=== fetch_queue_stage ===
File: src/rtl/fetch_queue_stage.sv
// fetch_queue_stage: instruction-fetch stage with a DEPTH-entry prefetch queue.
// Fetches one word per cycle from a combinational imem port, queues
// {fetch address + PC_STEP, instruction} pairs and hands them to decode
// through a valid/ready handshake. A taken branch flushes and redirects.
module fetch_queue_stage #(
  parameter int                    ADDR_WIDTH = 32,
  parameter int                    INST_WIDTH = 32,
  parameter int                    DEPTH      = 4,
  parameter logic [ADDR_WIDTH-1:0] RESET_PC   = '0,
  parameter int                    PC_STEP    = 4
) (
  input  logic                         clk,
  input  logic                         rst,
  input  logic                         freeze,
  input  logic                         branchTaken,
  input  logic [ADDR_WIDTH-1:0]        branchAddress,
  output logic [ADDR_WIDTH-1:0]        imemAddr,
  output logic                         imemReq,
  input  logic [INST_WIDTH-1:0]        imemInst,
  output logic                         outValid,
  input  logic                         outReady,
  output logic [ADDR_WIDTH-1:0]        PC,
  output logic [INST_WIDTH-1:0]        Instruction,
  output logic [$clog2(DEPTH):0]       count
);

  localparam int PW = $clog2(DEPTH);
  localparam int CW = PW + 1;
  localparam int EW = ADDR_WIDTH + INST_WIDTH;
  localparam logic [CW-1:0]         DEPTH_C = CW'(DEPTH);
  localparam logic [ADDR_WIDTH-1:0] STEP_C  = ADDR_WIDTH'(PC_STEP);

  logic [ADDR_WIDTH-1:0] fetch_pc_reg;
  logic [PW-1:0]         wr_ptr_reg;
  logic [PW-1:0]         rd_ptr_reg;
  logic [CW-1:0]         count_reg;
  logic [EW-1:0]         entry_reg [DEPTH];

  logic                  push;
  logic                  pop;
  logic [ADDR_WIDTH-1:0] fetch_pc_next;
  logic [EW-1:0]         head;

  assign fetch_pc_next = fetch_pc_reg + STEP_C;

  // Handshake and fetch-fire decode; a branch kills both push and pop.
  always_comb begin
    outValid = (count_reg != '0) && !branchTaken;
    pop      = outValid && outReady;
    imemReq  = !rst && !branchTaken && !freeze && ((count_reg < DEPTH_C) || pop);
    push     = imemReq;
  end

  assign imemAddr = fetch_pc_reg;
  assign count    = count_reg;
  assign head     = entry_reg[rd_ptr_reg];

  // Head entry is only shown while it is valid; otherwise outputs read zero.
  always_comb begin
    PC          = '0;
    Instruction = '0;
    if (outValid) begin
      PC          = head[EW-1:INST_WIDTH];
      Instruction = head[INST_WIDTH-1:0];
    end
  end

  // Queue storage: each slot captures the fetched pair when the write pointer selects it.
  generate
    for (genvar gi = 0; gi < DEPTH; gi++) begin : g_entry
      always_ff @(posedge clk) begin
        if (push && (wr_ptr_reg == PW'(gi)))
          entry_reg[gi] <= {fetch_pc_next, imemInst};
      end
    end
  endgenerate

  // Fetch PC, pointers and occupancy; reset beats branch, branch beats push/pop.
  always_ff @(posedge clk) begin
    if (rst) begin
      fetch_pc_reg <= RESET_PC;
      wr_ptr_reg   <= '0;
      rd_ptr_reg   <= '0;
      count_reg    <= '0;
    end else if (branchTaken) begin
      fetch_pc_reg <= branchAddress;
      wr_ptr_reg   <= '0;
      rd_ptr_reg   <= '0;
      count_reg    <= '0;
    end else begin
      if (push) begin
        fetch_pc_reg <= fetch_pc_next;
        wr_ptr_reg   <= wr_ptr_reg + 1'b1;
      end
      if (pop)
        rd_ptr_reg <= rd_ptr_reg + 1'b1;
      count_reg <= count_reg + CW'(push) - CW'(pop);
    end
  end

endmodule
File: config.mk
export PLATFORM = sky130hd
export DESIGN_NAME = fetch_queue_stage
export DESIGN_NICKNAME = d
export VERILOG_FILES = /design/src/rtl/fetch_queue_stage.sv
export SDC_FILE = /design/constraint.sdc
export NUM_CORES = 1
export LEC_CHECK = 0
export ABC_AREA = 1
export CAP_MARGIN = 10
export CORE_MARGIN = 2
export CORE_UTILIZATION = 40
export CTS_CLUSTER_SIZE = 20
export DETAILED_ROUTE_END_ITERATION = 6
export GPL_TIMING_DRIVEN = 1
export PLACE_DENSITY_LB_ADDON = 0.08
export SKIP_CTS_REPAIR_TIMING = 1
export SYNTH_ARGS = -nofsm -noshare
export SYNTH_HDL_FRONTEND = slang
export SYNTH_SLANG_ARGS = --single-unit
File: constraint.sdc
create_clock -name clk -period 4.6 [get_ports clk]
set_clock_uncertainty 0.05 [all_clocks]
set_input_delay 0.46 -clock clk [delete_from_list [all_inputs] [get_ports clk]]
set_output_delay 0.46 -clock clk [all_outputs]
set_load 0.01 [all_outputs]
fetch_queue_stage/met3.png
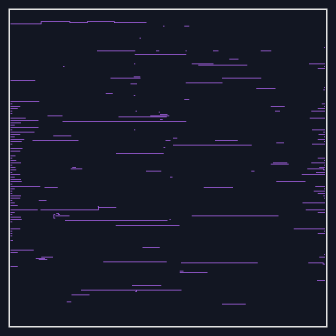
wire length on this layer: 1510 µm
share of all routed wire: 4.8%
main direction: horizontal
nets with wire on the layer: 141
overall routed net length: 31900 µm
met3 Resource Use GR: 2.53%

==> out/qor.yml <==
nFillCells: 2860
top_layer_used: "met4"
ys_sh_xor_pct: 1.34
regToRegEndpoint: "count[2]"
openroad.warnings: 29
cts.path.max_buffers: 3
largest_reg_flops: 256
wl_met1_um: 15300
largest_cell_class: "sequential cells"
rrSetupSlack_ns: 2.06
hold_depth: 2
nClkBuffers: 42
cp_max_fo: 72
flops: 297
ir_drop_mv: 0.285
hold_slack_ns: 0.412
ys_seq_share_pct: 66.8
path_clk_slew_ns: 0.06
stdcell_area_um2: 15800
floorplan.nets: 1282
syn_area_um2: 12700
cpMostUsedCell: "nor2_1"
tightest_slew_ns: 1.13
dr_wl_met3_um: 1510
p_sw_share_pct: 21.1
rows: 65
relSlewSlack_pct: 24.8
cp-endpoint: "PC[12]"
drt-pass1-iter-count: 5
worst-setup-path-type: "flip-flop to output port"
antenna_found_initial: 0
status: "finished, final reports clean"
tns_ns: 0
synth-edff-count: 256
die_w_um: 182
aoi_share_pct: 9.89
n_all_inverters: 71
fetch_queue_stage/registers.png
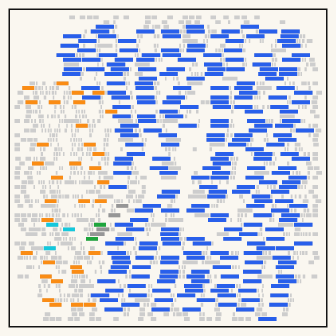
[blue] `entry_reg` | placed flops: 256
[green] `rd_ptr_reg` | placed flops: 2
[orange] `imemAddr` | placed flops: 32 | where: a column on the left
[cyan] `count` | placed flops: 3
not colored: 4
register area: 8510 µm²
Seq group: 0.00301 W
sequential share of cell area: 53.9%

## Yosys cell counts, types with 8 or more instances
| library cell | number | area, µm² |
|---|---|---|
| nand3_1 | 23 | 115 |
| nand2_1 | 152 | 571 |
| dfxtp_1 | 41 | 821 |
| xor2_1 | 9 | 78.8 |
| a21oi_1 | 89 | 445 |
| and2_1 | 8 | 50.1 |
| clkbuf_1 | 28 | 105 |
| buf_1 | 11 | 41.3 |
| nor2_1 | 302 | 1130 |
| edfxtp_1 | 256 | 7690 |
| o21ai_0 | 139 | 696 |
| buf_2 | 16 | 80.1 |
| inv_1 | 65 | 244 |
## worst max-delay path, delay by kind of cell (launching register included)
kind | cells | cell delay, ns
DFF | 1 | 0.76
buffers and inverters | 2 | 1.34
and+or+nand+nor | 2 | 0.22
AOI/OAI and AO/OA | 2 | 0.40
## power groups by stage
| stage | clock network [W] | logic [W] | registers (W) |
|---|---|---|---|
| finish | 0.00231 | 0.000325 | 0.00301 |
| global route | 0.00248 | 0.000359 | 0.00301 |
| CTS | 0.00237 | 0.000328 | 0.00301 |
| detailed placement | 0 | 0.000326 | 0.00306 |
| global placement | 0 | 0.000323 | 0.00306 |
| floorplan | 0 | 0.000142 | 0.00306 |

=== uart_tx_framed ===
uart_tx_framed/port_nets.png
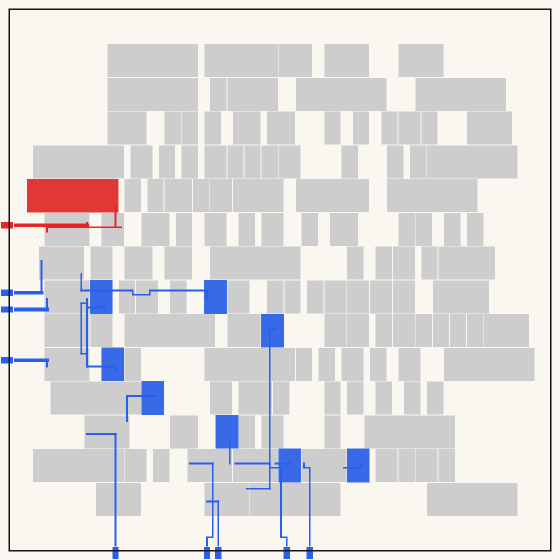
uart_tx_framed/wire_density.png
9 x 9 tiles, from black (low) to pale yellow (high), scaled to the fullest tile. Values are wire area over tile area, all layers added.
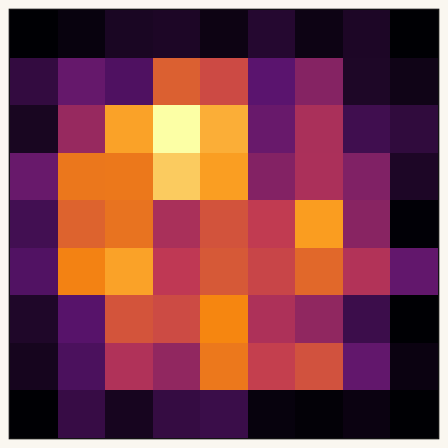
uart_tx_framed/met3.png
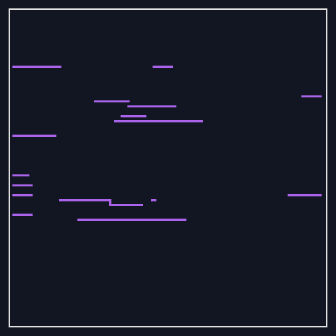
## src/rtl/uart_tx_framed.sv

```systemverilog
// uart_tx_framed: framed UART transmitter (start, DATA_BITS data LSB first, optional parity, STOP_BITS stop); parity support is compiled in with `define UART_TX_PARITY_EN
module uart_tx_framed #(
    parameter int DATA_BITS = 8,
    parameter int STOP_BITS = 1
) (
    input  logic                 clk,
    input  logic                 rst_n,
    input  logic                 baud_tick_1x,
    input  logic                 tx_valid,
    output logic                 tx_ready,
    input  logic [DATA_BITS-1:0] tx_data,
`ifdef UART_TX_PARITY_EN
    input  logic [1:0]           parity_mode,
`endif
    output logic                 tx_line,
    output logic                 tx_busy,
    output logic                 tx_done
);
    localparam int CW = $clog2(DATA_BITS);
    localparam logic [CW-1:0] LAST_BIT = CW'(DATA_BITS - 1);
    localparam logic LAST_STOP = (STOP_BITS == 2);

    typedef enum logic [2:0] {
        IDLE,
        ARM,
        START,
        DATA,
`ifdef UART_TX_PARITY_EN
        PARITY,
`endif
        STOP
    } state_t;

    state_t               state_q, state_d;
    logic [DATA_BITS-1:0] data_q, data_d;
    logic [CW-1:0]        cnt_q, cnt_d;
    logic                 stop_q, stop_d;
    logic                 line_q, line_d;
    logic                 busy_q, busy_d;
    logic                 done_q, done_d;
`ifdef UART_TX_PARITY_EN
    logic [1:0]           mode_q, mode_d;
    logic                 par_on, par_bit;

    // 01 and 10 enable parity; odd mode (10) inverts the even XOR
    assign par_on  = ^mode_q;
    assign par_bit = (^data_q) ^ mode_q[1];
`endif

    assign tx_ready = (state_q == IDLE);
    assign tx_line  = line_q;
    assign tx_busy  = busy_q;
    assign tx_done  = done_q;

    // Next-state and output logic; each state advances only on a baud tick
    always_comb begin
        state_d = state_q;
        data_d  = data_q;
        cnt_d   = cnt_q;
        stop_d  = stop_q;
        line_d  = line_q;
        busy_d  = busy_q;
        done_d  = 1'b0;
`ifdef UART_TX_PARITY_EN
        mode_d  = mode_q;
`endif
        case (state_q)
            IDLE: begin
                if (tx_valid) begin
                    state_d = ARM;
                    data_d  = tx_data;
                    busy_d  = 1'b1;
`ifdef UART_TX_PARITY_EN
                    mode_d  = parity_mode;
`endif
                end
            end
            ARM: begin
                if (baud_tick_1x) begin
                    line_d  = 1'b0;
                    state_d = START;
                end
            end
            START: begin
                if (baud_tick_1x) begin
                    line_d  = data_q[0];
                    cnt_d   = '0;
                    state_d = DATA;
                end
            end
            DATA: begin
                if (baud_tick_1x) begin
                    if (cnt_q != LAST_BIT) begin
                        line_d = data_q[cnt_q + CW'(1)];
                        cnt_d  = cnt_q + CW'(1);
                    end else begin
                        line_d  = 1'b1;
                        stop_d  = 1'b0;
                        state_d = STOP;
`ifdef UART_TX_PARITY_EN
                        if (par_on) begin
                            line_d  = par_bit;
                            state_d = PARITY;
                        end
`endif
                    end
                end
            end
`ifdef UART_TX_PARITY_EN
            PARITY: begin
                if (baud_tick_1x) begin
                    line_d  = 1'b1;
                    stop_d  = 1'b0;
                    state_d = STOP;
                end
            end
`endif
            STOP: begin
                if (baud_tick_1x) begin
                    if (stop_q == LAST_STOP) begin
                        state_d = IDLE;
                        busy_d  = 1'b0;
                        done_d  = 1'b1;
                        stop_d  = 1'b0;
                    end else begin
                        stop_d = stop_q + 1'b1;
                    end
                end
            end
            default: begin
                state_d = IDLE;
                line_d  = 1'b1;
                busy_d  = 1'b0;
            end
        endcase
    end

    // State register with synchronous active-low reset that aborts any frame
    always_ff @(posedge clk) begin
        if (!rst_n) begin
            state_q <= IDLE;
            data_q  <= '0;
            cnt_q   <= '0;
            stop_q  <= 1'b0;
            line_q  <= 1'b1;
            busy_q  <= 1'b0;
            done_q  <= 1'b0;
`ifdef UART_TX_PARITY_EN
            mode_q  <= 2'b00;
`endif
        end else begin
            state_q <= state_d;
            data_q  <= data_d;
            cnt_q   <= cnt_d;
            stop_q  <= stop_d;
            line_q  <= line_d;
            busy_q  <= busy_d;
            done_q  <= done_d;
`ifdef UART_TX_PARITY_EN
            mode_q  <= mode_d;
`endif
        end
    end
endmodule

```

## config.mk

```make
export PLATFORM = sky130hd
export DESIGN_NAME = uart_tx_framed
export DESIGN_NICKNAME = d
export VERILOG_FILES = /design/src/rtl/uart_tx_framed.sv
export SDC_FILE = /design/constraint.sdc
export NUM_CORES = 1
export LEC_CHECK = 0
export ABC_AREA = 1
export CORE_UTILIZATION = 50
export CTS_CLUSTER_DIAMETER = 100
export DETAILED_ROUTE_END_ITERATION = 10
export MAX_ROUTING_LAYER = met4
export PLACE_DENSITY = 0.77
export SKIP_LAST_GASP = 1
export SYNTH_ARGS = -nofsm -noshare
export SYNTH_HDL_FRONTEND = slang
export SYNTH_SLANG_ARGS = --single-unit
```

## constraint.sdc

```tcl
create_clock -name clk -period 3.6 [get_ports clk]
set_input_delay 0.54 -clock clk [delete_from_list [all_inputs] [get_ports clk]]
set_output_delay 0.54 -clock clk [all_outputs]
set_load 0.02 [all_outputs]
```

==> out/qor.yml <==
status: "finished, final reports clean"
p_comb_share_pct: 50.0
post-place-ws_ns: 1.68
clock_latency_ns: 0.29
floorplan.nets: 136
grt_pass1_wl_um: 2840
dp_cells: 151
setup_viol_count_final: 0
cts_num_sinks: 17
top_regs: "data_q (8), cnt_q (3), state_q (3)"
critPathSlowestCell: "clkdlybuf4s50_1"
openroad.warnings: 26
comb_share_pct: 43.1
n_all_inverters: 16
startpoint: "state_q[0]"
clock_skew_ns: 0.00165
drv_slew: 0
area_delta_synth_final_pct: 21.8
nMultiInputCombCells: 87
p_sw_share_pct: 43.6
rrSetupSlack_ns: 2.03
ir_drop_mv: 0.393
synth_flops: 17
cp_max_fo: 10
About uart_tx_framed/port_nets.png:
[blue] `tx_data` | direction: input | edge: 5 south, 3 west | end cells: 8 | buffers: 8 | wire: 106 µm
[red] `tx_busy` | direction: output | edge: west | end cells: 1 | buffers: 1 | wire: 13.9 µm
IO buf count: 15
I/O Pins: 16

About uart_tx_framed/wire_density.png:
fullest tile: 0.41
tiles over half the peak: 32%
nearly empty tiles: 8.6%
mean over tiles: 0.14
Vias: 812
routed len/inst: 10.6 µm
global-route usage over all layers: 21.1%

About uart_tx_framed/met3.png:
longest straight run: 14.7 µm
wire length on this layer: 84.4 µm
nets with wire on the layer: 13
main direction: horizontal
share of all routed wire: 5.1%
overall routed net length: 1640 µm
met3 Resource Use GR: 3.75%

worst min path at each step:
stage | slack (ns) | startpoint | cells after the start | end
after floorplan | 0.44 | data_q[0] | 2 | data_q[0]
after global placement | 0.45 | data_q[7] | 2 | data_q[7]
after detailed placement | 0.46 | data_q[7] | 2 | data_q[7]
after CTS | 0.47 | data_q[7] | 2 | data_q[7]
after global routing | 0.51 | data_q[2] | 2 | data_q[2]
final | 0.47 | data_q[7] | 2 | data_q[7]
metal layers:
| layer | share of wire, % | GRT usage [%] | vias to the layer above | routed length [µm] |
|---|---|---|---|---|
| li1 | - | - | 426 | - |
| met1 | 49 | 26.7 | 361 | 809 |
| met2 | 43 | 30.9 | 21 | 710 |
| met3 | 5.1 | 3.75 | 4 | 84 |
| met4 | 2.2 | 13.1 | 0 | 36 |
| met5 | 0 | - | - | 0 |
Yosys cell counts, drive strengths merged:
master | instances | area, µm²
a21oi | 15 | 90.1
buf | 1 | 5.00
clkbuf | 1 | 3.75
dfxtp | 17 | 340
ha | 2 | 25.0
inv | 16 | 60.1
nand2 | 34 | 148
nand3 | 15 | 75.1
nand4 | 1 | 6.26
nor2 | 11 | 51.3
nor3 | 1 | 16.3
nor4 | 1 | 6.26
o21ai | 7 | 35.0

=== mul_result_buffer ===
==> src/rtl/mul_result_buffer.sv <==
// Egress buffer for the multiplier wrapper: a first-word-fall-through FIFO that turns the
// tready-less product beat into a back-pressurable stream, with overflow and drop counters.
module mul_result_buffer #(
    parameter int AXI_DATA_WIDTH_P = 32,
    parameter int AXI_ID_WIDTH_P   = 4,
    parameter int FIFO_DEPTH_P     = 4,
    parameter int CNT_WIDTH_P      = 16
) (
    input  logic                              clk,
    input  logic                              rst_n,
    input  logic                              ing_tvalid,
    input  logic [AXI_DATA_WIDTH_P-1:0]       ing_tdata,
    input  logic [AXI_ID_WIDTH_P-1:0]         ing_tid,
    input  logic                              ing_tuser,
    output logic                              egr_tvalid,
    input  logic                              egr_tready,
    output logic [AXI_DATA_WIDTH_P-1:0]       egr_tdata,
    output logic                              egr_tlast,
    output logic [AXI_ID_WIDTH_P-1:0]         egr_tid,
    output logic                              egr_tuser,
    output logic [$clog2(FIFO_DEPTH_P):0]     fill_level,
    output logic                              almost_full,
    input  logic                              clr_counters,
    output logic [CNT_WIDTH_P-1:0]            ovf_count,
    output logic [CNT_WIDTH_P-1:0]            drop_count
);

    localparam int PTR_W = $clog2(FIFO_DEPTH_P) + 1;
    localparam int IDX_W = PTR_W - 1;
    localparam int ENT_W = AXI_DATA_WIDTH_P + AXI_ID_WIDTH_P + 1;

    // Counters stick at all-ones rather than wrapping back to a misleadingly small value.
    function automatic logic [CNT_WIDTH_P-1:0] sat_inc(
        input logic [CNT_WIDTH_P-1:0] cnt,
        input logic                   inc
    );
        if (inc && (cnt != {CNT_WIDTH_P{1'b1}})) begin
            return cnt + {{(CNT_WIDTH_P-1){1'b0}}, 1'b1};
        end else begin
            return cnt;
        end
    endfunction

    logic [ENT_W-1:0] mem_q [FIFO_DEPTH_P];
    logic [PTR_W-1:0] wr_ptr_q, wr_ptr_d;
    logic [PTR_W-1:0] rd_ptr_q, rd_ptr_d;
    logic [PTR_W-1:0] fill_q, fill_d;
    logic             almost_full_q, almost_full_d;
    logic [CNT_WIDTH_P-1:0] ovf_q, ovf_d;
    logic [CNT_WIDTH_P-1:0] drop_q, drop_d;

    logic             full_s;
    logic             empty_s;
    logic             pop_s;
    logic             push_s;
    logic             drop_s;
    logic [ENT_W-1:0] head_s;

    assign empty_s = (wr_ptr_q == rd_ptr_q);
    assign full_s  = (wr_ptr_q[PTR_W-1] != rd_ptr_q[PTR_W-1]) &&
                     (wr_ptr_q[IDX_W-1:0] == rd_ptr_q[IDX_W-1:0]);
    assign pop_s   = !empty_s && egr_tready;
    // A full FIFO still accepts when the head leaves in the same cycle.
    assign push_s  = ing_tvalid && (!full_s || pop_s);
    assign drop_s  = ing_tvalid && full_s && !pop_s;
    assign head_s  = mem_q[rd_ptr_q[IDX_W-1:0]];

    // Next-state for pointers, occupancy and counters.
    always_comb begin
        wr_ptr_d      = wr_ptr_q;
        rd_ptr_d      = rd_ptr_q;
        fill_d        = fill_q;
        almost_full_d = almost_full_q;
        ovf_d         = ovf_q;
        drop_d        = drop_q;

        if (push_s) begin
            wr_ptr_d = wr_ptr_q + {{(PTR_W-1){1'b0}}, 1'b1};
        end else begin
            wr_ptr_d = wr_ptr_q;
        end

        if (pop_s) begin
            rd_ptr_d = rd_ptr_q + {{(PTR_W-1){1'b0}}, 1'b1};
        end else begin
            rd_ptr_d = rd_ptr_q;
        end

        fill_d        = wr_ptr_d - rd_ptr_d;
        almost_full_d = (fill_d >= PTR_W'(FIFO_DEPTH_P - 1));

        // Clear first, then fold in this cycle's event so nothing is lost.
        if (clr_counters) begin
            ovf_d  = sat_inc({CNT_WIDTH_P{1'b0}}, push_s && ing_tuser);
            drop_d = sat_inc({CNT_WIDTH_P{1'b0}}, drop_s);
        end else begin
            ovf_d  = sat_inc(ovf_q, push_s && ing_tuser);
            drop_d = sat_inc(drop_q, drop_s);
        end
    end

    // Pointer, occupancy and counter registers.
    always_ff @(posedge clk or negedge rst_n) begin
        if (!rst_n) begin
            wr_ptr_q      <= {PTR_W{1'b0}};
            rd_ptr_q      <= {PTR_W{1'b0}};
            fill_q        <= {PTR_W{1'b0}};
            almost_full_q <= 1'b0;
            ovf_q         <= {CNT_WIDTH_P{1'b0}};
            drop_q        <= {CNT_WIDTH_P{1'b0}};
        end else begin
            wr_ptr_q      <= wr_ptr_d;
            rd_ptr_q      <= rd_ptr_d;
            fill_q        <= fill_d;
            almost_full_q <= almost_full_d;
            ovf_q         <= ovf_d;
            drop_q        <= drop_d;
        end
    end

    // Storage is cleared on reset so the head fields read zero until the first beat.
    always_ff @(posedge clk or negedge rst_n) begin
        if (!rst_n) begin
            for (int i = 0; i < FIFO_DEPTH_P; i++) begin
                mem_q[i] <= {ENT_W{1'b0}};
            end
        end else if (push_s) begin
            mem_q[wr_ptr_q[IDX_W-1:0]] <= {ing_tdata, ing_tid, ing_tuser};
        end else begin
            mem_q[wr_ptr_q[IDX_W-1:0]] <= mem_q[wr_ptr_q[IDX_W-1:0]];
        end
    end

    assign egr_tvalid  = !empty_s;
    assign egr_tdata   = head_s[ENT_W-1 -: AXI_DATA_WIDTH_P];
    assign egr_tid     = head_s[AXI_ID_WIDTH_P:1];
    assign egr_tuser   = head_s[0];
    assign egr_tlast   = 1'b1;
    assign fill_level  = fill_q;
    assign almost_full = almost_full_q;
    assign ovf_count   = ovf_q;
    assign drop_count  = drop_q;

endmodule

==> config.mk <==
export PLATFORM = sky130hd
export DESIGN_NAME = mul_result_buffer
export DESIGN_NICKNAME = d
export VERILOG_FILES = /design/src/rtl/mul_result_buffer.sv
export SDC_FILE = /design/constraint.sdc
export NUM_CORES = 1
export LEC_CHECK = 0
export CORE_ASPECT_RATIO = 1.75
export CORE_MARGIN = 2
export CORE_UTILIZATION = 40
export CTS_CLUSTER_SIZE = 10
export DETAILED_ROUTE_END_ITERATION = 12
export SKIP_CTS_REPAIR_TIMING = 1
export SYNTH_ARGS = -nofsm -noshare
export SYNTH_HDL_FRONTEND = slang
export SYNTH_SLANG_ARGS = --single-unit
==> constraint.sdc <==
create_clock -name clk -period 3.6 [get_ports clk]
set_input_delay 0.36 -clock clk [delete_from_list [all_inputs] [get_ports clk]]
set_output_delay 0.36 -clock clk [all_outputs]
set_load 0.01 [all_outputs]
==> out/qor.yml <==
setup_ws_ns: 0.426
cts_tree: "yes"
tns_ns: 0
power.share.clock_pct: 17.8
port_buffers: 115
gp_congestion: 0.764
finalHoldViolations: 0
floorplan.nets: 903
status: "finished, final reports clean"
startpoint: "wr_ptr_q[2]"
cts_inserted_buffers: 17
min_path_type: "primary input to async pin"
common_cells: "dfrtp_1 (190), nor2_1 (171), a21oi_1 (162)"
power_leakage_nw: 4.60
critical_path.cell_chain: "xnor2_1, nand3_1, nand2_1, mux2_2, fa_1, or4_1, and3_1, o22ai_1"
clock_skew_ns: 0.0116
r2r_cells: 8
grt_util_all_layers_pct: 19.6
power-top-group: "combinational logic"
core-area_um2: 23800
globalRouteOverflowTotal: 0
route.met2.wl_um: 12800
chipHeight_um: 209
post_drt_wl_per_cell_um: 18.8
core_util_floorplan_pct: 40.3
openroad.warnings: 29
grt_max_degree: 100
synth.top_cell.area_share_pct: 49.5
endpoint_kind: "flip-flop"
[layer usage]
| metal | GRT usage (%) | vias to the layer above |
|---|---|---|
| met5 | 0 | - |
| met4 | 7.17 | 0 |
| met3 | 3.06 | 34 |
| met2 | 34.7 | 138 |
| met1 | 24.1 | 3549 |
| li1 | - | 3275 |
[through the flow]
| stage | instance area [µm²] | std cells |
|---|---|---|
| final | 11700 | 1264 |
| after global routing | 11700 | 1264 |
| after CTS | 11700 | 1263 |
| after detailed placement | 11100 | 1231 |
| after global placement | 11100 | 1231 |
| after floorplan | 9610 | 852 |
[cells by family after synthesis]
kind of cell | synth area share, %
compound gates | 10.5
xor+xnor | 2.00
fa+ha+maj | 1.25
buf+inv | 3.16
flops | 49.5
mux | 21.6
other cells | 0.0390
simple gates | 11.9
[sequential cells by signal, indices dropped and copies added (netlist names)]
signal,flops
drop_count,16
fill_level,3
ovf_count,16
wr_ptr_q,3
almost_full,1
rd_ptr_q,3
mem_q,148
[final cells by class]
cell class,count,area [µm²]
diodes,1,2.50
inverters,9,33.8
well taps,308,385
repair buffers,136,1360
flip-flops and latches,190,4760
clock inverters,12,159
multi-input cells,588,4570
fillers,2252,12100
clock buffers,20,467
mul_result_buffer/met3.png
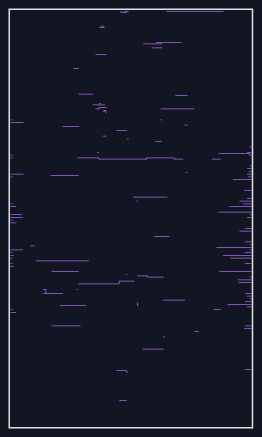
wire length on this layer: 646 µm
share of all routed wire: 2.7%
longest straight run: 28.3 µm
main direction: horizontal
overall routed net length: 23800 µm
met3 Resource Use GR: 3.06%


=== i2c_cmd_scheduler ===
i2c_cmd_scheduler/met3.png
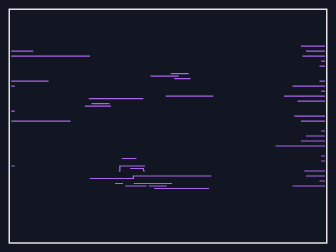
===== src/rtl/i2c_cmd_scheduler.sv =====
// i2c_cmd_scheduler: orders every WM8731 register write sent to the shared
// I2C byte engine. The fixed init table is replayed on start; afterwards
// single runtime writes are accepted from one valid/ready requester.
// Build option: define I2C_SCHED_RETRY_EN to re-issue a NACKed frame up to
// MAX_RETRY times before giving up; without it any NACK ends in ERROR.
module i2c_cmd_scheduler #(
  parameter logic [7:0] DEV_ADDR  = 8'h34,
  parameter int         MAX_RETRY = 3
) (
  input  logic        i_clk,
  input  logic        i_rst,
  input  logic        i_start,
  input  logic        i_req_valid,
  input  logic [15:0] i_req_data,
  output logic        o_req_ready,
  output logic        o_tx_valid,
  output logic [23:0] o_tx_data,
  input  logic        i_tx_ready,
  input  logic        i_tx_done,
  input  logic        i_tx_nack,
  output logic        o_init_done,
  output logic        o_busy,
  output logic        o_err
);

  localparam int N_INIT = 7;
  localparam logic [2:0] LAST_INDEX = 3'(N_INIT - 1);
  localparam int RETRY_W = (MAX_RETRY < 1) ? 1 : $clog2(MAX_RETRY + 1);
  localparam logic [RETRY_W-1:0] RETRY_MAX = RETRY_W'(MAX_RETRY);

  typedef enum logic [2:0] {
    IDLE,
    INIT_ISSUE,
    INIT_WAIT,
    READY,
    USR_ISSUE,
    USR_WAIT,
    ERROR
  } state_t;

  state_t state, next_state;
  logic [2:0]         index, next_index;
  logic [RETRY_W-1:0] retry_cnt, next_retry;
  logic [15:0]        usr_word, next_usr_word;
  logic               init_done_q, next_init_done;
  logic               err_q, next_err;
  logic               tx_valid_q, next_tx_valid;
  logic [23:0]        tx_data_q, next_tx_data;

  function automatic logic [15:0] init_word(input logic [2:0] idx);
    case (idx)
      3'd0:    init_word = 16'h1E00;
      3'd1:    init_word = 16'h0815;
      3'd2:    init_word = 16'h0A00;
      3'd3:    init_word = 16'h0C00;
      3'd4:    init_word = 16'h0E42;
      3'd5:    init_word = 16'h1019;
      3'd6:    init_word = 16'h1201;
      default: init_word = 16'h0000;
    endcase
  endfunction

  // State and datapath registers; the frame offer is registered so it is clean to the engine
  always_ff @(posedge i_clk or posedge i_rst) begin
    if (i_rst) begin
      state       <= IDLE;
      index       <= '0;
      retry_cnt   <= '0;
      usr_word    <= '0;
      init_done_q <= 1'b0;
      err_q       <= 1'b0;
      tx_valid_q  <= 1'b0;
      tx_data_q   <= '0;
    end else begin
      state       <= next_state;
      index       <= next_index;
      retry_cnt   <= next_retry;
      usr_word    <= next_usr_word;
      init_done_q <= next_init_done;
      err_q       <= next_err;
      tx_valid_q  <= next_tx_valid;
      tx_data_q   <= next_tx_data;
    end
  end

  // Next-state logic: init sequence, runtime writes, NACK handling and the next frame offer
  always_comb begin
    next_state     = state;
    next_index     = index;
    next_retry     = retry_cnt;
    next_usr_word  = usr_word;
    next_init_done = init_done_q;
    next_err       = err_q;
    next_tx_valid  = 1'b0;
    next_tx_data   = '0;

    case (state)
      IDLE, ERROR: begin
        if (i_start) begin
          next_index     = '0;
          next_retry     = '0;
          next_init_done = 1'b0;
          next_err       = 1'b0;
          next_state     = INIT_ISSUE;
        end
      end
      INIT_ISSUE: begin
        if (tx_valid_q && i_tx_ready) next_state = INIT_WAIT;
      end
      INIT_WAIT: begin
        if (i_tx_done && !i_tx_nack) begin
          next_retry = '0;
          if (index == LAST_INDEX) begin
            next_init_done = 1'b1;
            next_state     = READY;
          end else begin
            next_index = index + 3'd1;
            next_state = INIT_ISSUE;
          end
        end
      end
      READY: begin
        if (i_start) begin
          next_index     = '0;
          next_retry     = '0;
          next_init_done = 1'b0;
          next_err       = 1'b0;
          next_state     = INIT_ISSUE;
        end else if (i_req_valid) begin
          next_usr_word = i_req_data;
          next_state    = USR_ISSUE;
        end
      end
      USR_ISSUE: begin
        if (tx_valid_q && i_tx_ready) next_state = USR_WAIT;
      end
      USR_WAIT: begin
        if (i_tx_done && !i_tx_nack) begin
          next_retry = '0;
          next_state = READY;
        end
      end
      default: next_state = IDLE;
    endcase

    if ((state == INIT_WAIT || state == USR_WAIT) && i_tx_done && i_tx_nack) begin
`ifdef I2C_SCHED_RETRY_EN
      if (retry_cnt < RETRY_MAX) begin
        next_retry = retry_cnt + RETRY_W'(1);
        next_state = (state == INIT_WAIT) ? INIT_ISSUE : USR_ISSUE;
      end else begin
        next_err   = 1'b1;
        next_state = ERROR;
      end
`else
      next_err   = 1'b1;
      next_state = ERROR;
`endif
    end

    if (next_state == INIT_ISSUE) begin
      next_tx_valid = 1'b1;
      next_tx_data  = {DEV_ADDR, init_word(next_index)};
    end else if (next_state == USR_ISSUE) begin
      next_tx_valid = 1'b1;
      next_tx_data  = {DEV_ADDR, next_usr_word};
    end
  end

  // A simultaneous start wins over a runtime request, so ready is masked by i_start
  always_comb begin
    o_req_ready = (state == READY) && !i_start;
    o_busy      = !(state == IDLE || state == READY || state == ERROR);
  end

  assign o_tx_valid  = tx_valid_q;
  assign o_tx_data   = tx_data_q;
  assign o_init_done = init_done_q;
  assign o_err       = err_q;

endmodule

===== config.mk =====
export PLATFORM = sky130hd
export DESIGN_NAME = i2c_cmd_scheduler
export DESIGN_NICKNAME = d
export VERILOG_FILES = /design/src/rtl/i2c_cmd_scheduler.sv
export SDC_FILE = /design/constraint.sdc
export NUM_CORES = 1
export LEC_CHECK = 0
export CAP_MARGIN = 20
export CORE_ASPECT_RATIO = 0.7
export CORE_MARGIN = 5
export CORE_UTILIZATION = 47
export CTS_BUF_LIST = sky130_fd_sc_hd__clkbuf_16
export CTS_CLUSTER_DIAMETER = 200
export DETAILED_ROUTE_END_ITERATION = 7
export GPL_ROUTABILITY_DRIVEN = 1
export PLACE_DENSITY_LB_ADDON = 0.25
export SYNTH_ARGS = -nofsm -noshare
export SYNTH_HDL_FRONTEND = slang
export SYNTH_SLANG_ARGS = --single-unit

===== constraint.sdc =====
create_clock -name i_clk -period 3.12 [get_ports i_clk]
set_input_delay 0.624 -clock i_clk [delete_from_list [all_inputs] [get_ports i_clk]]
set_output_delay 0.624 -clock i_clk [all_outputs]
set_load 0.01 [all_outputs]

==> out/qor.yml <==
hpwlAfterDp_um: 2910
comb_share_pct: 28.8
wl_met1_um: 1800
common_cells: "dfrtp_1 (41), inv_1 (17), mux2i_1 (10)"
cts.path.max_buffers: 2
drcViolationCount: 0
mostFrequentLayoutCell: "clkdlybuf4s50_1"
ys_sh_simple_pct: 13.2
path_clk_slew_ns: 0.06
top_layer_used: "met4"
synth_top_cell_by_area: "dfrtp_1"
clock_latency_ns: 0.28
min_period_ns: 2.81
cap_violations: 0
topCellsByArea: "dfrtp_1 (54%), mux2i_1 (5.3%), mux2_2 (4.1%)"
cts_num_sinks: 41
power.share.clock_pct: 22.3
cts_hold_buf: 0
rsz0062_at_grt: "false"
p_comb_share_pct: 39.8
nFillCells: 308
antenna_left: 0
cts_inserted_buffers: 5
yosysWarningCount: 0
chipHeight_um: 63.2
route.met2.wl_um: 1860
fa_ha_area_share_pct: 1.32
clock_skew_ns: 0.00273
critPathMaxStageDelay_ns: 0.56
status: "finished, final reports clean"
n_all_inverters: 18
mostFrequentLayoutCells: "clkdlybuf4s50_1 (46), dfrtp_1 (41), inv_1 (17), mux2i_1 (10)"
globalRouteOverflowTotal: 0
core_util_floorplan_pct: 48.5
critPathSlowestCell: "or4_1"
post_drt_wl_per_cell_um: 14.8
power.density_nw_per_um2: 868
tapCellCount: 52
p_total_w: 0.00220
arrival_ns: 3.02
grt_util_all_layers_pct: 15.9
## Picture notes: i2c_cmd_scheduler/met3.png
longest straight run: 21.2 µm
main direction: horizontal
nets with wire on the layer: 43
wire length on this layer: 304 µm
share of all routed wire: 7.6%
overall routed net length: 4000 µm
Vias: 1389
met3 Resource Use GR: 5.21%

[final timing paths]
| path | from | to | cells past startpoint |
|---|---|---|---|
| worst max register to register | state[0] | o_tx_data[6] | 6 |
| worst min-delay path | usr_word[0] | usr_word[0] | 2 |
| min in group asynchronous | i_rst | usr_word[8] | 3 |
| worst min register to register | usr_word[0] | usr_word[0] | 2 |
| worst max-delay path | i_tx_done | o_tx_data[6] | 7 |
| max in group asynchronous | i_rst | o_err | 3 |
[sequential cells by signal (all words and copies together) (netlist names)]
signal       count
o_tx_valid       1
o_init_done      1
usr_word        16
state            3
o_err            1
o_tx_data       16
index            3
[logic make-up after synthesis]
family                   Yosys count
flip-flops                        41
AND/OR/NAND/NOR                   40
adder cells (fa/ha/maj)            2
AND-OR/OR-AND                     34
other                              1
multiplexers                      17
XOR/XNOR                           2
buffers and inverters             33
[metrics by stage]
stage               cells  area [µm²]  setup slack, ns  util (%)  hold slack [ns]
floorplan             174        1920            0.629         -            0.451
global placement      262        2390            0.115      60.8            0.467
detailed placement    262        2390           0.0390      60.8            0.468
CTS                   270        2530            0.319      64.5            0.482
global route          270        2530            0.271      64.5            0.498
finish                270        2530            0.313      64.5            0.476

=== config_word_parser_flat ===
config_word_parser_flat/registers.png
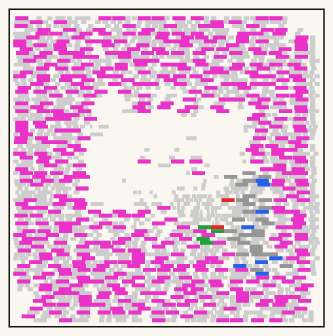
config_word_parser_flat/wire_density.png
22 x 22 tiles, from black (low) to pale yellow (high), scaled to the fullest tile. Values are wire area over tile area, all layers added.
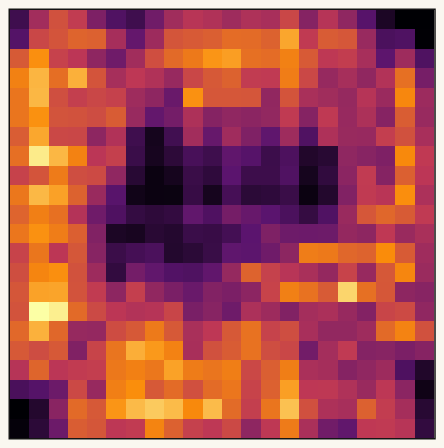
config_word_parser_flat/met3.png
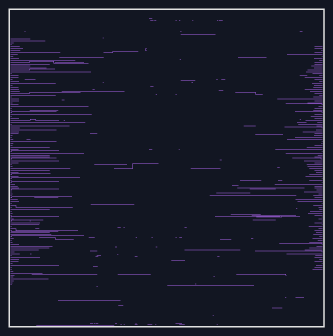
==> config.mk <==
export PLATFORM = sky130hd
export DESIGN_NAME = config_word_parser_flat
export DESIGN_NICKNAME = d
export VERILOG_FILES = /design/src/rtl/config_word_parser_pkg.sv /design/src/rtl/config_word_parser_if.sv /design/src/rtl/config_word_parser_assembler.sv /design/src/rtl/config_word_parser.sv /design/src/flat_wrapper.sv
export SDC_FILE = /design/constraint.sdc
export NUM_CORES = 1
export LEC_CHECK = 0
export CORE_AREA = 2 2 218 220
export DETAILED_ROUTE_END_ITERATION = 12
export DIE_AREA = 0 0 220 222
export MAX_ROUTING_LAYER = met4
export PLACE_DENSITY = 0.75
export SLEW_MARGIN = 20
export SYNTH_ARGS = -nofsm -noshare
export SYNTH_HDL_FRONTEND = slang
export SYNTH_SLANG_ARGS = --single-unit
==> constraint.sdc <==
create_clock -name CLK -period 2.73 [get_ports CLK]
set_clock_uncertainty 0.05 [all_clocks]
set_input_delay 0.273 -clock CLK [delete_from_list [all_inputs] [get_ports CLK]]
set_output_delay 0.273 -clock CLK [all_outputs]
set_load 0.02 [all_outputs]
==> src/rtl/config_word_parser_pkg.sv <==
// -----------------------------------------------------------------------------
// config_parser_pkg
// Shared types and constants for the configuration word parser.
//   parser_state_e     : parser FSM states (HUNT, HEADER, DATA)
//   SYNC_WORD_DEFAULT  : word that arms the parser
//   DESYNC_COLUMN      : header column value that returns the parser to HUNT
//   HDR_* positions    : header field locations ([31:24] column, [23:16] index)
//   hdr_column/hdr_index: field extraction helpers
// -----------------------------------------------------------------------------
package config_parser_pkg;

   typedef enum logic [1:0] {
      HUNT   = 2'd0,
      HEADER = 2'd1,
      DATA   = 2'd2
   } parser_state_e;

   localparam logic [31:0] SYNC_WORD_DEFAULT = 32'hFAB0_FAB1;
   localparam logic [7:0]  DESYNC_COLUMN     = 8'hFF;

   localparam int HDR_COL_MSB = 31;
   localparam int HDR_COL_LSB = 24;
   localparam int HDR_IDX_MSB = 23;
   localparam int HDR_IDX_LSB = 16;

   function automatic logic [7:0] hdr_column(input logic [31:0] word);
      return word[HDR_COL_MSB:HDR_COL_LSB];
   endfunction

   function automatic logic [7:0] hdr_index(input logic [31:0] word);
      return word[HDR_IDX_MSB:HDR_IDX_LSB];
   endfunction

endpackage

==> src/rtl/config_word_parser_if.sv <==
// -----------------------------------------------------------------------------
// config_word_parser_if
// Self-write input stream and frame-write output bundle of the parser.
//   master : bitstream source / fabric side (drives SelfWrite*, observes frame)
//   slave  : the parser (consumes SelfWrite*, drives frame outputs)
// Signals: SelfWriteStrobe, SelfWriteData[31:0], FrameData[32*NUM_ROWS-1:0],
//          FrameColumn[7:0], FrameIndex[7:0], FrameStrobe, ConfigActive,
//          FormatError, and FrameCount[15:0] when CONFIG_FRAME_COUNTER_EN
//          is defined.
// -----------------------------------------------------------------------------
interface config_word_parser_if #(
   parameter int NUM_ROWS = 16
);
   logic                    SelfWriteStrobe;
   logic [31:0]             SelfWriteData;
   logic [32*NUM_ROWS-1:0]  FrameData;
   logic [7:0]              FrameColumn;
   logic [7:0]              FrameIndex;
   logic                    FrameStrobe;
   logic                    ConfigActive;
   logic                    FormatError;
`ifdef CONFIG_FRAME_COUNTER_EN
   logic [15:0]             FrameCount;
`endif

   modport master (
      output SelfWriteStrobe, SelfWriteData,
`ifdef CONFIG_FRAME_COUNTER_EN
      input  FrameCount,
`endif
      input  FrameData, FrameColumn, FrameIndex, FrameStrobe,
             ConfigActive, FormatError
   );

   modport slave (
      input  SelfWriteStrobe, SelfWriteData,
`ifdef CONFIG_FRAME_COUNTER_EN
      output FrameCount,
`endif
      output FrameData, FrameColumn, FrameIndex, FrameStrobe,
             ConfigActive, FormatError
   );

endinterface

==> src/rtl/config_word_parser_assembler.sv <==
// -----------------------------------------------------------------------------
// config_frame_assembler
// Row counter, NUM_ROWS x 32 frame register and commit pulse.
//   CLK, resetn  : clock, asynchronous active-low reset
//   clr          : restart at row 0 (new header accepted)
//   wr_en        : data word accepted this cycle, written at row row_cnt
//   wr_data      : the data word
//   discard      : current frame is invalid, suppress the commit pulse
//   frame_data   : assembled frame, row r at [32r+31:32r]
//   last_row     : row counter points at the final row
//   frame_strobe : one-cycle pulse the cycle after the last row is written
// -----------------------------------------------------------------------------
module config_frame_assembler #(
   parameter int NUM_ROWS = 16
) (
   input  logic                   CLK,
   input  logic                   resetn,
   input  logic                   clr,
   input  logic                   wr_en,
   input  logic [31:0]            wr_data,
   input  logic                   discard,
   output logic [32*NUM_ROWS-1:0] frame_data,
   output logic                   last_row,
   output logic                   frame_strobe
);

   localparam int ROW_W = (NUM_ROWS > 1) ? $clog2(NUM_ROWS) : 1;

   logic [ROW_W-1:0]              row_cnt_q;
   logic [NUM_ROWS-1:0][31:0]     data_q;

   assign last_row   = (row_cnt_q == ROW_W'(NUM_ROWS - 1));
   assign frame_data = data_q;

   // NOTE: the frame register is reset like any control flop because its
   // all-zero reset value is visible on FrameData.
   // NOTE: sequential state uses non-blocking assignments only so every flop
   // samples pre-edge values regardless of process ordering.
   always_ff @(posedge CLK or negedge resetn) begin
      if (!resetn) begin
         row_cnt_q    <= '0;
         data_q       <= '0;
         frame_strobe <= 1'b0;
      end else begin
         frame_strobe <= wr_en && last_row && !discard;
         if (clr) begin
            row_cnt_q <= '0;
         end else if (wr_en) begin
            data_q[row_cnt_q] <= wr_data;
            row_cnt_q         <= row_cnt_q + 1'b1;
         end
      end
   end

endmodule

==> src/rtl/config_word_parser.sv <==
// -----------------------------------------------------------------------------
// config_word_parser
// Receiving end of the 32-bit self-write configuration port. Hunts for the
// sync word, decodes frame headers, collects NUM_ROWS data words per frame
// and emits one FrameStrobe per valid frame.
//   CLK     : system clock, rising edge
//   resetn  : asynchronous active-low reset
//   bus     : config_word_parser_if.slave (SelfWrite* in, Frame* out,
//             ConfigActive, FormatError)
// Optional: define CONFIG_FRAME_COUNTER_EN to add bus.FrameCount, a saturating
// count of committed frames cleared by each sync word accepted in HUNT.
// -----------------------------------------------------------------------------
module config_word_parser
   import config_parser_pkg::*;
#(
   parameter int          NUM_COLUMNS    = 16,
   parameter int          NUM_ROWS       = 16,
   parameter int          FRAMES_PER_COL = 20,
   parameter logic [31:0] SYNC_WORD      = SYNC_WORD_DEFAULT
) (
   input  logic                 CLK,
   input  logic                 resetn,
   config_word_parser_if.slave  bus
);

   parser_state_e state_q, state_d;

   logic       strobe;
   logic       word_is_sync;
   logic [7:0] word_col;
   logic [7:0] word_idx;
   logic       hdr_bad;

   logic       hdr_load;
   logic       data_wr;
   logic       hunt_sync;

   logic [7:0] hdr_col_q;
   logic [7:0] hdr_idx_q;
   logic       discard_q;
   logic       format_error_q;
   logic [7:0] frame_column_q;
   logic [7:0] frame_index_q;

   logic       last_row;
   logic       frame_strobe;
   logic       commit;

   assign strobe       = bus.SelfWriteStrobe;
   assign word_is_sync = (bus.SelfWriteData == SYNC_WORD);
   assign word_col     = hdr_column(bus.SelfWriteData);
   assign word_idx     = hdr_index(bus.SelfWriteData);

   // Range checks on the 8-bit fields, zero-extended.
   assign hdr_bad = ({24'd0, word_col} >= 32'(NUM_COLUMNS)) ||
                    ({24'd0, word_idx} >= 32'(FRAMES_PER_COL));

   always_ff @(posedge CLK or negedge resetn) begin
      if (!resetn) state_q <= HUNT;
      else         state_q <= state_d;
   end

   // NOTE: every output of this block gets a default first, so no path can
   // leave a signal unassigned and infer a latch.
   always_comb begin
      state_d   = state_q;
      hdr_load  = 1'b0;
      data_wr   = 1'b0;
      hunt_sync = 1'b0;
      case (state_q)
         HUNT: begin
            if (strobe && word_is_sync) begin
               state_d   = HEADER;
               hunt_sync = 1'b1;
            end
         end
         HEADER: begin
            // A repeated sync word in HEADER is a no-op.
            if (strobe && !word_is_sync) begin
               if (word_col == DESYNC_COLUMN) begin
                  state_d = HUNT;
               end else begin
                  hdr_load = 1'b1;
                  state_d  = DATA;
               end
            end
         end
         DATA: begin
            // Sync-valued words are ordinary data here.
            if (strobe) begin
               data_wr = 1'b1;
               if (last_row) state_d = HEADER;
            end
         end
         default: state_d = HUNT;
      endcase
   end

   assign commit = data_wr && last_row && !discard_q;

   always_ff @(posedge CLK or negedge resetn) begin
      if (!resetn) begin
         hdr_col_q      <= '0;
         hdr_idx_q      <= '0;
         discard_q      <= 1'b0;
         format_error_q <= 1'b0;
         frame_column_q <= '0;
         frame_index_q  <= '0;
      end else begin
         if (hdr_load) begin
            hdr_col_q <= word_col;
            hdr_idx_q <= word_idx;
            discard_q <= hdr_bad;
            if (hdr_bad) format_error_q <= 1'b1;
         end
         // Column/index move only on commit, so they stay stable through the
         // following header and data words.
         if (commit) begin
            frame_column_q <= hdr_col_q;
            frame_index_q  <= hdr_idx_q;
         end
      end
   end

   config_frame_assembler #(
      .NUM_ROWS (NUM_ROWS)
   ) u_assembler (
      .CLK          (CLK),
      .resetn       (resetn),
      .clr          (hdr_load),
      .wr_en        (data_wr),
      .wr_data      (bus.SelfWriteData),
      .discard      (discard_q),
      .frame_data   (bus.FrameData),
      .last_row     (last_row),
      .frame_strobe (frame_strobe)
   );

   assign bus.FrameStrobe  = frame_strobe;
   assign bus.FrameColumn  = frame_column_q;
   assign bus.FrameIndex   = frame_index_q;
   assign bus.ConfigActive = (state_q != HUNT);
   assign bus.FormatError  = format_error_q;

`ifdef CONFIG_FRAME_COUNTER_EN
   logic [15:0] frame_count_q;

   always_ff @(posedge CLK or negedge resetn) begin
      if (!resetn) begin
         frame_count_q <= '0;
      end else if (hunt_sync) begin
         frame_count_q <= '0;
      end else if (frame_strobe && (frame_count_q != 16'hFFFF)) begin
         frame_count_q <= frame_count_q + 16'd1;
      end
   end

   assign bus.FrameCount = frame_count_q;
`else
   // hunt_sync only feeds the optional frame counter.
   logic unused_hunt_sync;
   assign unused_hunt_sync = hunt_sync;
`endif

endmodule
==> src/flat_wrapper.sv <==
// flat-port wrapper written by rule: the top's interface ports become plain ports
module config_word_parser_flat import config_parser_pkg::*;
#(
   parameter int          NUM_COLUMNS    = 16,
   parameter int          NUM_ROWS       = 16,
   parameter int          FRAMES_PER_COL = 20,
   parameter logic [31:0] SYNC_WORD      = SYNC_WORD_DEFAULT
)
  (CLK, resetn, bus_SelfWriteStrobe, bus_SelfWriteData, bus_FrameData, bus_FrameColumn, bus_FrameIndex, bus_FrameStrobe, bus_ConfigActive, bus_FormatError);
  config_word_parser_if #(.NUM_ROWS(NUM_ROWS)) bus_i ();
  input  logic CLK;
  input  logic resetn;
  input wire logic [$bits(bus_i.SelfWriteStrobe)-1:0] bus_SelfWriteStrobe;
  input wire logic [$bits(bus_i.SelfWriteData)-1:0] bus_SelfWriteData;
  output wire logic [$bits(bus_i.FrameData)-1:0] bus_FrameData;
  output wire logic [$bits(bus_i.FrameColumn)-1:0] bus_FrameColumn;
  output wire logic [$bits(bus_i.FrameIndex)-1:0] bus_FrameIndex;
  output wire logic [$bits(bus_i.FrameStrobe)-1:0] bus_FrameStrobe;
  output wire logic [$bits(bus_i.ConfigActive)-1:0] bus_ConfigActive;
  output wire logic [$bits(bus_i.FormatError)-1:0] bus_FormatError;
  assign bus_i.SelfWriteStrobe = bus_SelfWriteStrobe;
  assign bus_i.SelfWriteData = bus_SelfWriteData;
  assign bus_FrameData = bus_i.FrameData;
  assign bus_FrameColumn = bus_i.FrameColumn;
  assign bus_FrameIndex = bus_i.FrameIndex;
  assign bus_FrameStrobe = bus_i.FrameStrobe;
  assign bus_ConfigActive = bus_i.ConfigActive;
  assign bus_FormatError = bus_i.FormatError;
  config_word_parser #(.NUM_COLUMNS(NUM_COLUMNS), .NUM_ROWS(NUM_ROWS), .FRAMES_PER_COL(FRAMES_PER_COL), .SYNC_WORD(SYNC_WORD)) u_core (.CLK(CLK), .resetn(resetn), .bus(bus_i));
endmodule
==> out/qor.yml <==
status: "finished, final reports clean"
cp_max_fo: 8
avgSynthCellArea_um2: 16.4
post-place-ws_ns: -0.176
power.share.clock_pct: 25.6
wl_met1_um: 25700
mostFrequentLayoutCell: "clkdlybuf4s50_1"
fa_ha_area_share_pct: 0.240
cts.path.max_buffers: 3
comb_share_pct: 22.4
stdcell_area_um2: 29500
power-top-group: "sequential cells"
pg_comb_w: 0.0110
cts_root_buf: "clkbuf_16"
bufAreaShareNonClock_pct: 21.5
grt_pass1_vias: 13949
startpoint: "bus_SelfWriteData[11]"
n_all_buffers: 643
critical_path.cell_chain: "clkdlybuf4s50_1, nor4bb_1, buf_4, and4b_1, a31oi_2, buf_4, mux2_1"
logic_area_um2: 6620
nets: 1916
cp-start-kind: "primary input"
p_comb_share_pct: 36.0
synth_top_cell_by_area: "dfrtp_1"
ir_drop_mv: 0.730
rows: 79
drv_slew: 0
min_path_type: "primary input to async pin"
p_sw_share_pct: 32.3
power_leakage_nw: 14.0
grt_busiest_layer: "met2"
p_switching_w: 0.00986
crit_family: "simple AND/OR/NAND/NOR gates"
drtIter0Drc: 714
rrSetupSlack_ns: 0.47
cpMostUsedCell: "buf_4"
flops: 553
grt_pass1_wl_um: 93400
ys_chip_area_um2: 20900
cts_resized: 0
## Picture notes: config_word_parser_flat/registers.png
[red] `u_core.state_q` | placed flops: 2
[magenta] `u_core.u_assembler.frame_data` | placed flops: 512 | where: spread over the die
[blue] `u_core.bus.FrameIndex` | placed flops: 8 | where: south-east
[green] `u_core.u_assembler.row_cnt_q` | placed flops: 4
not colored: 27
core utilization of the finished layout: 63.7%
sequential share of cell area: 46.9%
register area: 13800 µm²
Seq group: 0.0117 W

## Picture notes: config_word_parser_flat/wire_density.png
mean over tiles: 0.21
densest ninth of the die: south
tiles over half the peak: 47%
fullest tile: 0.45
Vias: 13115
global-route usage over all layers: 26.7%
overall routed net length: 63100 µm
routed len/inst: 24.9 µm

## Picture notes: config_word_parser_flat/met3.png
share of all routed wire: 6.6%
nets with wire on the layer: 286
main direction: horizontal
wire length on this layer: 4180 µm
longest straight run: 60.7 µm
met3 Resource Use GR: 6.60%

[state kept, by name, indices dropped and copies added, names as in the netlist]
| name | flops |
|---|---|
| u_core.u_assembler.frame_strobe | 1 |
| u_core.discard_q | 1 |
| u_core.bus.FrameIndex | 8 |
| u_core.u_assembler.row_cnt_q | 4 |
| u_core.hdr_col_q | 8 |
| u_core.bus.FrameColumn | 8 |
| u_core.bus.FormatError | 1 |
| u_core.hdr_idx_q | 8 |
| u_core.u_assembler.frame_data | 512 |
| u_core.state_q | 2 |
[Yosys cell counts (2+ instances only)]
| cell type | count |
|---|---|
| nor2_1 | 6 |
| o21ai_0 | 8 |
| mux2_1 | 16 |
| and3b_1 | 2 |
| xor2_1 | 2 |
| inv_1 | 7 |
| ha_1 | 4 |
| nor3_2 | 2 |
| nand4_1 | 5 |
| buf_1 | 25 |
| buf_2 | 27 |
| clkbuf_1 | 44 |
| mux2_2 | 526 |
| nand2_1 | 23 |
| nand3_1 | 2 |
| dfrtp_1 | 553 |
| nor4bb_1 | 4 |
[timing repair]
action / in CTS / in global routing
hold endpoints to repair: 186 / 0
buffers inserted: 0 / 0
hold buffers: 1 / 0

=== eviction_tracker_drain ===
eviction_tracker_drain/registers.png
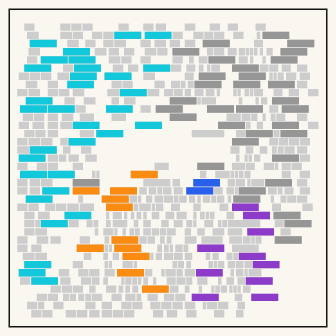
eviction_tracker_drain/met3.png
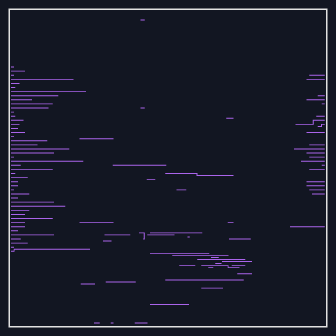
**src/rtl/eviction_tracker_drain.sv**
```systemverilog
// eviction_tracker_drain: streams tracker buffer entries out as packed words, then pulses a stall clear.
module eviction_tracker_drain #(
  parameter int COUNTER_BW   = 30,
  parameter int BUFFER_LIMIT = 1024,
  parameter int RD_LATENCY   = 2,
  parameter int BW_BUFFER    = $clog2(BUFFER_LIMIT)
) (
  input  logic                  clock_i,
  input  logic                  reset_i,
  input  logic                  enable_i,
  input  logic                  stall_i,
  input  logic                  flush_i,
  input  logic [31:0]           count_i,
  input  logic [COUNTER_BW-1:0] trace_i,
  input  logic [1:0]            status_i,
  output logic [BW_BUFFER-1:0]  addr_o,
  output logic [31:0]           data_o,
  output logic                  valid_o,
  input  logic                  ready_i,
  output logic                  clear_o,
  output logic                  done_o,
  output logic                  busy_o,
  output logic [31:0]           words_o
);
  localparam logic [1:0] IDLE = 2'd0, READ = 2'd1, PUSH = 2'd2, CLEAR = 2'd3;
  localparam int NW = BW_BUFFER + 1;
  localparam int WW = RD_LATENCY > 1 ? $clog2(RD_LATENCY) : 1;
  if (COUNTER_BW > 30 || RD_LATENCY < 1) begin : g_bad_params
    $error("eviction_tracker_drain: COUNTER_BW must be <= 30 and RD_LATENCY >= 1");
  end
  logic [1:0] state;
  logic [NW-1:0] n, n_in;
  logic [BW_BUFFER-1:0] idx;
  logic [WW-1:0] wcnt;
  logic [31:0] word;
  logic last;
  assign n_in = count_i >= 32'(BUFFER_LIMIT) ? NW'(BUFFER_LIMIT) : count_i[NW-1:0];
  assign word = {status_i, 30'b0} | 32'(trace_i);
  assign last = {1'b0, idx} == n - NW'(1);
  assign clear_o = state == CLEAR;
  assign done_o = state == CLEAR;
  assign busy_o = state != IDLE;
  always_ff @(posedge clock_i or posedge reset_i) begin
    if (reset_i) begin
      state <= IDLE;
      n <= '0;
      idx <= '0;
      wcnt <= '0;
      addr_o <= '0;
      data_o <= '0;
      valid_o <= 1'b0;
      words_o <= '0;
    end else begin
      case (state)
        IDLE: if (enable_i & (stall_i | flush_i)) begin
          n <= n_in;
          idx <= '0;
          addr_o <= '0;
          wcnt <= '0;
          state <= n_in == '0 ? CLEAR : READ;
        end
        READ: if (wcnt == WW'(RD_LATENCY - 1)) begin
          data_o <= word;
          valid_o <= 1'b1;
          state <= PUSH;
        end else begin
          wcnt <= wcnt + 1'b1;
        end
        PUSH: if (ready_i) begin
          valid_o <= 1'b0;
          words_o <= words_o + 32'd1;
          if (last) begin
            state <= CLEAR;
          end else begin
            idx <= idx + 1'b1;
            addr_o <= idx + 1'b1;
            wcnt <= '0;
            state <= READ;
          end
        end
        default: state <= IDLE;
      endcase
    end
  end
endmodule
```
**config.mk**
```make
export PLATFORM = sky130hd
export DESIGN_NAME = eviction_tracker_drain
export DESIGN_NICKNAME = d
export VERILOG_FILES = /design/src/rtl/eviction_tracker_drain.sv
export SDC_FILE = /design/constraint.sdc
export NUM_CORES = 1
export LEC_CHECK = 0
export CORE_MARGIN = 2
export CORE_UTILIZATION = 40
export DETAILED_ROUTE_END_ITERATION = 8
export PLACE_DENSITY = 0.76
export SLEW_MARGIN = 20
export SYNTH_ARGS = -nofsm -noshare
export SYNTH_HDL_FRONTEND = slang
export SYNTH_SLANG_ARGS = --single-unit
```
**constraint.sdc**
```tcl
create_clock -name clock_i -period 2.34 [get_ports clock_i]
set_input_delay 0.234 -clock clock_i [delete_from_list [all_inputs] [get_ports clock_i]]
set_output_delay 0.234 -clock clock_i [all_outputs]
set_load 0.02 [all_outputs]
```
==> out/qor.yml <==
grt_pass1_vias: 3631
regToRegEndpoint: "idx[8]"
core-area_um2: 9820
gp_congestion: 0.869
post-place-ws_ns: -0.170
power.density_nw_per_um2: 929
clock_latency_ns: 0.35
rrSetupSlack_ns: -0.1
arrival_ns: 2.70
final_cells: 670
synth_cells: 366
status: "finished, violations left"
stdcell_area_um2: 6100
post_drt_wl_per_cell_um: 15.3
ys_seq_share_pct: 54.6
antenna_left: 0
core_util_floorplan_pct: 41.5
ys_top_logic_family: "simple AND/OR/NAND/NOR gates"
setup_ws_ns: -0.0986
rsz0062_at_grt: "true"
common_cells: "dfrtp_1 (89), nand2_1 (44), xnor2_1 (34)"
finalHoldViolations: 0
ir_drop_mv: 0.621
r2r_start: "n[1]"
setup_viol_count_final: 12
tightest_slew_ns: 0.780
synth_flops: 89
crit_family: "simple AND/OR/NAND/NOR gates"
synthMuxAreaShare_pct: 9.57
mostFrequentLayoutCells: "clkdlybuf4s50_1 (147), dfrtp_1 (89), nand2_1 (44), xnor2_1 (34), mux2_2 (32)"
path_clk_slew_ns: 0.09
mostFrequentLayoutCell: "clkdlybuf4s50_1"
grt_util_all_layers_pct: 18.9
violations: "negative setup slack"
cp_max_fo: 9
ys_sh_xor_pct: 9.02
drv_slew: 0
nets: 605
About eviction_tracker_drain/registers.png:
[cyan] `data_o` | placed flops: 32
[orange] `n` | placed flops: 11
[purple] `idx` | placed flops: 10 | where: south-east
[blue] `state` | placed flops: 2
not colored: 34
sequential share of cell area: 36.5%
Seq group: 0.00223 W
register area: 2230 µm²
core utilization of the finished layout: 62.1%

About eviction_tracker_drain/met3.png:
wire length on this layer: 741 µm
share of all routed wire: 7.2%
longest straight run: 25.8 µm
main direction: horizontal
met3 Resource Use GR: 4.37%
overall routed net length: 10300 µm

==> final cells by class <==
cell class,count,area (µm²)
multi-input cells,253,1760
fillers,870,3720
well taps,133,166
clock buffers,10,138
clock inverters,6,90.1
repair buffers,171,1690
inverters,8,33.8
flip-flops and latches,89,2230
==> power by group <==
part / internal (W) / total (W) / switching (W)
logic: 0.00119 / 0.00225 / 0.00106
clock network: 0.000635 / 0.00119 / 0.000557
registers: 0.00193 / 0.00223 / 0.000303
==> what timing repair did <==
action                     4_1_cts  5_1_grt
pin swaps                        1        0
setup endpoints to repair       12       12
gates cloned                     0        1
gates resized                    7        5
setup buffers                    2        0
==> routing by layer <==
metal  part of all wire (%)  up-vias  track usage [%]
li1                       -     1608                -
met1                     40     1695             23.0
met2                     50      131             32.7
met3                    7.2       15             4.37
met4                    1.9        0             7.05
met5                      0        -                0
==> worst reg2reg max path: cells and delay by family, from the launching register on <==
family,cells,cell delay (ns)
AND-OR/OR-AND,3,0.46
AND/OR/NAND/NOR,4,1.14
buffers and inverters,2,0.24
flip-flops,1,0.40
adder cells (fa/ha/maj),1,0.13
==> state kept, by name (all words and copies together) (netlist names) <==
register  count
state         2
words_o      32
n            11
data_o       32
wcnt          1
valid_o       1
idx          10

=== nmul_sched ===
nmul_sched/wire_density.png
17 x 17 tiles, from black (low) to pale yellow (high), scaled to the fullest tile. Values are wire area over tile area, all layers added.
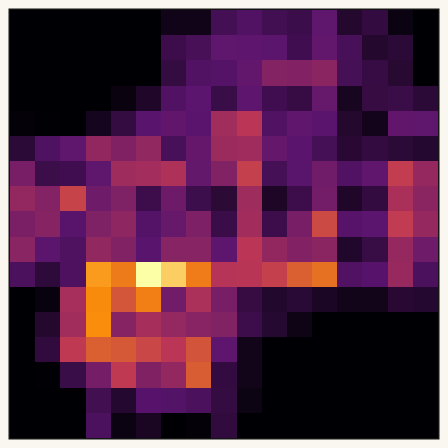
nmul_sched/final_placement.png
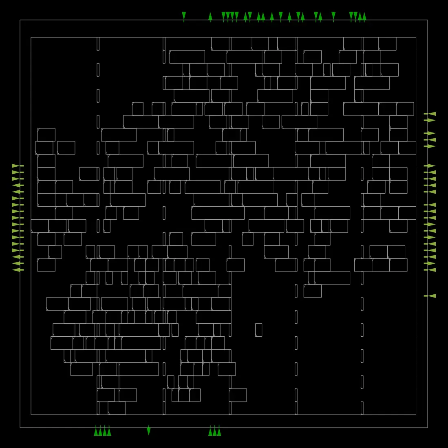
nmul_sched/met3.png
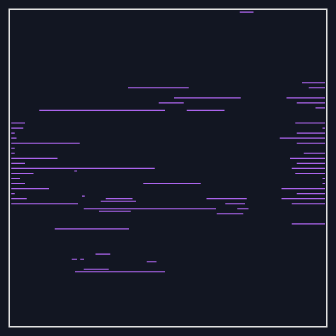
### src/rtl/nmul_sched_pkg.sv
// Shared constants, tag type and id-width helper for the nmul_sched multiplier scheduler.
package nmul_sched_pkg;

   localparam int NSIZE_DEF = 4;
   localparam int NREQ_DEF  = 4;
   localparam int LAT_DEF   = 2;
   localparam int CNT_W     = 16;
   // Tag id is stored at a fixed width; the top level keeps only the low id bits.
   localparam int TAG_ID_W  = 8;

   typedef struct packed {
      logic                valid;
      logic [TAG_ID_W-1:0] id;
   } tag_t;

   function automatic int id_width(input int n);
      if (n <= 2) begin
         return 1;
      end else begin
         return $clog2(n);
      end
   endfunction

endpackage

### src/rtl/nmul_sched_rr_arbiter.sv
// Round-robin arbiter: one-hot grant searched upward from the slot after the last grant.
module rr_arbiter
   import nmul_sched_pkg::*;
#(
   parameter int Nreq = NREQ_DEF
) (
   input  logic            Clk,
   input  logic            Clr,
   input  logic [Nreq-1:0] Req,
   input  logic            Accept,
   output logic [Nreq-1:0] Gnt
);

   localparam int IdW = id_width(Nreq);

   logic [IdW-1:0]  ptr_r;
   logic [Nreq-1:0] gnt_s;
   logic [IdW-1:0]  gnt_id_s;

   // Priority search with wrap-around; grant is suppressed while Clr is high.
   always_comb begin
      logic           found_s;
      logic [IdW-1:0] idx_s;
      gnt_s    = {Nreq{1'b0}};
      gnt_id_s = {IdW{1'b0}};
      found_s  = 1'b0;
      idx_s    = {IdW{1'b0}};
      for (int off = 1; off <= Nreq; off++) begin
         idx_s = IdW'((int'(ptr_r) + off) % Nreq);
         if (!found_s && Req[idx_s]) begin
            gnt_s[idx_s] = 1'b1;
            gnt_id_s     = idx_s;
            found_s      = 1'b1;
         end else begin
            found_s = found_s;
         end
      end
      if (Clr) begin
         gnt_s = {Nreq{1'b0}};
      end else begin
         gnt_s = gnt_s;
      end
   end

   assign Gnt = gnt_s;

   // Pointer remembers the last granted requester so it drops to lowest priority.
   always_ff @(posedge Clk) begin
      if (Clr) begin
         ptr_r <= IdW'(Nreq - 1);
      end else if (Accept) begin
         ptr_r <= gnt_id_s;
      end else begin
         ptr_r <= ptr_r;
      end
   end

endmodule

### src/rtl/nmul_sched.sv
// Shares one pipelined multiplier among Nreq requesters and returns tagged products in order.
// Optional per-requester grant counters are built when NMUL_SCHED_STATS_EN is defined.
module nmul_sched
   import nmul_sched_pkg::*;
#(
   parameter int Nsize = NSIZE_DEF,
   parameter int Nreq  = NREQ_DEF,
   parameter int Lat   = LAT_DEF
) (
   input  logic                      Clk,
   input  logic                      Clr,
   input  logic [Nreq-1:0]           ReqValid,
   input  logic [Nreq*Nsize-1:0]     ReqA,
   input  logic [Nreq*Nsize-1:0]     ReqB,
   output logic [Nreq-1:0]           ReqReady,
   output logic [Nsize-1:0]          MulA,
   output logic [Nsize-1:0]          MulB,
   input  logic [2*Nsize-1:0]        MulR,
   output logic                      RspValid,
   output logic [id_width(Nreq)-1:0] RspId,
   output logic [2*Nsize-1:0]        RspR
`ifdef NMUL_SCHED_STATS_EN
   ,output logic [Nreq*CNT_W-1:0]    GrantCnt
`endif
);

   localparam int IdW = id_width(Nreq);

   logic [Nreq-1:0]  gnt_s;
   logic             accept_s;
   logic [IdW-1:0]   gnt_id_s;
   logic [Nsize-1:0] a_sel_s;
   logic [Nsize-1:0] b_sel_s;
   tag_t             tag_r [0:Lat];

   rr_arbiter #(.Nreq(Nreq)) u_arb (
      .Clk    (Clk),
      .Clr    (Clr),
      .Req    (ReqValid),
      .Accept (accept_s),
      .Gnt    (gnt_s)
   );

   assign ReqReady = gnt_s;
   assign accept_s = |(ReqValid & gnt_s);

   // One-hot grant to index and operand mux; OR-reduction is exact because the grant is one-hot.
   always_comb begin
      gnt_id_s = {IdW{1'b0}};
      a_sel_s  = {Nsize{1'b0}};
      b_sel_s  = {Nsize{1'b0}};
      for (int i = 0; i < Nreq; i++) begin
         gnt_id_s = gnt_id_s | (gnt_s[i] ? IdW'(i) : {IdW{1'b0}});
         a_sel_s  = a_sel_s | (gnt_s[i] ? ReqA[i*Nsize +: Nsize] : {Nsize{1'b0}});
         b_sel_s  = b_sel_s | (gnt_s[i] ? ReqB[i*Nsize +: Nsize] : {Nsize{1'b0}});
      end
   end

   // Operand registers feeding the multiplier.
   always_ff @(posedge Clk) begin
      if (Clr) begin
         MulA <= {Nsize{1'b0}};
         MulB <= {Nsize{1'b0}};
      end else if (accept_s) begin
         MulA <= a_sel_s;
         MulB <= b_sel_s;
      end else begin
         MulA <= MulA;
         MulB <= MulB;
      end
   end

   // Tag pipeline tracks each issued operation until its product reaches MulR.
   always_ff @(posedge Clk) begin
      if (Clr) begin
         for (int j = 0; j <= Lat; j++) begin
            tag_r[j] <= '0;
         end
      end else begin
         tag_r[0] <= accept_s ? tag_t'{valid: 1'b1, id: TAG_ID_W'(gnt_id_s)}
                              : tag_t'{valid: 1'b0, id: {TAG_ID_W{1'b0}}};
         for (int j = 1; j <= Lat; j++) begin
            tag_r[j] <= tag_r[j-1];
         end
      end
   end

   // Response capture; product and id hold between pulses.
   always_ff @(posedge Clk) begin
      if (Clr) begin
         RspValid <= 1'b0;
         RspR     <= {(2*Nsize){1'b0}};
         RspId    <= {IdW{1'b0}};
      end else if (tag_r[Lat].valid) begin
         RspValid <= 1'b1;
         RspR     <= MulR;
         RspId    <= tag_r[Lat].id[IdW-1:0];
      end else begin
         RspValid <= 1'b0;
         RspR     <= RspR;
         RspId    <= RspId;
      end
   end

`ifdef NMUL_SCHED_STATS_EN
   logic [CNT_W-1:0] cnt_r [Nreq];

   // Saturating per-requester accept counters.
   always_ff @(posedge Clk) begin
      for (int i = 0; i < Nreq; i++) begin
         if (Clr) begin
            cnt_r[i] <= {CNT_W{1'b0}};
         end else if (ReqValid[i] && gnt_s[i] && (cnt_r[i] != {CNT_W{1'b1}})) begin
            cnt_r[i] <= cnt_r[i] + CNT_W'(1);
         end else begin
            cnt_r[i] <= cnt_r[i];
         end
      end
   end

   for (genvar g = 0; g < Nreq; g++) begin : g_cnt
      assign GrantCnt[g*CNT_W +: CNT_W] = cnt_r[g];
   end
`endif

endmodule

### config.mk
export PLATFORM = sky130hd
export DESIGN_NAME = nmul_sched
export DESIGN_NICKNAME = d
export VERILOG_FILES = /design/src/rtl/nmul_sched_pkg.sv /design/src/rtl/nmul_sched_rr_arbiter.sv /design/src/rtl/nmul_sched.sv
export SDC_FILE = /design/constraint.sdc
export NUM_CORES = 1
export LEC_CHECK = 0
export ABC_AREA = 0
export CORE_MARGIN = 2
export CORE_UTILIZATION = 26
export DETAILED_ROUTE_END_ITERATION = 10
export PLACE_DENSITY = 0.53
export SYNTH_ARGS = -nofsm -noshare
export SYNTH_HDL_FRONTEND = slang
export SYNTH_SLANG_ARGS = --single-unit
### constraint.sdc
create_clock -name Clk -period 4.8 [get_ports Clk]
set_input_delay 0.96 -clock Clk [delete_from_list [all_inputs] [get_ports Clk]]
set_output_delay 0.96 -clock Clk [all_outputs]
set_load 0.02 [all_outputs]
==> out/qor.yml <==
status: "finished, final reports clean"
antenna_found_initial: 0
common_cells: "dfxtp_1 (30), nand2_1 (17), nor2_1 (16)"
startpoint: "ReqValid[3]"
viasPerCell: 5.15
min_from: "tag_r[0][8]"
cts_inserted_buffers: 5
final_cells: 329
cts_num_sinks: 30
place_area_um2: 2460
port_buffers: 68
chipHeight_um: 85.2
ir_drop_mv: 0.208
p_sw_share_pct: 36.5
ys_sh_simple_pct: 18.4
synth_cells: 185
path_clk_slew_ns: 0.06
h-tree-depth: 2
cts_root_buf: "clkbuf_8"
About nmul_sched/wire_density.png:
mean over tiles: 0.12
emptiest ninth of the die: south-east
nearly empty tiles: 26%
tiles over half the peak: 8.3%
fullest tile: 0.56
Vias: 1695
overall routed net length: 5170 µm
global-route usage over all layers: 14.4%

About nmul_sched/final_placement.png:
row cnt: 29
Core Footprint: 6350 µm²
# Taps: 77
fill count: 649

About nmul_sched/met3.png:
nets with wire on the layer: 55
share of all routed wire: 10%
met3 Resource Use GR: 4.28%

[layer usage]
metal / vias up / part of all wire, % / GRT usage, %
met5: - / 0 / 0
met4: 0 / 1.6 / 4.04
met3: 8 / 10 / 4.28
met2: 82 / 43 / 21.1
met1: 778 / 45 / 20.5
li1: 827 / - / -
[registers in the layout, summed over array words and instances, names as in the netlist]
signal	flops
u_arb.ptr_r	2
MulA	4
RspR	8
RspValid	1
MulB	4
RspId	2
tag_r	9
[power groups by stage]
stage                     Sequential [W]  Combinational [W]  Clock (W)
after floorplan                 0.000354           0.000376          0
after global placement          0.000326           0.000593          0
after detailed placement        0.000328           0.000592          0
after CTS                       0.000322           0.000594   0.000263
after global routing            0.000327           0.000645   0.000276
final                           0.000321           0.000591   0.000254
[critical path, stage by stage]
cell             delay, ns
clkdlybuf4s50_1       0.56
mux4_2                0.67
nor4b_2               0.38
nand2_1               0.15
a21oi_1               0.19
clkdlybuf4s50_1       0.65
[layout make-up]
type,count,area share [%]
clock inverters,1,1.17
inverters,6,0.876
flip-flops and latches,30,23.4
clock buffers,6,3.21
multi-input cells,134,39.1
well taps,77,3.75
repair buffers,75,28.5

=== control_seq ===
control_seq/port_nets.png
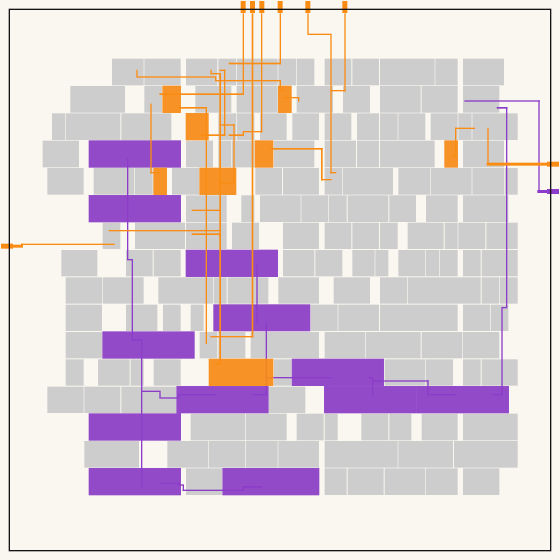
control_seq/met3.png
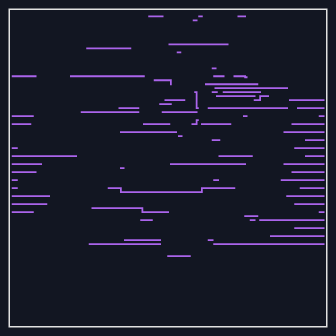
<file path="src/rtl/control_seq.sv">
// Instruction sequencer: fetches an instruction word from the bus and decodes it
// into one-hot-low bus-driver/load enables, ALU mode, PC load and flag updates.
module control_seq #(
    parameter int SRC_W = 3,
    parameter int DST_W = 3,
    localparam int IR_W = DST_W + SRC_W + 2
) (
    input  logic                  clk,
    input  logic                  resetBar,
    input  logic [IR_W-1:0]       bus,
    input  logic                  memReady,
    input  logic                  aluZero,
    input  logic                  aluCarry,
    output logic [(1<<SRC_W)-1:0] assertBar,
    output logic [(1<<DST_W)-1:0] loadBar,
    output logic [(1<<DST_W)-1:0] triggerBar,
    output logic                  doSubtract,
    output logic                  doJump,
    output logic                  flagZero,
    output logic                  flagCarry,
    output logic [IR_W-1:0]       ir,
    output logic                  halted,
    output logic                  fetching
);

    typedef enum logic [1:0] {
        FETCH = 2'd0,
        EXEC  = 2'd1,
        HALT  = 2'd2
    } state_t;

    state_t state, nextState;

    logic             bit7;
    logic             bit3;
    logic [DST_W-1:0] dest;
    logic [SRC_W-1:0] source;
    logic             memAccess;
    logic             stall;

    assign bit7   = ir[IR_W-1];
    assign dest   = ir[IR_W-2 -: DST_W];
    assign bit3   = ir[SRC_W];
    assign source = ir[SRC_W-1:0];

    // Index 5 on either side is the RAM port; it must wait for memReady.
    assign memAccess = (source == SRC_W'(5)) || (dest == DST_W'(5));
    assign stall     = (state == EXEC) && memAccess && !memReady;

    assign halted   = (state == HALT);
    assign fetching = (state == FETCH);

    always_ff @(posedge clk or negedge resetBar) begin
        if (!resetBar) begin
            state     <= FETCH;
            ir        <= '0;
            flagZero  <= 1'b0;
            flagCarry <= 1'b0;
        end else begin
            state <= nextState;
            if (state == FETCH && memReady) begin
                ir <= bus;
            end
            if (state == EXEC && !stall && dest == DST_W'(2)) begin
                flagZero  <= aluZero;
                flagCarry <= aluCarry;
            end
        end
    end

    always_comb begin
        nextState  = state;
        assertBar  = '1;
        loadBar    = '1;
        triggerBar = '1;
        doSubtract = 1'b0;
        doJump     = 1'b0;
        case (state)
            FETCH: begin
                assertBar[0] = 1'b0;
                loadBar[0]   = 1'b0;
                if (memReady) begin
                    nextState = EXEC;
                end
            end
            EXEC: begin
                assertBar[source] = 1'b0;
                if (dest != '0) begin
                    loadBar[dest] = 1'b0;
                end
                doSubtract = bit3;
                doJump     = (dest == DST_W'(1)) &&
                             ((bit3 & flagZero) | (bit7 & flagCarry) | (~bit3 & ~bit7));
                if (!stall) begin
                    // Triggers pulse low during the low half of the completing cycle.
                    triggerBar = loadBar | {(1<<DST_W){clk}};
                    nextState  = (ir == IR_W'(1)) ? HALT : FETCH;
                end
            end
            HALT: begin
                nextState = HALT;
            end
            default: begin
                nextState = FETCH;
            end
        endcase
    end

endmodule

</file>
<file path="config.mk">
export PLATFORM = sky130hd
export DESIGN_NAME = control_seq
export DESIGN_NICKNAME = d
export VERILOG_FILES = /design/src/rtl/control_seq.sv
export SDC_FILE = /design/constraint.sdc
export NUM_CORES = 1
export LEC_CHECK = 0
export CORE_MARGIN = 3
export CORE_UTILIZATION = 37
export DETAILED_ROUTE_END_ITERATION = 7
export HOLD_SLACK_MARGIN = 0.02
export PLACE_DENSITY = 0.85
export SYNTH_ARGS = -nofsm -noshare
export SYNTH_HDL_FRONTEND = slang
export SYNTH_SLANG_ARGS = --single-unit
</file>
<file path="constraint.sdc">
create_clock -name clk -period 2.4 [get_ports clk]
set_clock_uncertainty 0.2 [all_clocks]
set_input_delay 0.6 -clock clk [delete_from_list [all_inputs] [get_ports clk]]
set_output_delay 0.6 -clock clk [all_outputs]
set_load 0.005 [all_outputs]
</file>
==> out/qor.yml <==
drcViolationCount: 0
avgSynthCellArea_um2: 10.1
stdcell_area_um2: 1760
setup_viol_count_final: 24
critPathMaxStageDelay_ns: 0.37
grt_util_all_layers_pct: 26.7
core-area_um2: 2060
ys_sh_xor_pct: 0
grtUsageMet2_pct: 41.7
violations: "negative setup slack"
drt-pass1-iter-count: 4
globalRouteOverflowTotal: 0
hold_depth: 1
route.met2.wl_um: 1880
post_drt_wl_per_cell_um: 19.3
post_cts_buffers: 9
ir_drop_mv: 0.601
die_w_um: 53.8
cp_data_required_time_ns: 1.60
relSlewSlack_pct: 60.2
crit_buf_inv: 3
status: "finished, violations left"
power.density_nw_per_um2: 840
crit_family: "simple AND/OR/NAND/NOR gates"
chip_area_um2: 2890
path_clk_slew_ns: 0.08
p_total_w: 0.00148
grt_busiest_layer: "met2"
cts_hold_buf: 0
regToRegEndpoint: "state[1]"
syn_area_um2: 845
cp.depth: 4
cts_tree: "yes"
rsz0062_at_grt: "true"
cpMostUsedCell: "buf_8"
setup_ws_ns: -0.331
ys_types: 32
endpoint_kind: "output port"
cp-endpoint: "triggerBar[7]"
drive_gt1_share_pct: 52.9
Notes on control_seq/port_nets.png above:
[purple] `resetBar` | direction: input | edge: east | end cells: 12 | buffers: 1 | wire: 134 µm
[orange] `loadBar` | direction: output | edge: 6 north, 1 east, 1 west | end cells: 8 | buffers: 9 | wire: 256 µm
IO buf count: 49
I/O Pins: 51

Notes on control_seq/met3.png above:
wire length on this layer: 382 µm
nets with wire on the layer: 60
overall routed net length: 3840 µm
Vias: 1126
met3 Resource Use GR: 12.5%

## flip-flops by register name, indices dropped and copies added, names as in the netlist
name / flops
flagCarry: 1
flagZero: 1
ir: 8
state: 2
## cell type report
type | count | area, µm²
timing repair buffer | 74 | 677
multi-input combinational | 63 | 573
clock buffer | 21 | 168
sequential | 12 | 303
inverter | 2 | 7.51
tap | 27 | 33.8
fill | 103 | 300
## synthesized netlist by cell type, drive strengths merged
library cell,count,area share [%]
nand2b,1,0.74
o32ai,1,1.0
or3,1,0.74
nand3,8,4.7
and2b,1,0.89
dfrtp,12,36
clkbuf,1,0.59
nor2b,4,3.0
nor3b,1,2.2
a21oi,4,2.4
inv,2,0.89
nand4b,1,1.0
and2,2,1.5
or3b,1,1.0
conb,1,0.44
nand2,5,2.2
nand3b,6,6.8
o21a,1,0.89
nand4bb,1,1.3
nand4,2,1.5
o211a,1,1.2
buf,6,5.2
nor2,7,3.4
o31ai,1,0.89
mux2,10,17
o211ai,1,0.89
a211o,2,2.1
## where the power goes
part           switching [W]  internal (W)
Sequential         0.0000583      0.000255
Clock               0.000179      0.000315
Combinational       0.000277      0.000395

=== signed_acc_stage_flat ===
signed_acc_stage_flat/port_nets.png
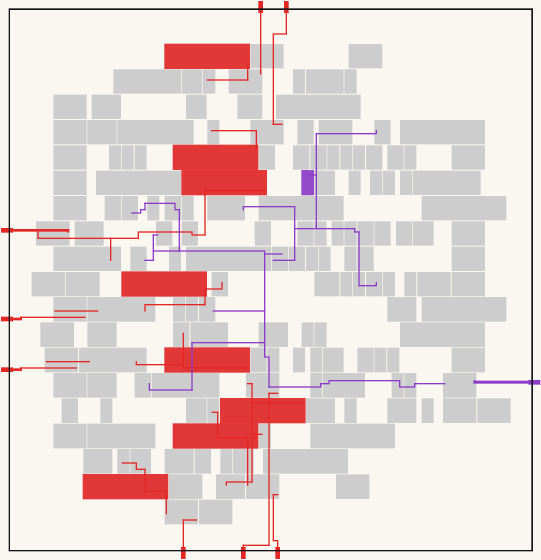
signed_acc_stage_flat/wire_density.png
11 x 12 tiles, from black (low) to pale yellow (high), scaled to the fullest tile. Values are wire area over tile area, all layers added.
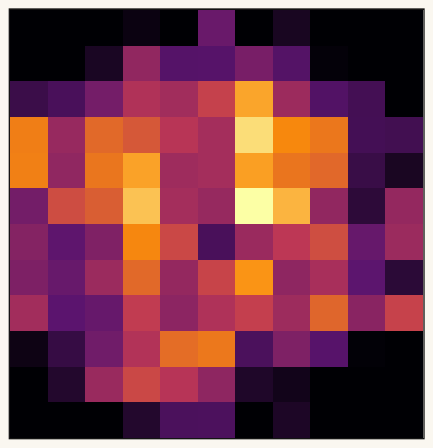
**config.mk**
```make
export PLATFORM = sky130hd
export DESIGN_NAME = signed_acc_stage_flat
export DESIGN_NICKNAME = d
export VERILOG_FILES = /design/src/rtl/signed_acc_stage_if.sv /design/src/rtl/signed_acc_stage.sv /design/src/flat_wrapper.sv
export SDC_FILE = /design/constraint.sdc
export NUM_CORES = 1
export LEC_CHECK = 0
export ABC_AREA = 1
export CORE_AREA = 2 2 54 56
export CTS_BUF_LIST = sky130_fd_sc_hd__clkbuf_2
export CTS_CLUSTER_SIZE = 28
export DETAILED_ROUTE_END_ITERATION = 10
export DIE_AREA = 0 0 56 58
export GPL_TIMING_DRIVEN = 0
export PLACE_DENSITY = 0.7
export SLEW_MARGIN = 10
export SYNTH_ARGS = -nofsm -noshare
export SYNTH_HDL_FRONTEND = slang
export SYNTH_SLANG_ARGS = --single-unit
```
**constraint.sdc**
```tcl
create_clock -name clk -period 3.9 [get_ports clk]
set_input_delay 0.78 -clock clk [delete_from_list [all_inputs] [get_ports clk]]
set_output_delay 0.78 -clock clk [all_outputs]
set_load 0.02 [all_outputs]
```
**src/rtl/signed_acc_stage_if.sv**
```systemverilog
// Handshake/bus bundle for signed_acc_stage: operand stream in, sequence result out.
// Both sides use valid/ready: a transfer happens on a rising clk edge where valid && ready; the
// sender holds its payload stable while valid && !ready.
interface signed_acc_stage_if #(
  parameter int WIDTH = 8
);
  logic             in_valid;
  logic             in_ready;
  logic [WIDTH-1:0] in_data;
  logic             in_sub;
  logic             in_last;
  logic             out_valid;
  logic             out_ready;
  logic [WIDTH-1:0] out_sum;
  logic             out_ovf;
  logic [7:0]       out_count;

  modport master (
    output in_valid, in_data, in_sub, in_last, out_ready,
    input  in_ready, out_valid, out_sum, out_ovf, out_count
  );

  modport slave (
    input  in_valid, in_data, in_sub, in_last, out_ready,
    output in_ready, out_valid, out_sum, out_ovf, out_count
  );
endinterface

```
**src/rtl/signed_acc_stage.sv**
```systemverilog
// Multi-operand signed add/sub accumulator with a sticky overflow flag and a saturating count.
// Optional feature: define ACC_SATURATE_EN to clamp the accumulator on overflow instead of wrapping.
module signed_acc_stage #(
  parameter int WIDTH = 8
) (
  input  logic                   clk,
  input  logic                   rst_n,
  signed_acc_stage_if.slave      bus,
  output logic [0:0]             o_dbg_state
);
  localparam logic [0:0] ST_ACCUM = 1'b0;
  localparam logic [0:0] ST_DONE  = 1'b1;

  logic [0:0]       r_state;
  logic [WIDTH-1:0] r_acc;
  logic             r_ovf;
  logic [7:0]       r_cnt;

  logic [WIDTH-1:0] w_b;
  logic [WIDTH:0]   w_carry;
  logic [WIDTH-1:0] w_raw;
  logic             w_step_ovf;
  logic [WIDTH-1:0] w_next;

  // Ripple add/sub: subtraction is acc + ~data + 1, the +1 entering as the initial carry.
  always_comb begin
    w_b        = bus.in_sub ? ~bus.in_data : bus.in_data;
    w_carry    = '0;
    w_carry[0] = bus.in_sub;
    w_raw      = '0;
    for (int i = 0; i < WIDTH; i++) begin
      w_raw[i]     = r_acc[i] ^ w_b[i] ^ w_carry[i];
      w_carry[i+1] = (r_acc[i] & w_b[i]) | (r_acc[i] & w_carry[i]) | (w_b[i] & w_carry[i]);
    end
    w_step_ovf = w_carry[WIDTH-1] ^ w_carry[WIDTH];
`ifdef ACC_SATURATE_EN
    // On overflow both effective operand signs agree, so the accumulator sign picks the rail.
    if (w_step_ovf) begin
      w_next = r_acc[WIDTH-1] ? {1'b1, {(WIDTH-1){1'b0}}} : {1'b0, {(WIDTH-1){1'b1}}};
    end else begin
      w_next = w_raw;
    end
`else
    w_next = w_raw;
`endif
  end

  always_ff @(posedge clk or negedge rst_n) begin
    if (!rst_n) begin
      r_state <= ST_ACCUM;
      r_acc   <= '0;
      r_ovf   <= 1'b0;
      r_cnt   <= '0;
    end else begin
      case (r_state)
        ST_ACCUM: begin
          if (bus.in_valid) begin
            r_acc <= w_next;
            r_ovf <= r_ovf | w_step_ovf;
            if (r_cnt != 8'hFF) r_cnt <= r_cnt + 8'd1;
            if (bus.in_last) r_state <= ST_DONE;
          end
        end
        ST_DONE: begin
          if (bus.out_ready) begin
            r_acc   <= '0;
            r_ovf   <= 1'b0;
            r_cnt   <= '0;
            r_state <= ST_ACCUM;
          end
        end
        default: r_state <= ST_ACCUM;
      endcase
    end
  end

  // Handshake outputs come from the state register alone.
  assign bus.in_ready  = (r_state == ST_ACCUM);
  assign bus.out_valid = (r_state == ST_DONE);
  assign bus.out_sum   = r_acc;
  assign bus.out_ovf   = r_ovf;
  assign bus.out_count = r_cnt;
  assign o_dbg_state   = r_state;
endmodule

```
**src/flat_wrapper.sv**
```systemverilog
// flat-port wrapper written by rule: the top's interface ports become plain ports
module signed_acc_stage_flat 
#(
  parameter int WIDTH = 8
)
  (clk, rst_n, o_dbg_state, bus_in_valid, bus_in_data, bus_in_sub, bus_in_last, bus_out_ready, bus_in_ready, bus_out_valid, bus_out_sum, bus_out_ovf, bus_out_count);
  signed_acc_stage_if #(.WIDTH(WIDTH)) bus_i ();
  input  logic clk;
  input  logic rst_n;
  output logic [0:0] o_dbg_state;
  input wire logic [$bits(bus_i.in_valid)-1:0] bus_in_valid;
  input wire logic [$bits(bus_i.in_data)-1:0] bus_in_data;
  input wire logic [$bits(bus_i.in_sub)-1:0] bus_in_sub;
  input wire logic [$bits(bus_i.in_last)-1:0] bus_in_last;
  input wire logic [$bits(bus_i.out_ready)-1:0] bus_out_ready;
  output wire logic [$bits(bus_i.in_ready)-1:0] bus_in_ready;
  output wire logic [$bits(bus_i.out_valid)-1:0] bus_out_valid;
  output wire logic [$bits(bus_i.out_sum)-1:0] bus_out_sum;
  output wire logic [$bits(bus_i.out_ovf)-1:0] bus_out_ovf;
  output wire logic [$bits(bus_i.out_count)-1:0] bus_out_count;
  assign bus_i.in_valid = bus_in_valid;
  assign bus_i.in_data = bus_in_data;
  assign bus_i.in_sub = bus_in_sub;
  assign bus_i.in_last = bus_in_last;
  assign bus_i.out_ready = bus_out_ready;
  assign bus_in_ready = bus_i.in_ready;
  assign bus_out_valid = bus_i.out_valid;
  assign bus_out_sum = bus_i.out_sum;
  assign bus_out_ovf = bus_i.out_ovf;
  assign bus_out_count = bus_i.out_count;
  signed_acc_stage #(.WIDTH(WIDTH)) u_core (.clk(clk), .rst_n(rst_n), .bus(bus_i), .o_dbg_state(o_dbg_state));
endmodule
```
==> out/qor.yml <==
fin_util_pct: 57.4
die_w_um: 56
finalHoldViolations: 0
max_freq_mhz: 271
ys_sh_simple_pct: 22.8
openroad.warnings: 26
core-area_um2: 2660
final_cells: 194
dr_wl_met3_um: 141
ir_drop_mv: 0.303
grt_max_degree: 19
yosysWarningCount: 0
critical_path.cell_chain: "clkdlybuf4s50_1, o21ai_0, fa_1, fa_1, inv_1, fa_1, fa_1, fa_1, inv_1, fa_2, fa_1, o22ai_1"
viasPerCell: 4.86
cts_root_buf: "clkbuf_2"
post_cts_buffers: 0
drcViolationCount: 0
nets: 187
p_seq_w: 0.000301
seq_area_share_pct: 29.5
antenna_cells: 0
grt_pass1_vias: 907
comb_share_pct: 39.7
status: "finished, final reports clean"
crit_buf_inv: 3
fa_ha_area_share_pct: 13.2
tightest_slew_ns: 0.811
drv_slew: 0
arrival_ns: 3.92
min_from: "u_core.bus.out_ovf"
final-clk-cell-share_pct: 0.982
chip_area_um2: 3250
ys_chip_area_um2: 1150
tapCellCount: 31
bufAreaShareNonClock_pct: 23.4
globalRouteOverflowTotal: 0
rrSetupSlack_ns: 0.71
synth_top_cell_by_count: "nand2_1"
avgSynthCellArea_um2: 9.00
## Picture notes: signed_acc_stage_flat/port_nets.png
[red] `bus_out_sum` | direction: output | edge: 3 south, 3 west, 2 north | end cells: 8 | buffers: 8 | wire: 199 µm
[purple] `bus_in_ready` | direction: output | edge: east | end cells: 1 | buffers: 2 | wire: 141 µm
IO buf count: 32
I/O Pins: 34

## Picture notes: signed_acc_stage_flat/wire_density.png
fullest tile: 0.33
nearly empty tiles: 21%
tiles over half the peak: 24%
densest ninth of the die: center
routed len/inst: 11.3 µm
overall routed net length: 2190 µm

[state kept, by name, indices dropped and copies added (netlist names)]
signal and flops:
u_core.bus.out_count 8, u_core.bus.out_sum 8, u_core.bus.out_ovf 1, u_core.bus.out_valid 1
[worst reg2reg max path, delay by kind of cell, from the launching register on]
kind	cells	cell delay, ns
fa+ha+maj	7	2.18
buf+inv	3	0.21
compound gates	2	0.25
flops	1	0.44
simple gates	1	0.04
[placed cells by master, fill, tap and decap left out, types with 2 or more instances in the layout]
| cell | instances |
|---|---|
| buf_2 | 2 |
| nand3_1 | 16 |
| nand2_4 | 3 |
| nor2_1 | 8 |
| o21ai_1 | 2 |
| dfrtp_1 | 18 |
| fa_1 | 6 |
| xnor2_1 | 5 |
| o22ai_1 | 5 |
| xor2_1 | 3 |
| clkdlybuf4s50_1 | 32 |
| o21ai_0 | 5 |
| nand2_1 | 24 |
| nand2_2 | 2 |
| a21oi_1 | 2 |
| clkbuf_2 | 3 |
| o21ai_2 | 4 |
| inv_1 | 15 |

=== gold_ring_router ===
gold_ring_router/final_placement.png
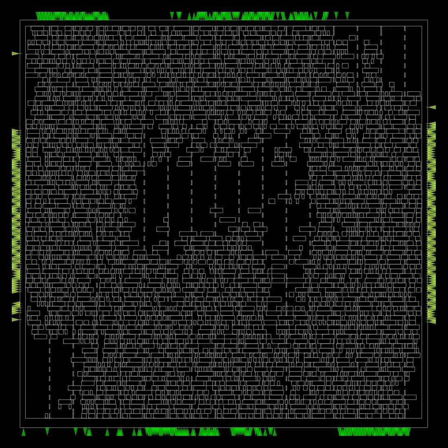
gold_ring_router/registers.png
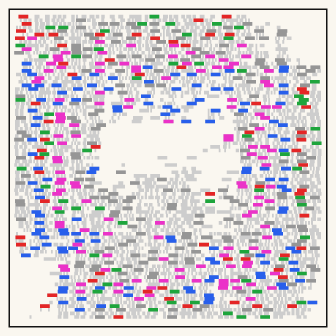
gold_ring_router/port_nets.png
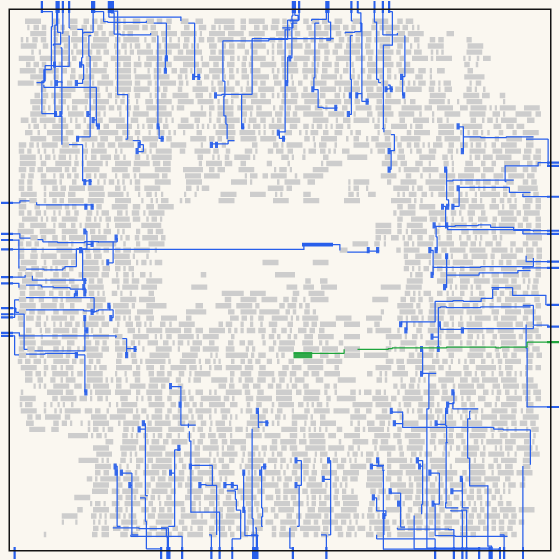
[src/rtl/ring_noc_pkg.sv]
// Shared definitions for the bidirectional ring NoC.
// Provides the flit width, header field positions, port indices and a
// helper that halves the hop field of a flit.
package ring_noc_pkg;

  localparam int unsigned PACKET_SIZE = 64;

  localparam int unsigned DIR_BIT = 62;
  localparam int unsigned HOP_MSB = 55;
  localparam int unsigned HOP_LSB = 48;
  localparam int unsigned VC_BIT  = 63;

  localparam int unsigned CW  = 0;
  localparam int unsigned CCW = 1;
  localparam int unsigned PE  = 2;

  typedef logic [PACKET_SIZE-1:0] packet_t;

  // Ring hop: halve the hop field, leave every other bit untouched.
  function automatic packet_t shift_hop(input packet_t p);
    packet_t r;
    r = p;
    r[HOP_MSB:HOP_LSB] = p[HOP_MSB:HOP_LSB] >> 1;
    return r;
  endfunction

endpackage

[src/rtl/ring_vc_input_buffer.sv]
// Two-slot virtual-channel input buffer for one router port.
// Ports:
//   clk, reset   clock, synchronous active-low reset
//   polarity     current VC phase; slot[polarity] is external, slot[~polarity] internal
//   si, ri, di   upstream valid, ready (external slot empty), packet
//   req, pkt     internal slot full flag and its packet
//   clr          grant from an output arbiter; empties the internal slot
module ring_vc_input_buffer
  import ring_noc_pkg::*;
(
  input  logic    clk,
  input  logic    reset,
  input  logic    polarity,
  input  logic    si,
  output logic    ri,
  input  packet_t di,
  output logic    req,
  output packet_t pkt,
  input  logic    clr
);

  packet_t [1:0] data;
  logic    [1:0] full;
  logic          ext_idx;
  logic          int_idx;

  assign ext_idx = polarity;
  assign int_idx = ~polarity;

  assign ri  = ~full[ext_idx];
  assign req = full[int_idx];
  assign pkt = data[int_idx];

  // Accept into the external slot and drain the internal slot; they never alias.
  always_ff @(posedge clk) begin
    if (!reset) begin
      full <= '0;
      data <= '0;
    end else begin
      if (si && ri) begin
        data[ext_idx] <= di;
        full[ext_idx] <= 1'b1;
      end
      if (clr) begin
        full[int_idx] <= 1'b0;
      end
    end
  end

endmodule

[src/rtl/gold_ring_router.sv]
// Three-port, two-VC router node for the bidirectional ring.
// Ring flits with hop == 0 eject to the PE, otherwise continue in their
// direction with hop halved; PE flits inject cw/ccw per the header dir bit.
// Ports:
//   clk, reset            clock, synchronous active-low reset
//   polarity              VC phase, toggles every cycle
//   cwsi/ccwsi/pesi       input valid      cwri/ccwri/peri  input ready
//   cwdi/ccwdi/pedi       input packet
//   cwso/ccwso/peso       output valid     cwro/ccwro/pero  output ready
//   cwdo/ccwdo/pedo       output packet (registered, one-cycle pulse)
module gold_ring_router
  import ring_noc_pkg::*;
(
  input  logic                   clk,
  input  logic                   reset,
  output logic                   polarity,
  input  logic                   cwsi,
  input  logic                   ccwsi,
  input  logic                   pesi,
  output logic                   cwri,
  output logic                   ccwri,
  output logic                   peri,
  input  logic [PACKET_SIZE-1:0] cwdi,
  input  logic [PACKET_SIZE-1:0] ccwdi,
  input  logic [PACKET_SIZE-1:0] pedi,
  output logic                   cwso,
  output logic                   ccwso,
  output logic                   peso,
  input  logic                   cwro,
  input  logic                   ccwro,
  input  logic                   pero,
  output logic [PACKET_SIZE-1:0] cwdo,
  output logic [PACKET_SIZE-1:0] ccwdo,
  output logic [PACKET_SIZE-1:0] pedo
);

  logic    cw_req, ccw_req, pe_req;
  packet_t cw_pkt, ccw_pkt, pe_pkt;
  logic    cw_clr, ccw_clr, pe_clr;

  ring_vc_input_buffer u_cw_in (
    .clk(clk), .reset(reset), .polarity(polarity),
    .si(cwsi), .ri(cwri), .di(cwdi),
    .req(cw_req), .pkt(cw_pkt), .clr(cw_clr)
  );

  ring_vc_input_buffer u_ccw_in (
    .clk(clk), .reset(reset), .polarity(polarity),
    .si(ccwsi), .ri(ccwri), .di(ccwdi),
    .req(ccw_req), .pkt(ccw_pkt), .clr(ccw_clr)
  );

  ring_vc_input_buffer u_pe_in (
    .clk(clk), .reset(reset), .polarity(polarity),
    .si(pesi), .ri(peri), .di(pedi),
    .req(pe_req), .pkt(pe_pkt), .clr(pe_clr)
  );

  // Route decode on the internal slots.
  logic cw_hop0, ccw_hop0;
  assign cw_hop0  = (cw_pkt[HOP_MSB:HOP_LSB] == 8'h00);
  assign ccw_hop0 = (ccw_pkt[HOP_MSB:HOP_LSB] == 8'h00);

  // Eligibility: full slot, routed here, and downstream ready.
  logic cwo_cw_e, cwo_pe_e, ccwo_ccw_e, ccwo_pe_e, peo_cw_e, peo_ccw_e;
  assign cwo_cw_e   = cw_req  & ~cw_hop0  & cwro;
  assign cwo_pe_e   = pe_req  & ~pe_pkt[DIR_BIT] & cwro;
  assign ccwo_ccw_e = ccw_req & ~ccw_hop0 & ccwro;
  assign ccwo_pe_e  = pe_req  &  pe_pkt[DIR_BIT] & ccwro;
  assign peo_cw_e   = cw_req  &  cw_hop0  & pero;
  assign peo_ccw_e  = ccw_req &  ccw_hop0 & pero;

  // Two-way round robin; ptr = 0 favours the first contender.
  logic cwo_ptr, ccwo_ptr, peo_ptr;
  logic cwo_cw_g, cwo_pe_g, ccwo_ccw_g, ccwo_pe_g, peo_cw_g, peo_ccw_g;
  assign cwo_cw_g   = cwo_cw_e   & (~cwo_ptr  | ~cwo_pe_e);
  assign cwo_pe_g   = cwo_pe_e   & ( cwo_ptr  | ~cwo_cw_e);
  assign ccwo_ccw_g = ccwo_ccw_e & (~ccwo_ptr | ~ccwo_pe_e);
  assign ccwo_pe_g  = ccwo_pe_e  & ( ccwo_ptr | ~ccwo_ccw_e);
  assign peo_cw_g   = peo_cw_e   & (~peo_ptr  | ~peo_ccw_e);
  assign peo_ccw_g  = peo_ccw_e  & ( peo_ptr  | ~peo_cw_e);

  // Routing is unique, so each input sees at most one grant.
  assign cw_clr  = cwo_cw_g   | peo_cw_g;
  assign ccw_clr = ccwo_ccw_g | peo_ccw_g;
  assign pe_clr  = cwo_pe_g   | ccwo_pe_g;

  // Phase, arbiter pointers and output registers.
  // A pointer only moves when both contenders were eligible, so a lone
  // request never steals the favoured position from the loser that is waiting.
  always_ff @(posedge clk) begin
    if (!reset) begin
      polarity <= 1'b0;
      cwo_ptr  <= 1'b0;
      ccwo_ptr <= 1'b0;
      peo_ptr  <= 1'b0;
      cwso     <= 1'b0;
      ccwso    <= 1'b0;
      peso     <= 1'b0;
      cwdo     <= '0;
      ccwdo    <= '0;
      pedo     <= '0;
    end else begin
      polarity <= ~polarity;
      if (cwo_cw_e && cwo_pe_e)     cwo_ptr  <= ~cwo_ptr;
      if (ccwo_ccw_e && ccwo_pe_e)  ccwo_ptr <= ~ccwo_ptr;
      if (peo_cw_e && peo_ccw_e)    peo_ptr  <= ~peo_ptr;
      cwso  <= cwo_cw_g | cwo_pe_g;
      ccwso <= ccwo_ccw_g | ccwo_pe_g;
      peso  <= peo_cw_g | peo_ccw_g;
      cwdo  <= cwo_cw_g   ? shift_hop(cw_pkt)  : (cwo_pe_g  ? shift_hop(pe_pkt) : '0);
      ccwdo <= ccwo_ccw_g ? shift_hop(ccw_pkt) : (ccwo_pe_g ? shift_hop(pe_pkt) : '0);
      pedo  <= peo_cw_g   ? cw_pkt             : (peo_ccw_g ? ccw_pkt           : '0);
    end
  end

endmodule

[config.mk]
export PLATFORM = sky130hd
export DESIGN_NAME = gold_ring_router
export DESIGN_NICKNAME = d
export VERILOG_FILES = /design/src/rtl/ring_noc_pkg.sv /design/src/rtl/ring_vc_input_buffer.sv /design/src/rtl/gold_ring_router.sv
export SDC_FILE = /design/constraint.sdc
export NUM_CORES = 1
export LEC_CHECK = 0
export ABC_AREA = 0
export CAP_MARGIN = 20
export CELL_PAD_IN_SITES_DETAIL_PLACEMENT = 1
export CELL_PAD_IN_SITES_GLOBAL_PLACEMENT = 1
export CORE_MARGIN = 3
export CORE_UTILIZATION = 43
export CTS_CLUSTER_SIZE = 12
export DETAILED_ROUTE_END_ITERATION = 8
export HOLD_SLACK_MARGIN = 0.15
export PLACE_DENSITY = 0.9
export SYNTH_ARGS = -nofsm -noshare
export SYNTH_HDL_FRONTEND = slang
export SYNTH_SLANG_ARGS = --single-unit
[constraint.sdc]
create_clock -name clk -period 2.95 [get_ports clk]
set_input_delay 0.59 -clock clk [delete_from_list [all_inputs] [get_ports clk]]
set_output_delay 0.59 -clock clk [all_outputs]
set_load 0.1 [all_outputs]
==> out/qor.yml <==
status: "finished, final reports clean"
fin_crit_sh_pct: 89.4
final-clk-cell-share_pct: 6.63
top_layer_used: "met5"
cts_tree: "yes"
grt_pass1_wl_um: 132000
h-tree-depth: 2
post-place-ws_ns: 0.271
vias: 20522
pg_comb_w: 0.00224
antenna_cells: 14
n_all_inverters: 1
ys_sh_simple_pct: 17.6
viasPerCell: 5.71
drtIter0Drc: 1365
nets: 3045
area_delta_synth_final_pct: 26.7
n_all_buffers: 444
gr-usage-met3_pct: 7.16
openroad.warnings: 33
setup_ws_ns: 0.312
die_w_um: 238
endpoint_kind: "output port"
synth_flops: 585
About gold_ring_router/final_placement.png:
core utilization of the finished layout: 55.3%
# Taps: 688
Post-Layout Cell Count: 3592
fill count: 5953
registers: 585

About gold_ring_router/registers.png:
[blue] `u_cw_in.data` | placed flops: 128 | where: spread over the die
[red] `pedo` | placed flops: 64 | where: spread over the die
[green] `ccwdo` | placed flops: 63 | where: spread over the die
[magenta] `u_pe_in.data` | placed flops: 126 | where: spread over the die
not colored: 204
register area: 11700 µm²
sequential share of cell area: 40.1%
Seq group: 0.00841 W

About gold_ring_router/port_nets.png:
[green] `cwri` | direction: output | edge: east | end cells: 1 | buffers: 1 | wire: 112 µm
[blue] `pedi` | direction: input | edge: 23 south, 20 north, 11 west, 10 east | end cells: 126 | buffers: 63 | wire: 4230 µm
I/O Pins: 399
IO buf count: 395

Yosys cell counts, types with 3 or more instances:
master | instances | area (µm²)
nor4_2 | 6 | 75.1
nor2b_1 | 4 | 25.0
a21oi_1 | 12 | 60.1
nor2_1 | 4 | 15.0
buf_2 | 39 | 195
and2_1 | 129 | 807
nor3b_1 | 3 | 22.5
o21ai_0 | 10 | 50.1
nand3b_1 | 6 | 45.0
buf_4 | 7 | 52.6
o22ai_1 | 167 | 1040
mux2i_1 | 192 | 1920
o22ai_2 | 12 | 150
a21boi_0 | 385 | 2890
or3b_1 | 4 | 35.0
nand2_1 | 771 | 2890
buf_6 | 15 | 169
clkbuf_1 | 135 | 507
dfxtp_1 | 585 | 11700
nand3_1 | 6 | 30.0
clkbuf_8 | 4 | 55.1
final timing paths:
| kind | slack [ns] | from | endpoint | depth (start not counted) |
|---|---|---|---|---|
| worst min-delay path | 0.42 | reset | u_ccw_in.data[78] | 2 |
| worst max-delay path | 0.31 | polarity | polarity | 2 |
| worst min register to register | 0.46 | u_pe_in.data[77] | u_pe_in.data[77] | 2 |
| worst max register to register | 0.45 | u_cw_in.data[48] | pedo[39] | 6 |

=== axi_stream_master_packetizer ===
axi_stream_master_packetizer/registers.png
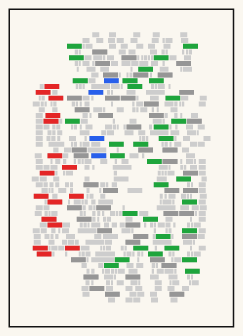
axi_stream_master_packetizer/final_placement.png
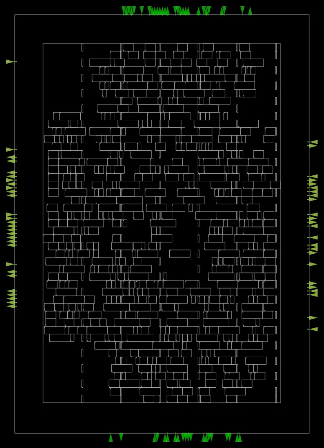
## src/rtl/axi_stream_master_packetizer.sv

```systemverilog
// axi_stream_master_packetizer: registered AXI-Stream master with a two-entry
// (output + skid) buffer, beat counting with forced tlast every pkt_len beats,
// and a count of completed packets.
// Optional build macro AXIS_TX_FORMAL_EN enables embedded protocol assertions.
module axi_stream_master_packetizer #(
  parameter int unsigned byte_width = 4,
  parameter int unsigned pkt_len    = 16
) (
  input  logic                      clk,
  input  logic                      reset,
  input  logic                      in_valid,
  output logic                      in_ready,
  input  logic [8*byte_width-1:0]   in_data,
  input  logic [byte_width-1:0]     in_keep,
  input  logic                      in_last,
  output logic                      tvalid,
  input  logic                      tready,
  output logic [8*byte_width-1:0]   tdata,
  output logic [byte_width-1:0]     tkeep,
  output logic [byte_width-1:0]     tstrb,
  output logic                      tlast,
  output logic [15:0]               pkt_count
);

  localparam int unsigned data_w = 8 * byte_width;
  localparam int unsigned cnt_w  = (pkt_len > 1) ? $clog2(pkt_len) : 1;
  localparam logic [cnt_w-1:0] last_pos = cnt_w'(pkt_len - 1);

  // Output register entry
  logic              out_valid, out_valid_nxt;
  logic [data_w-1:0] out_data,  out_data_nxt;
  logic [byte_width-1:0] out_keep, out_keep_nxt;
  logic              out_last,  out_last_nxt;

  // Skid register entry
  logic              skid_valid, skid_valid_nxt;
  logic [data_w-1:0] skid_data,  skid_data_nxt;
  logic [byte_width-1:0] skid_keep, skid_keep_nxt;
  logic              skid_last,  skid_last_nxt;

  logic              ready_q, ready_nxt;
  logic [cnt_w-1:0]  acc_cnt, acc_cnt_nxt;   // packet position of the next accepted beat
  logic [cnt_w-1:0]  beat_cnt, beat_cnt_nxt; // packet position of the next transferred beat
  logic [15:0]       pkt_cnt, pkt_cnt_nxt;

  logic accept;
  logic xfer;
  logic in_last_eff;

  // Next-state computation for buffer, counters and registered in_ready
  always_comb begin
    out_valid_nxt  = out_valid;
    out_data_nxt   = out_data;
    out_keep_nxt   = out_keep;
    out_last_nxt   = out_last;
    skid_valid_nxt = skid_valid;
    skid_data_nxt  = skid_data;
    skid_keep_nxt  = skid_keep;
    skid_last_nxt  = skid_last;
    acc_cnt_nxt    = acc_cnt;
    beat_cnt_nxt   = beat_cnt;
    pkt_cnt_nxt    = pkt_cnt;

    accept      = in_valid && ready_q;
    xfer        = out_valid && tready;
    in_last_eff = in_last || (acc_cnt == last_pos);

    // tlast is fixed at acceptance so it cannot change while stalled
    if (accept) begin
      acc_cnt_nxt = in_last_eff ? '0 : acc_cnt + cnt_w'(1);
    end

    if (xfer) begin
      if (skid_valid) begin
        out_data_nxt   = skid_data;
        out_keep_nxt   = skid_keep;
        out_last_nxt   = skid_last;
        skid_valid_nxt = 1'b0;
      end else if (accept) begin
        out_data_nxt = in_data;
        out_keep_nxt = in_keep;
        out_last_nxt = in_last_eff;
      end else begin
        out_valid_nxt = 1'b0;
      end
      beat_cnt_nxt = out_last ? '0 : beat_cnt + cnt_w'(1);
      if (out_last) begin
        pkt_cnt_nxt = pkt_cnt + 16'd1;
      end
    end else if (accept) begin
      if (!out_valid) begin
        out_valid_nxt = 1'b1;
        out_data_nxt  = in_data;
        out_keep_nxt  = in_keep;
        out_last_nxt  = in_last_eff;
      end else begin
        skid_valid_nxt = 1'b1;
        skid_data_nxt  = in_data;
        skid_keep_nxt  = in_keep;
        skid_last_nxt  = in_last_eff;
      end
    end

    // in_ready comes from a flop: open whenever the skid entry will be free
    ready_nxt = !skid_valid_nxt;
  end

  // State registers with synchronous reset
  always_ff @(posedge clk) begin
    if (reset) begin
      out_valid  <= 1'b0;
      out_data   <= '0;
      out_keep   <= '0;
      out_last   <= 1'b0;
      skid_valid <= 1'b0;
      skid_data  <= '0;
      skid_keep  <= '0;
      skid_last  <= 1'b0;
      ready_q    <= 1'b0;
      acc_cnt    <= '0;
      beat_cnt   <= '0;
      pkt_cnt    <= '0;
    end else begin
      out_valid  <= out_valid_nxt;
      out_data   <= out_data_nxt;
      out_keep   <= out_keep_nxt;
      out_last   <= out_last_nxt;
      skid_valid <= skid_valid_nxt;
      skid_data  <= skid_data_nxt;
      skid_keep  <= skid_keep_nxt;
      skid_last  <= skid_last_nxt;
      ready_q    <= ready_nxt;
      acc_cnt    <= acc_cnt_nxt;
      beat_cnt   <= beat_cnt_nxt;
      pkt_cnt    <= pkt_cnt_nxt;
    end
  end

  assign in_ready  = ready_q;
  assign tvalid    = out_valid;
  assign tdata     = out_data;
  assign tkeep     = out_keep;
  assign tstrb     = out_keep;
  assign tlast     = out_last;
  assign pkt_count = pkt_cnt;

`ifdef AXIS_TX_FORMAL_EN
  logic                  f_prev_reset;
  logic                  f_prev_stall;
  logic [data_w-1:0]     f_prev_data;
  logic [byte_width-1:0] f_prev_keep;
  logic                  f_prev_last;

  // Capture previous-cycle state for stability checks
  always_ff @(posedge clk) begin
    f_prev_reset <= reset;
    f_prev_stall <= tvalid && !tready && !reset;
    f_prev_data  <= tdata;
    f_prev_keep  <= tkeep;
    f_prev_last  <= tlast;
  end

  // Protocol properties of the master interface
  always_ff @(posedge clk) begin
    if (f_prev_stall) begin
      assert (tvalid);
      assert (tdata == f_prev_data);
      assert (tkeep == f_prev_keep);
      assert (tlast == f_prev_last);
    end
    if (f_prev_reset) begin
      assert (!tvalid);
    end
    assert (tstrb == tkeep);
    assert (32'(beat_cnt) < pkt_len);
  end
`else
  // No embedded checks in the default build
`endif

endmodule

```

## config.mk

```make
export PLATFORM = sky130hd
export DESIGN_NAME = axi_stream_master_packetizer
export DESIGN_NICKNAME = d
export VERILOG_FILES = /design/src/rtl/axi_stream_master_packetizer.sv
export SDC_FILE = /design/constraint.sdc
export NUM_CORES = 1
export LEC_CHECK = 0
export CORE_AREA = 10 10 95 139
export DETAILED_ROUTE_END_ITERATION = 7
export DIE_AREA = 0 0 105 149
export PLACE_DENSITY = 0.62
export SKIP_LAST_GASP = 1
export SLEW_MARGIN = 10
export SYNTH_ARGS = -nofsm -noshare
export SYNTH_HDL_FRONTEND = slang
export SYNTH_SLANG_ARGS = --single-unit
```

## constraint.sdc

```tcl
create_clock -name clk -period 2.1 [get_ports clk]
set_input_delay 0.21 -clock clk [delete_from_list [all_inputs] [get_ports clk]]
set_output_delay 0.21 -clock clk [all_outputs]
set_load 0.005 [all_outputs]
```

==> out/qor.yml <==
arrival_ns: 2.02
drv_slew: 0
synth_stat.cells: 456
crit_buf_inv: 2
ys_sh_simple_pct: 17.9
synthMuxAreaShare_pct: 8.88
dp_cells: 679
clock_skew_ns: 0.00407
ys_chip_area_um2: 4170
status: "finished, final reports clean"
ys_seq_share_pct: 46.6
critical_path.cell_chain: "clkdlybuf4s50_1, nand2_1, ha_1, a221oi_4, buf_12, nor2_1, a211oi_2"
syn_area_um2: 4170
cp-start-kind: "primary input"
fin_crit_sh_pct: 84.2
min_period_ns: 1.77
About axi_stream_master_packetizer/registers.png:
[blue] `tkeep` | placed flops: 4
[green] `skid_data` | placed flops: 32
[red] `pkt_count` | placed flops: 16
not colored: 45
sequential share of cell area: 34.6%
core utilization of the finished layout: 51.8%
Seq group: 0.00194 W
register area: 1940 µm²

About axi_stream_master_packetizer/final_placement.png:
row cnt: 47
Post-Layout Cell Count: 694
registers: 97

registers in the layout (all words and copies together), names as in the netlist:
name        cells
skid_last       1
tvalid          1
pkt_count      16
acc_cnt         4
tkeep           4
tlast           1
skid_data      32
skid_valid      1
in_ready        1
skid_keep       4
tdata          32
cells by family after synthesis:
| group | Yosys count |
|---|---|
| multiplexers | 37 |
| buffers and inverters | 44 |
| AND/OR/NAND/NOR | 169 |
| XOR/XNOR | 9 |
| adder cells (fa/ha/maj) | 3 |
| flip-flops | 97 |
| AND-OR/OR-AND | 97 |
power breakdown:
| part | total, W | internal, W | switching [W] | leakage (nW) |
|---|---|---|---|---|
| clock | 0.00162 | 0.000977 | 0.000647 | 0.148 |
| sequential | 0.00194 | 0.00191 | 0.0000388 | 0.786 |
| combinational | 0.000490 | 0.000263 | 0.000227 | 1.20 |
per-layer routing:
layer	share of wire (%)	vias to the layer above
met3	5.9	9
met1	41	1628
met4	1.5	0
li1	-	1742
met5	0	-
met2	51	62
area by class of cell:
cell class	count	share of cell area, %
clock inverter	3	0.714
multi-input combinational	315	35.8
timing repair buffer	115	20.7
tap	147	3.28
sequential	97	34.6
inverter	5	0.335
clock buffer	12	4.58

=== sync_memory ===
### src/rtl/sync_memory_pkg.sv
// Shared definitions for the clocked scratch memory: sweep FSM state encoding.
package sync_memory_pkg;

   typedef enum logic {
      ST_CLEAR = 1'b0,
      ST_READY = 1'b1
   } state_e;

endpackage : sync_memory_pkg

### src/rtl/sync_memory_read_port.sv
// One registered read port: write-first bypass and forced clear value while sweeping.
module sync_memory_read_port #(
   parameter int unsigned            ADDR_WIDTH  = 8,
   parameter int unsigned            DATA_WIDTH  = 8,
   parameter logic [DATA_WIDTH-1:0]  CLEAR_VALUE = '0
) (
   input  logic                  clk,
   input  logic                  reset_n,
   input  logic                  sweeping,
   input  logic                  write_en,
   input  logic [ADDR_WIDTH-1:0] write_address,
   input  logic [DATA_WIDTH-1:0] write_data,
   input  logic [ADDR_WIDTH-1:0] read_address,
   input  logic [DATA_WIDTH-1:0] mem_data,
   output logic [DATA_WIDTH-1:0] read_data
);

   // write_en is the effective write, so a write dropped by clear is never bypassed
   always_ff @(posedge clk or negedge reset_n) begin
      if (!reset_n) begin
         read_data <= CLEAR_VALUE;
      end else if (sweeping) begin
         read_data <= CLEAR_VALUE;
      end else if (write_en && (read_address == write_address)) begin
         read_data <= write_data;
      end else begin
         read_data <= mem_data;
      end
   end

endmodule : sync_memory_read_port

### src/rtl/sync_memory.sv
// Clocked scratch memory: one write port, READ_PORTS registered read ports,
// and a one-cell-per-cycle clear sweep after reset or on request.
module sync_memory
   import sync_memory_pkg::*;
#(
   parameter int unsigned            ADDR_WIDTH  = 8,
   parameter int unsigned            DATA_WIDTH  = 8,
   parameter int unsigned            READ_PORTS  = 2,
   parameter logic [DATA_WIDTH-1:0]  CLEAR_VALUE = '0
) (
   input  logic                             clk,
   input  logic                             reset_n,
   input  logic                             clear,
   input  logic                             write_enable,
   input  logic [ADDR_WIDTH-1:0]            write_address,
   input  logic [DATA_WIDTH-1:0]            write_data,
   input  logic [READ_PORTS*ADDR_WIDTH-1:0] read_address,
   output logic [READ_PORTS*DATA_WIDTH-1:0] read_data,
   output logic                             busy,
   output logic                             write_dropped
);

   localparam int unsigned DEPTH = 1 << ADDR_WIDTH;

   state_e                  state_q, state_d;
   logic [ADDR_WIDTH-1:0]   sweep_ptr_q, sweep_ptr_d;
   logic                    busy_d;
   logic                    dropped_d;
   logic                    write_en;
   logic                    mem_we;
   logic [ADDR_WIDTH-1:0]   mem_addr;
   logic [DATA_WIDTH-1:0]   mem_wdata;
   logic [DATA_WIDTH-1:0]   mem [DEPTH];

   // Sweep FSM state, pointer and registered status outputs
   always_ff @(posedge clk or negedge reset_n) begin
      if (!reset_n) begin
         state_q       <= ST_CLEAR;
         sweep_ptr_q   <= '0;
         busy          <= 1'b1;
         write_dropped <= 1'b0;
      end else begin
         state_q       <= state_d;
         sweep_ptr_q   <= sweep_ptr_d;
         busy          <= busy_d;
         write_dropped <= dropped_d;
      end
   end

   // Next state, array write selection and dropped-write detection
   always_comb begin
      state_d     = state_q;
      sweep_ptr_d = sweep_ptr_q;
      dropped_d   = 1'b0;
      write_en    = 1'b0;
      mem_we      = 1'b0;
      mem_addr    = write_address;
      mem_wdata   = write_data;
      case (state_q)
         ST_CLEAR: begin
            mem_we    = 1'b1;
            mem_addr  = sweep_ptr_q;
            mem_wdata = CLEAR_VALUE;
            dropped_d = write_enable;
            if (clear) begin
               sweep_ptr_d = '0;
            end else if (sweep_ptr_q == ADDR_WIDTH'(DEPTH - 1)) begin
               sweep_ptr_d = '0;
               state_d     = ST_READY;
            end else begin
               sweep_ptr_d = sweep_ptr_q + ADDR_WIDTH'(1);
            end
         end
         ST_READY: begin
            // clear takes priority over a same-cycle write
            if (clear) begin
               state_d     = ST_CLEAR;
               sweep_ptr_d = '0;
               dropped_d   = write_enable;
            end else if (write_enable) begin
               write_en = 1'b1;
               mem_we   = 1'b1;
            end
         end
         default: begin
            state_d     = ST_CLEAR;
            sweep_ptr_d = '0;
         end
      endcase
      busy_d = (state_d == ST_CLEAR);
   end

   // Storage array is never reset directly; the sweep clears it
   always_ff @(posedge clk) begin
      if (mem_we) begin
         mem[mem_addr] <= mem_wdata;
      end
   end

   for (genvar p = 0; p < int'(READ_PORTS); p++) begin : g_port
      sync_memory_read_port #(
         .ADDR_WIDTH  (ADDR_WIDTH),
         .DATA_WIDTH  (DATA_WIDTH),
         .CLEAR_VALUE (CLEAR_VALUE)
      ) u_port (
         .clk           (clk),
         .reset_n       (reset_n),
         .sweeping      (busy),
         .write_en      (write_en),
         .write_address (write_address),
         .write_data    (write_data),
         .read_address  (read_address[p*ADDR_WIDTH +: ADDR_WIDTH]),
         .mem_data      (mem[read_address[p*ADDR_WIDTH +: ADDR_WIDTH]]),
         .read_data     (read_data[p*DATA_WIDTH +: DATA_WIDTH])
      );
   end

endmodule : sync_memory

### config.mk
export PLATFORM = sky130hd
export DESIGN_NAME = sync_memory
export DESIGN_NICKNAME = d
export VERILOG_FILES = /design/src/rtl/sync_memory_pkg.sv /design/src/rtl/sync_memory_read_port.sv /design/src/rtl/sync_memory.sv
export SDC_FILE = /design/constraint.sdc
export NUM_CORES = 2
export LEC_CHECK = 0
export CORE_MARGIN = 4
export CORE_UTILIZATION = 30
export DETAILED_ROUTE_END_ITERATION = 16
export PLACE_DENSITY = 0.48
export SYNTH_ARGS = -nofsm -noshare
export SYNTH_HDL_FRONTEND = slang
export SYNTH_SLANG_ARGS = --single-unit
export TNS_END_PERCENT = 50
### constraint.sdc
create_clock -name clk -period 6.9 [get_ports clk]
set_input_delay 1.38 -clock clk [delete_from_list [all_inputs] [get_ports clk]]
set_output_delay 1.38 -clock clk [all_outputs]
set_load 0.05 [all_outputs]
sync_memory/port_nets.png
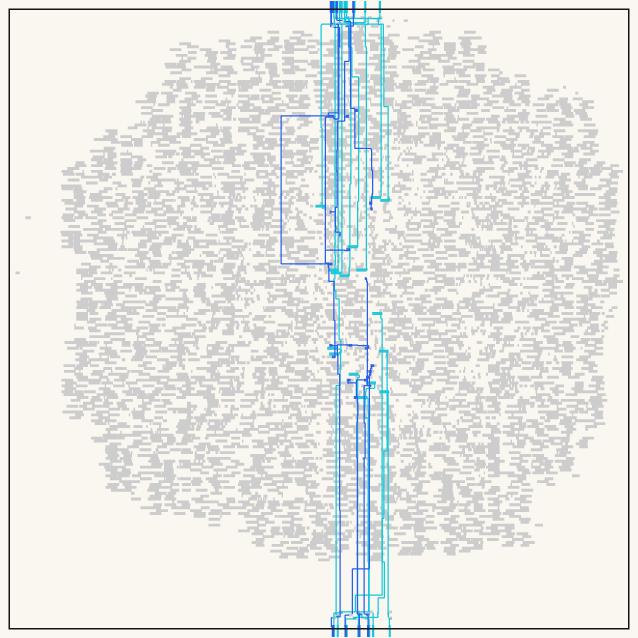
[cyan] `read_data` | direction: output | edge: 9 north, 7 south | end cells: 16 | buffers: 16 | wire: 4130 µm
[blue] `write_data` | direction: input | edge: 4 north, 4 south | end cells: 24 | buffers: 8 | wire: 2380 µm
I/O Pins: 54
IO buf count: 53

sync_memory/registers.png
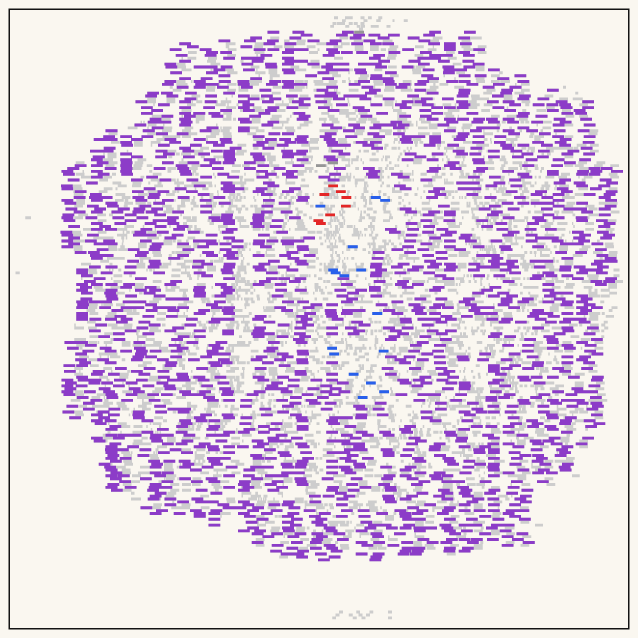
[purple] `mem` | placed flops: 2048 | where: spread over the die
[red] `sweep_ptr_q` | placed flops: 8
[blue] `g_port.u_port.read_data` | placed flops: 16 | where: center
not colored: 3
core utilization of the finished layout: 34.1%
Seq group: 0.0137 W
register area: 62200 µm²
sequential share of cell area: 56.1%

sync_memory/wire_density.png
29 x 29 tiles, from black (low) to pale yellow (high), scaled to the fullest tile. Values are wire area over tile area, all layers added.
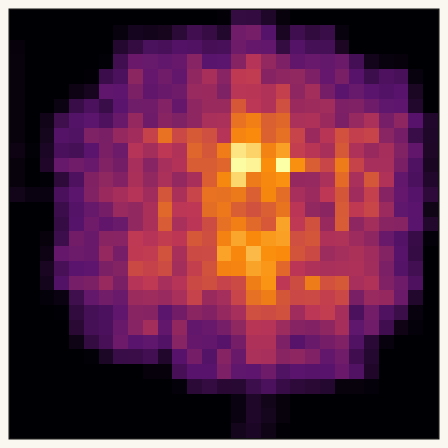
emptiest ninth of the die: south-west
mean over tiles: 0.20
densest ninth of the die: center
nearly empty tiles: 30%
fullest tile: 0.76
routed len/inst: 40.0 µm
global-route usage over all layers: 22.9%
Vias: 59765
overall routed net length: 397000 µm

==> out/qor.yml <==
status: "finished, final reports clean"
largest_reg_flops: 2048
drv_slew: 0
chip_area_um2: 336000
n_all_inverters: 16
flops: 2075
largest_cell_class: "sequential cells"
max_freq_mhz: 191
drt-pass1-iter-count: 5
power.internal_w: 0.0213
viasPerCell: 6.02
cts_tree: "yes"
rows: 209
die_w_um: 580
yosysWarningCount: 0
cts.path.max_buffers: 4
tightest_slew_ns: 1.43
synth-edff-count: 2048
synth.top_cell.area_share_pct: 62.7
-- Yosys cell counts, types with 26 or more instances --
| cell type | number |
|---|---|
| o22ai_1 | 158 |
| buf_2 | 99 |
| buf_4 | 43 |
| buf_8 | 30 |
| o21ai_0 | 60 |
| buf_6 | 52 |
| dfrtp_1 | 26 |
| nand3_1 | 49 |
| edfxtp_1 | 2048 |
| and2_1 | 28 |
| nor4_1 | 30 |
| o221ai_1 | 55 |
| a22oi_1 | 75 |
| nand2_1 | 202 |
| clkbuf_1 | 155 |
| a21oi_1 | 76 |
| nor2_1 | 330 |
| nor3_1 | 59 |
| a2111oi_0 | 38 |
| a211oi_1 | 44 |
| mux4_2 | 890 |
| mux2i_1 | 407 |
-- logic make-up (layout without fill, tap and decap cells) --
kind of cell | count (synthesis) | in the layout | share of synthesized area, %
buffers and inverters | 435 | 744 | 3.08
xor gates and xnor gates | 20 | 20 | 0.179
and+or+nand+nor | 788 | 788 | 3.58
DFF | 2075 | 2075 | 63.4
muxes | 1323 | 1323 | 25.1
AOI/OAI and AO/OA | 646 | 646 | 4.67
adders and majority gates | 1 | 1 | 0.0128
other | 0 | 11 | 0


==> gallery <==
Routed metal per tile.
shot_01.png
17 x 13 tiles, from black (low) to pale yellow (high), scaled to the fullest tile. Values are wire area over tile area, all layers added.
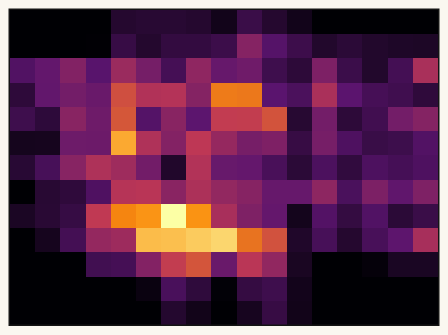
shot_02.png
36 x 36 tiles, from black (low) to pale yellow (high), scaled to the fullest tile. Values are wire area over tile area, all layers added.
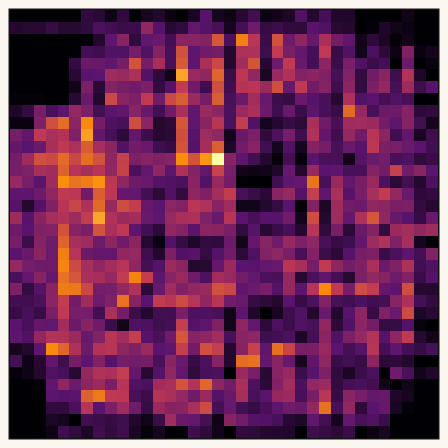
shot_03.png
21 x 21 tiles, from black (low) to pale yellow (high), scaled to the fullest tile. Values are wire area over tile area, all layers added.
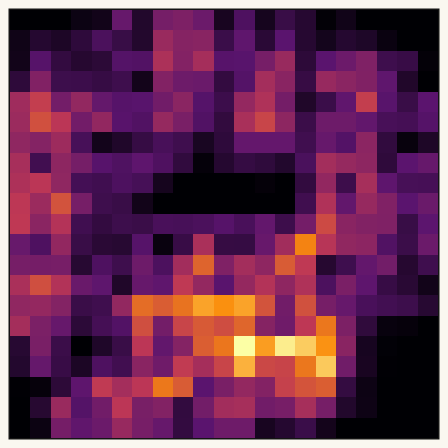
shot_04.png
21 x 30 tiles, from black (low) to pale yellow (high), scaled to the fullest tile. Values are wire area over tile area, all layers added.
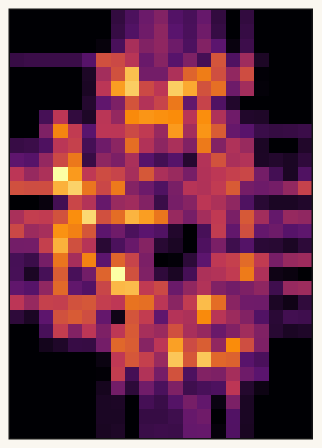
shot_05.png
11 x 11 tiles, from black (low) to pale yellow (high), scaled to the fullest tile. Values are wire area over tile area, all layers added.
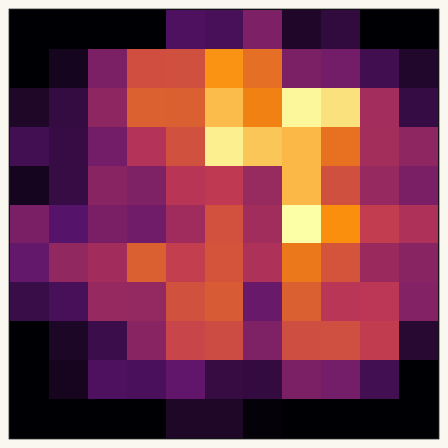
shot_06.png
12 x 21 tiles, from black (low) to pale yellow (high), scaled to the fullest tile. Values are wire area over tile area, all layers added.
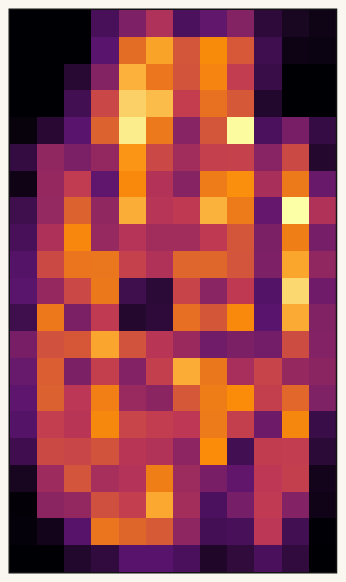
axi_stream_master_packetizer: shot_04.png
fetch_queue_stage: shot_02.png
i2c_cmd_scheduler: shot_01.png
eviction_tracker_drain: shot_03.png
mul_result_buffer: shot_06.png
control_seq: shot_05.png

Key to shot_04.png:
nearly empty tiles: 24%
fullest tile: 0.37
mean over tiles: 0.11
tiles over half the peak: 21%


==> layout pictures side by side <==
Register map, names as in the netlist.
(a)
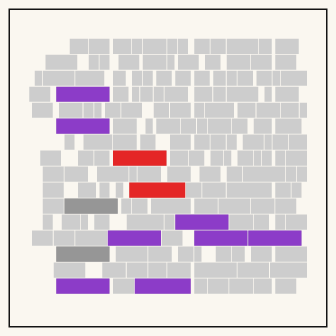
(b)
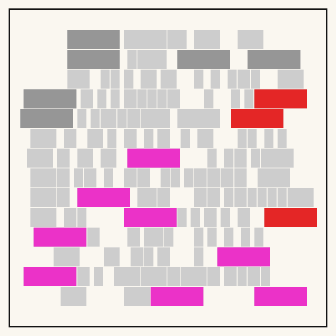
(c)
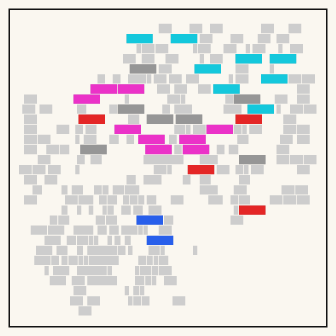
(d)
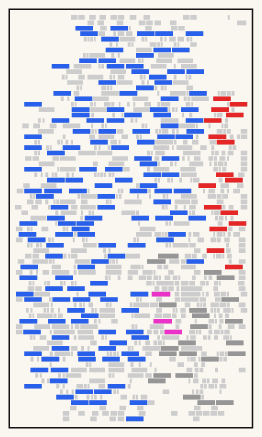
(e)
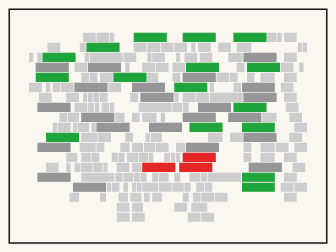
| from | picture |
|---|---|
| uart_tx_framed | (b) |
| control_seq | (a) |
| i2c_cmd_scheduler | (e) |
| mul_result_buffer | (d) |
| nmul_sched | (c) |
Of these, fewest sequential cells: (a)
Of these, most cells: (d)

No activity file was given, so power comes from the tool's default toggle rates.
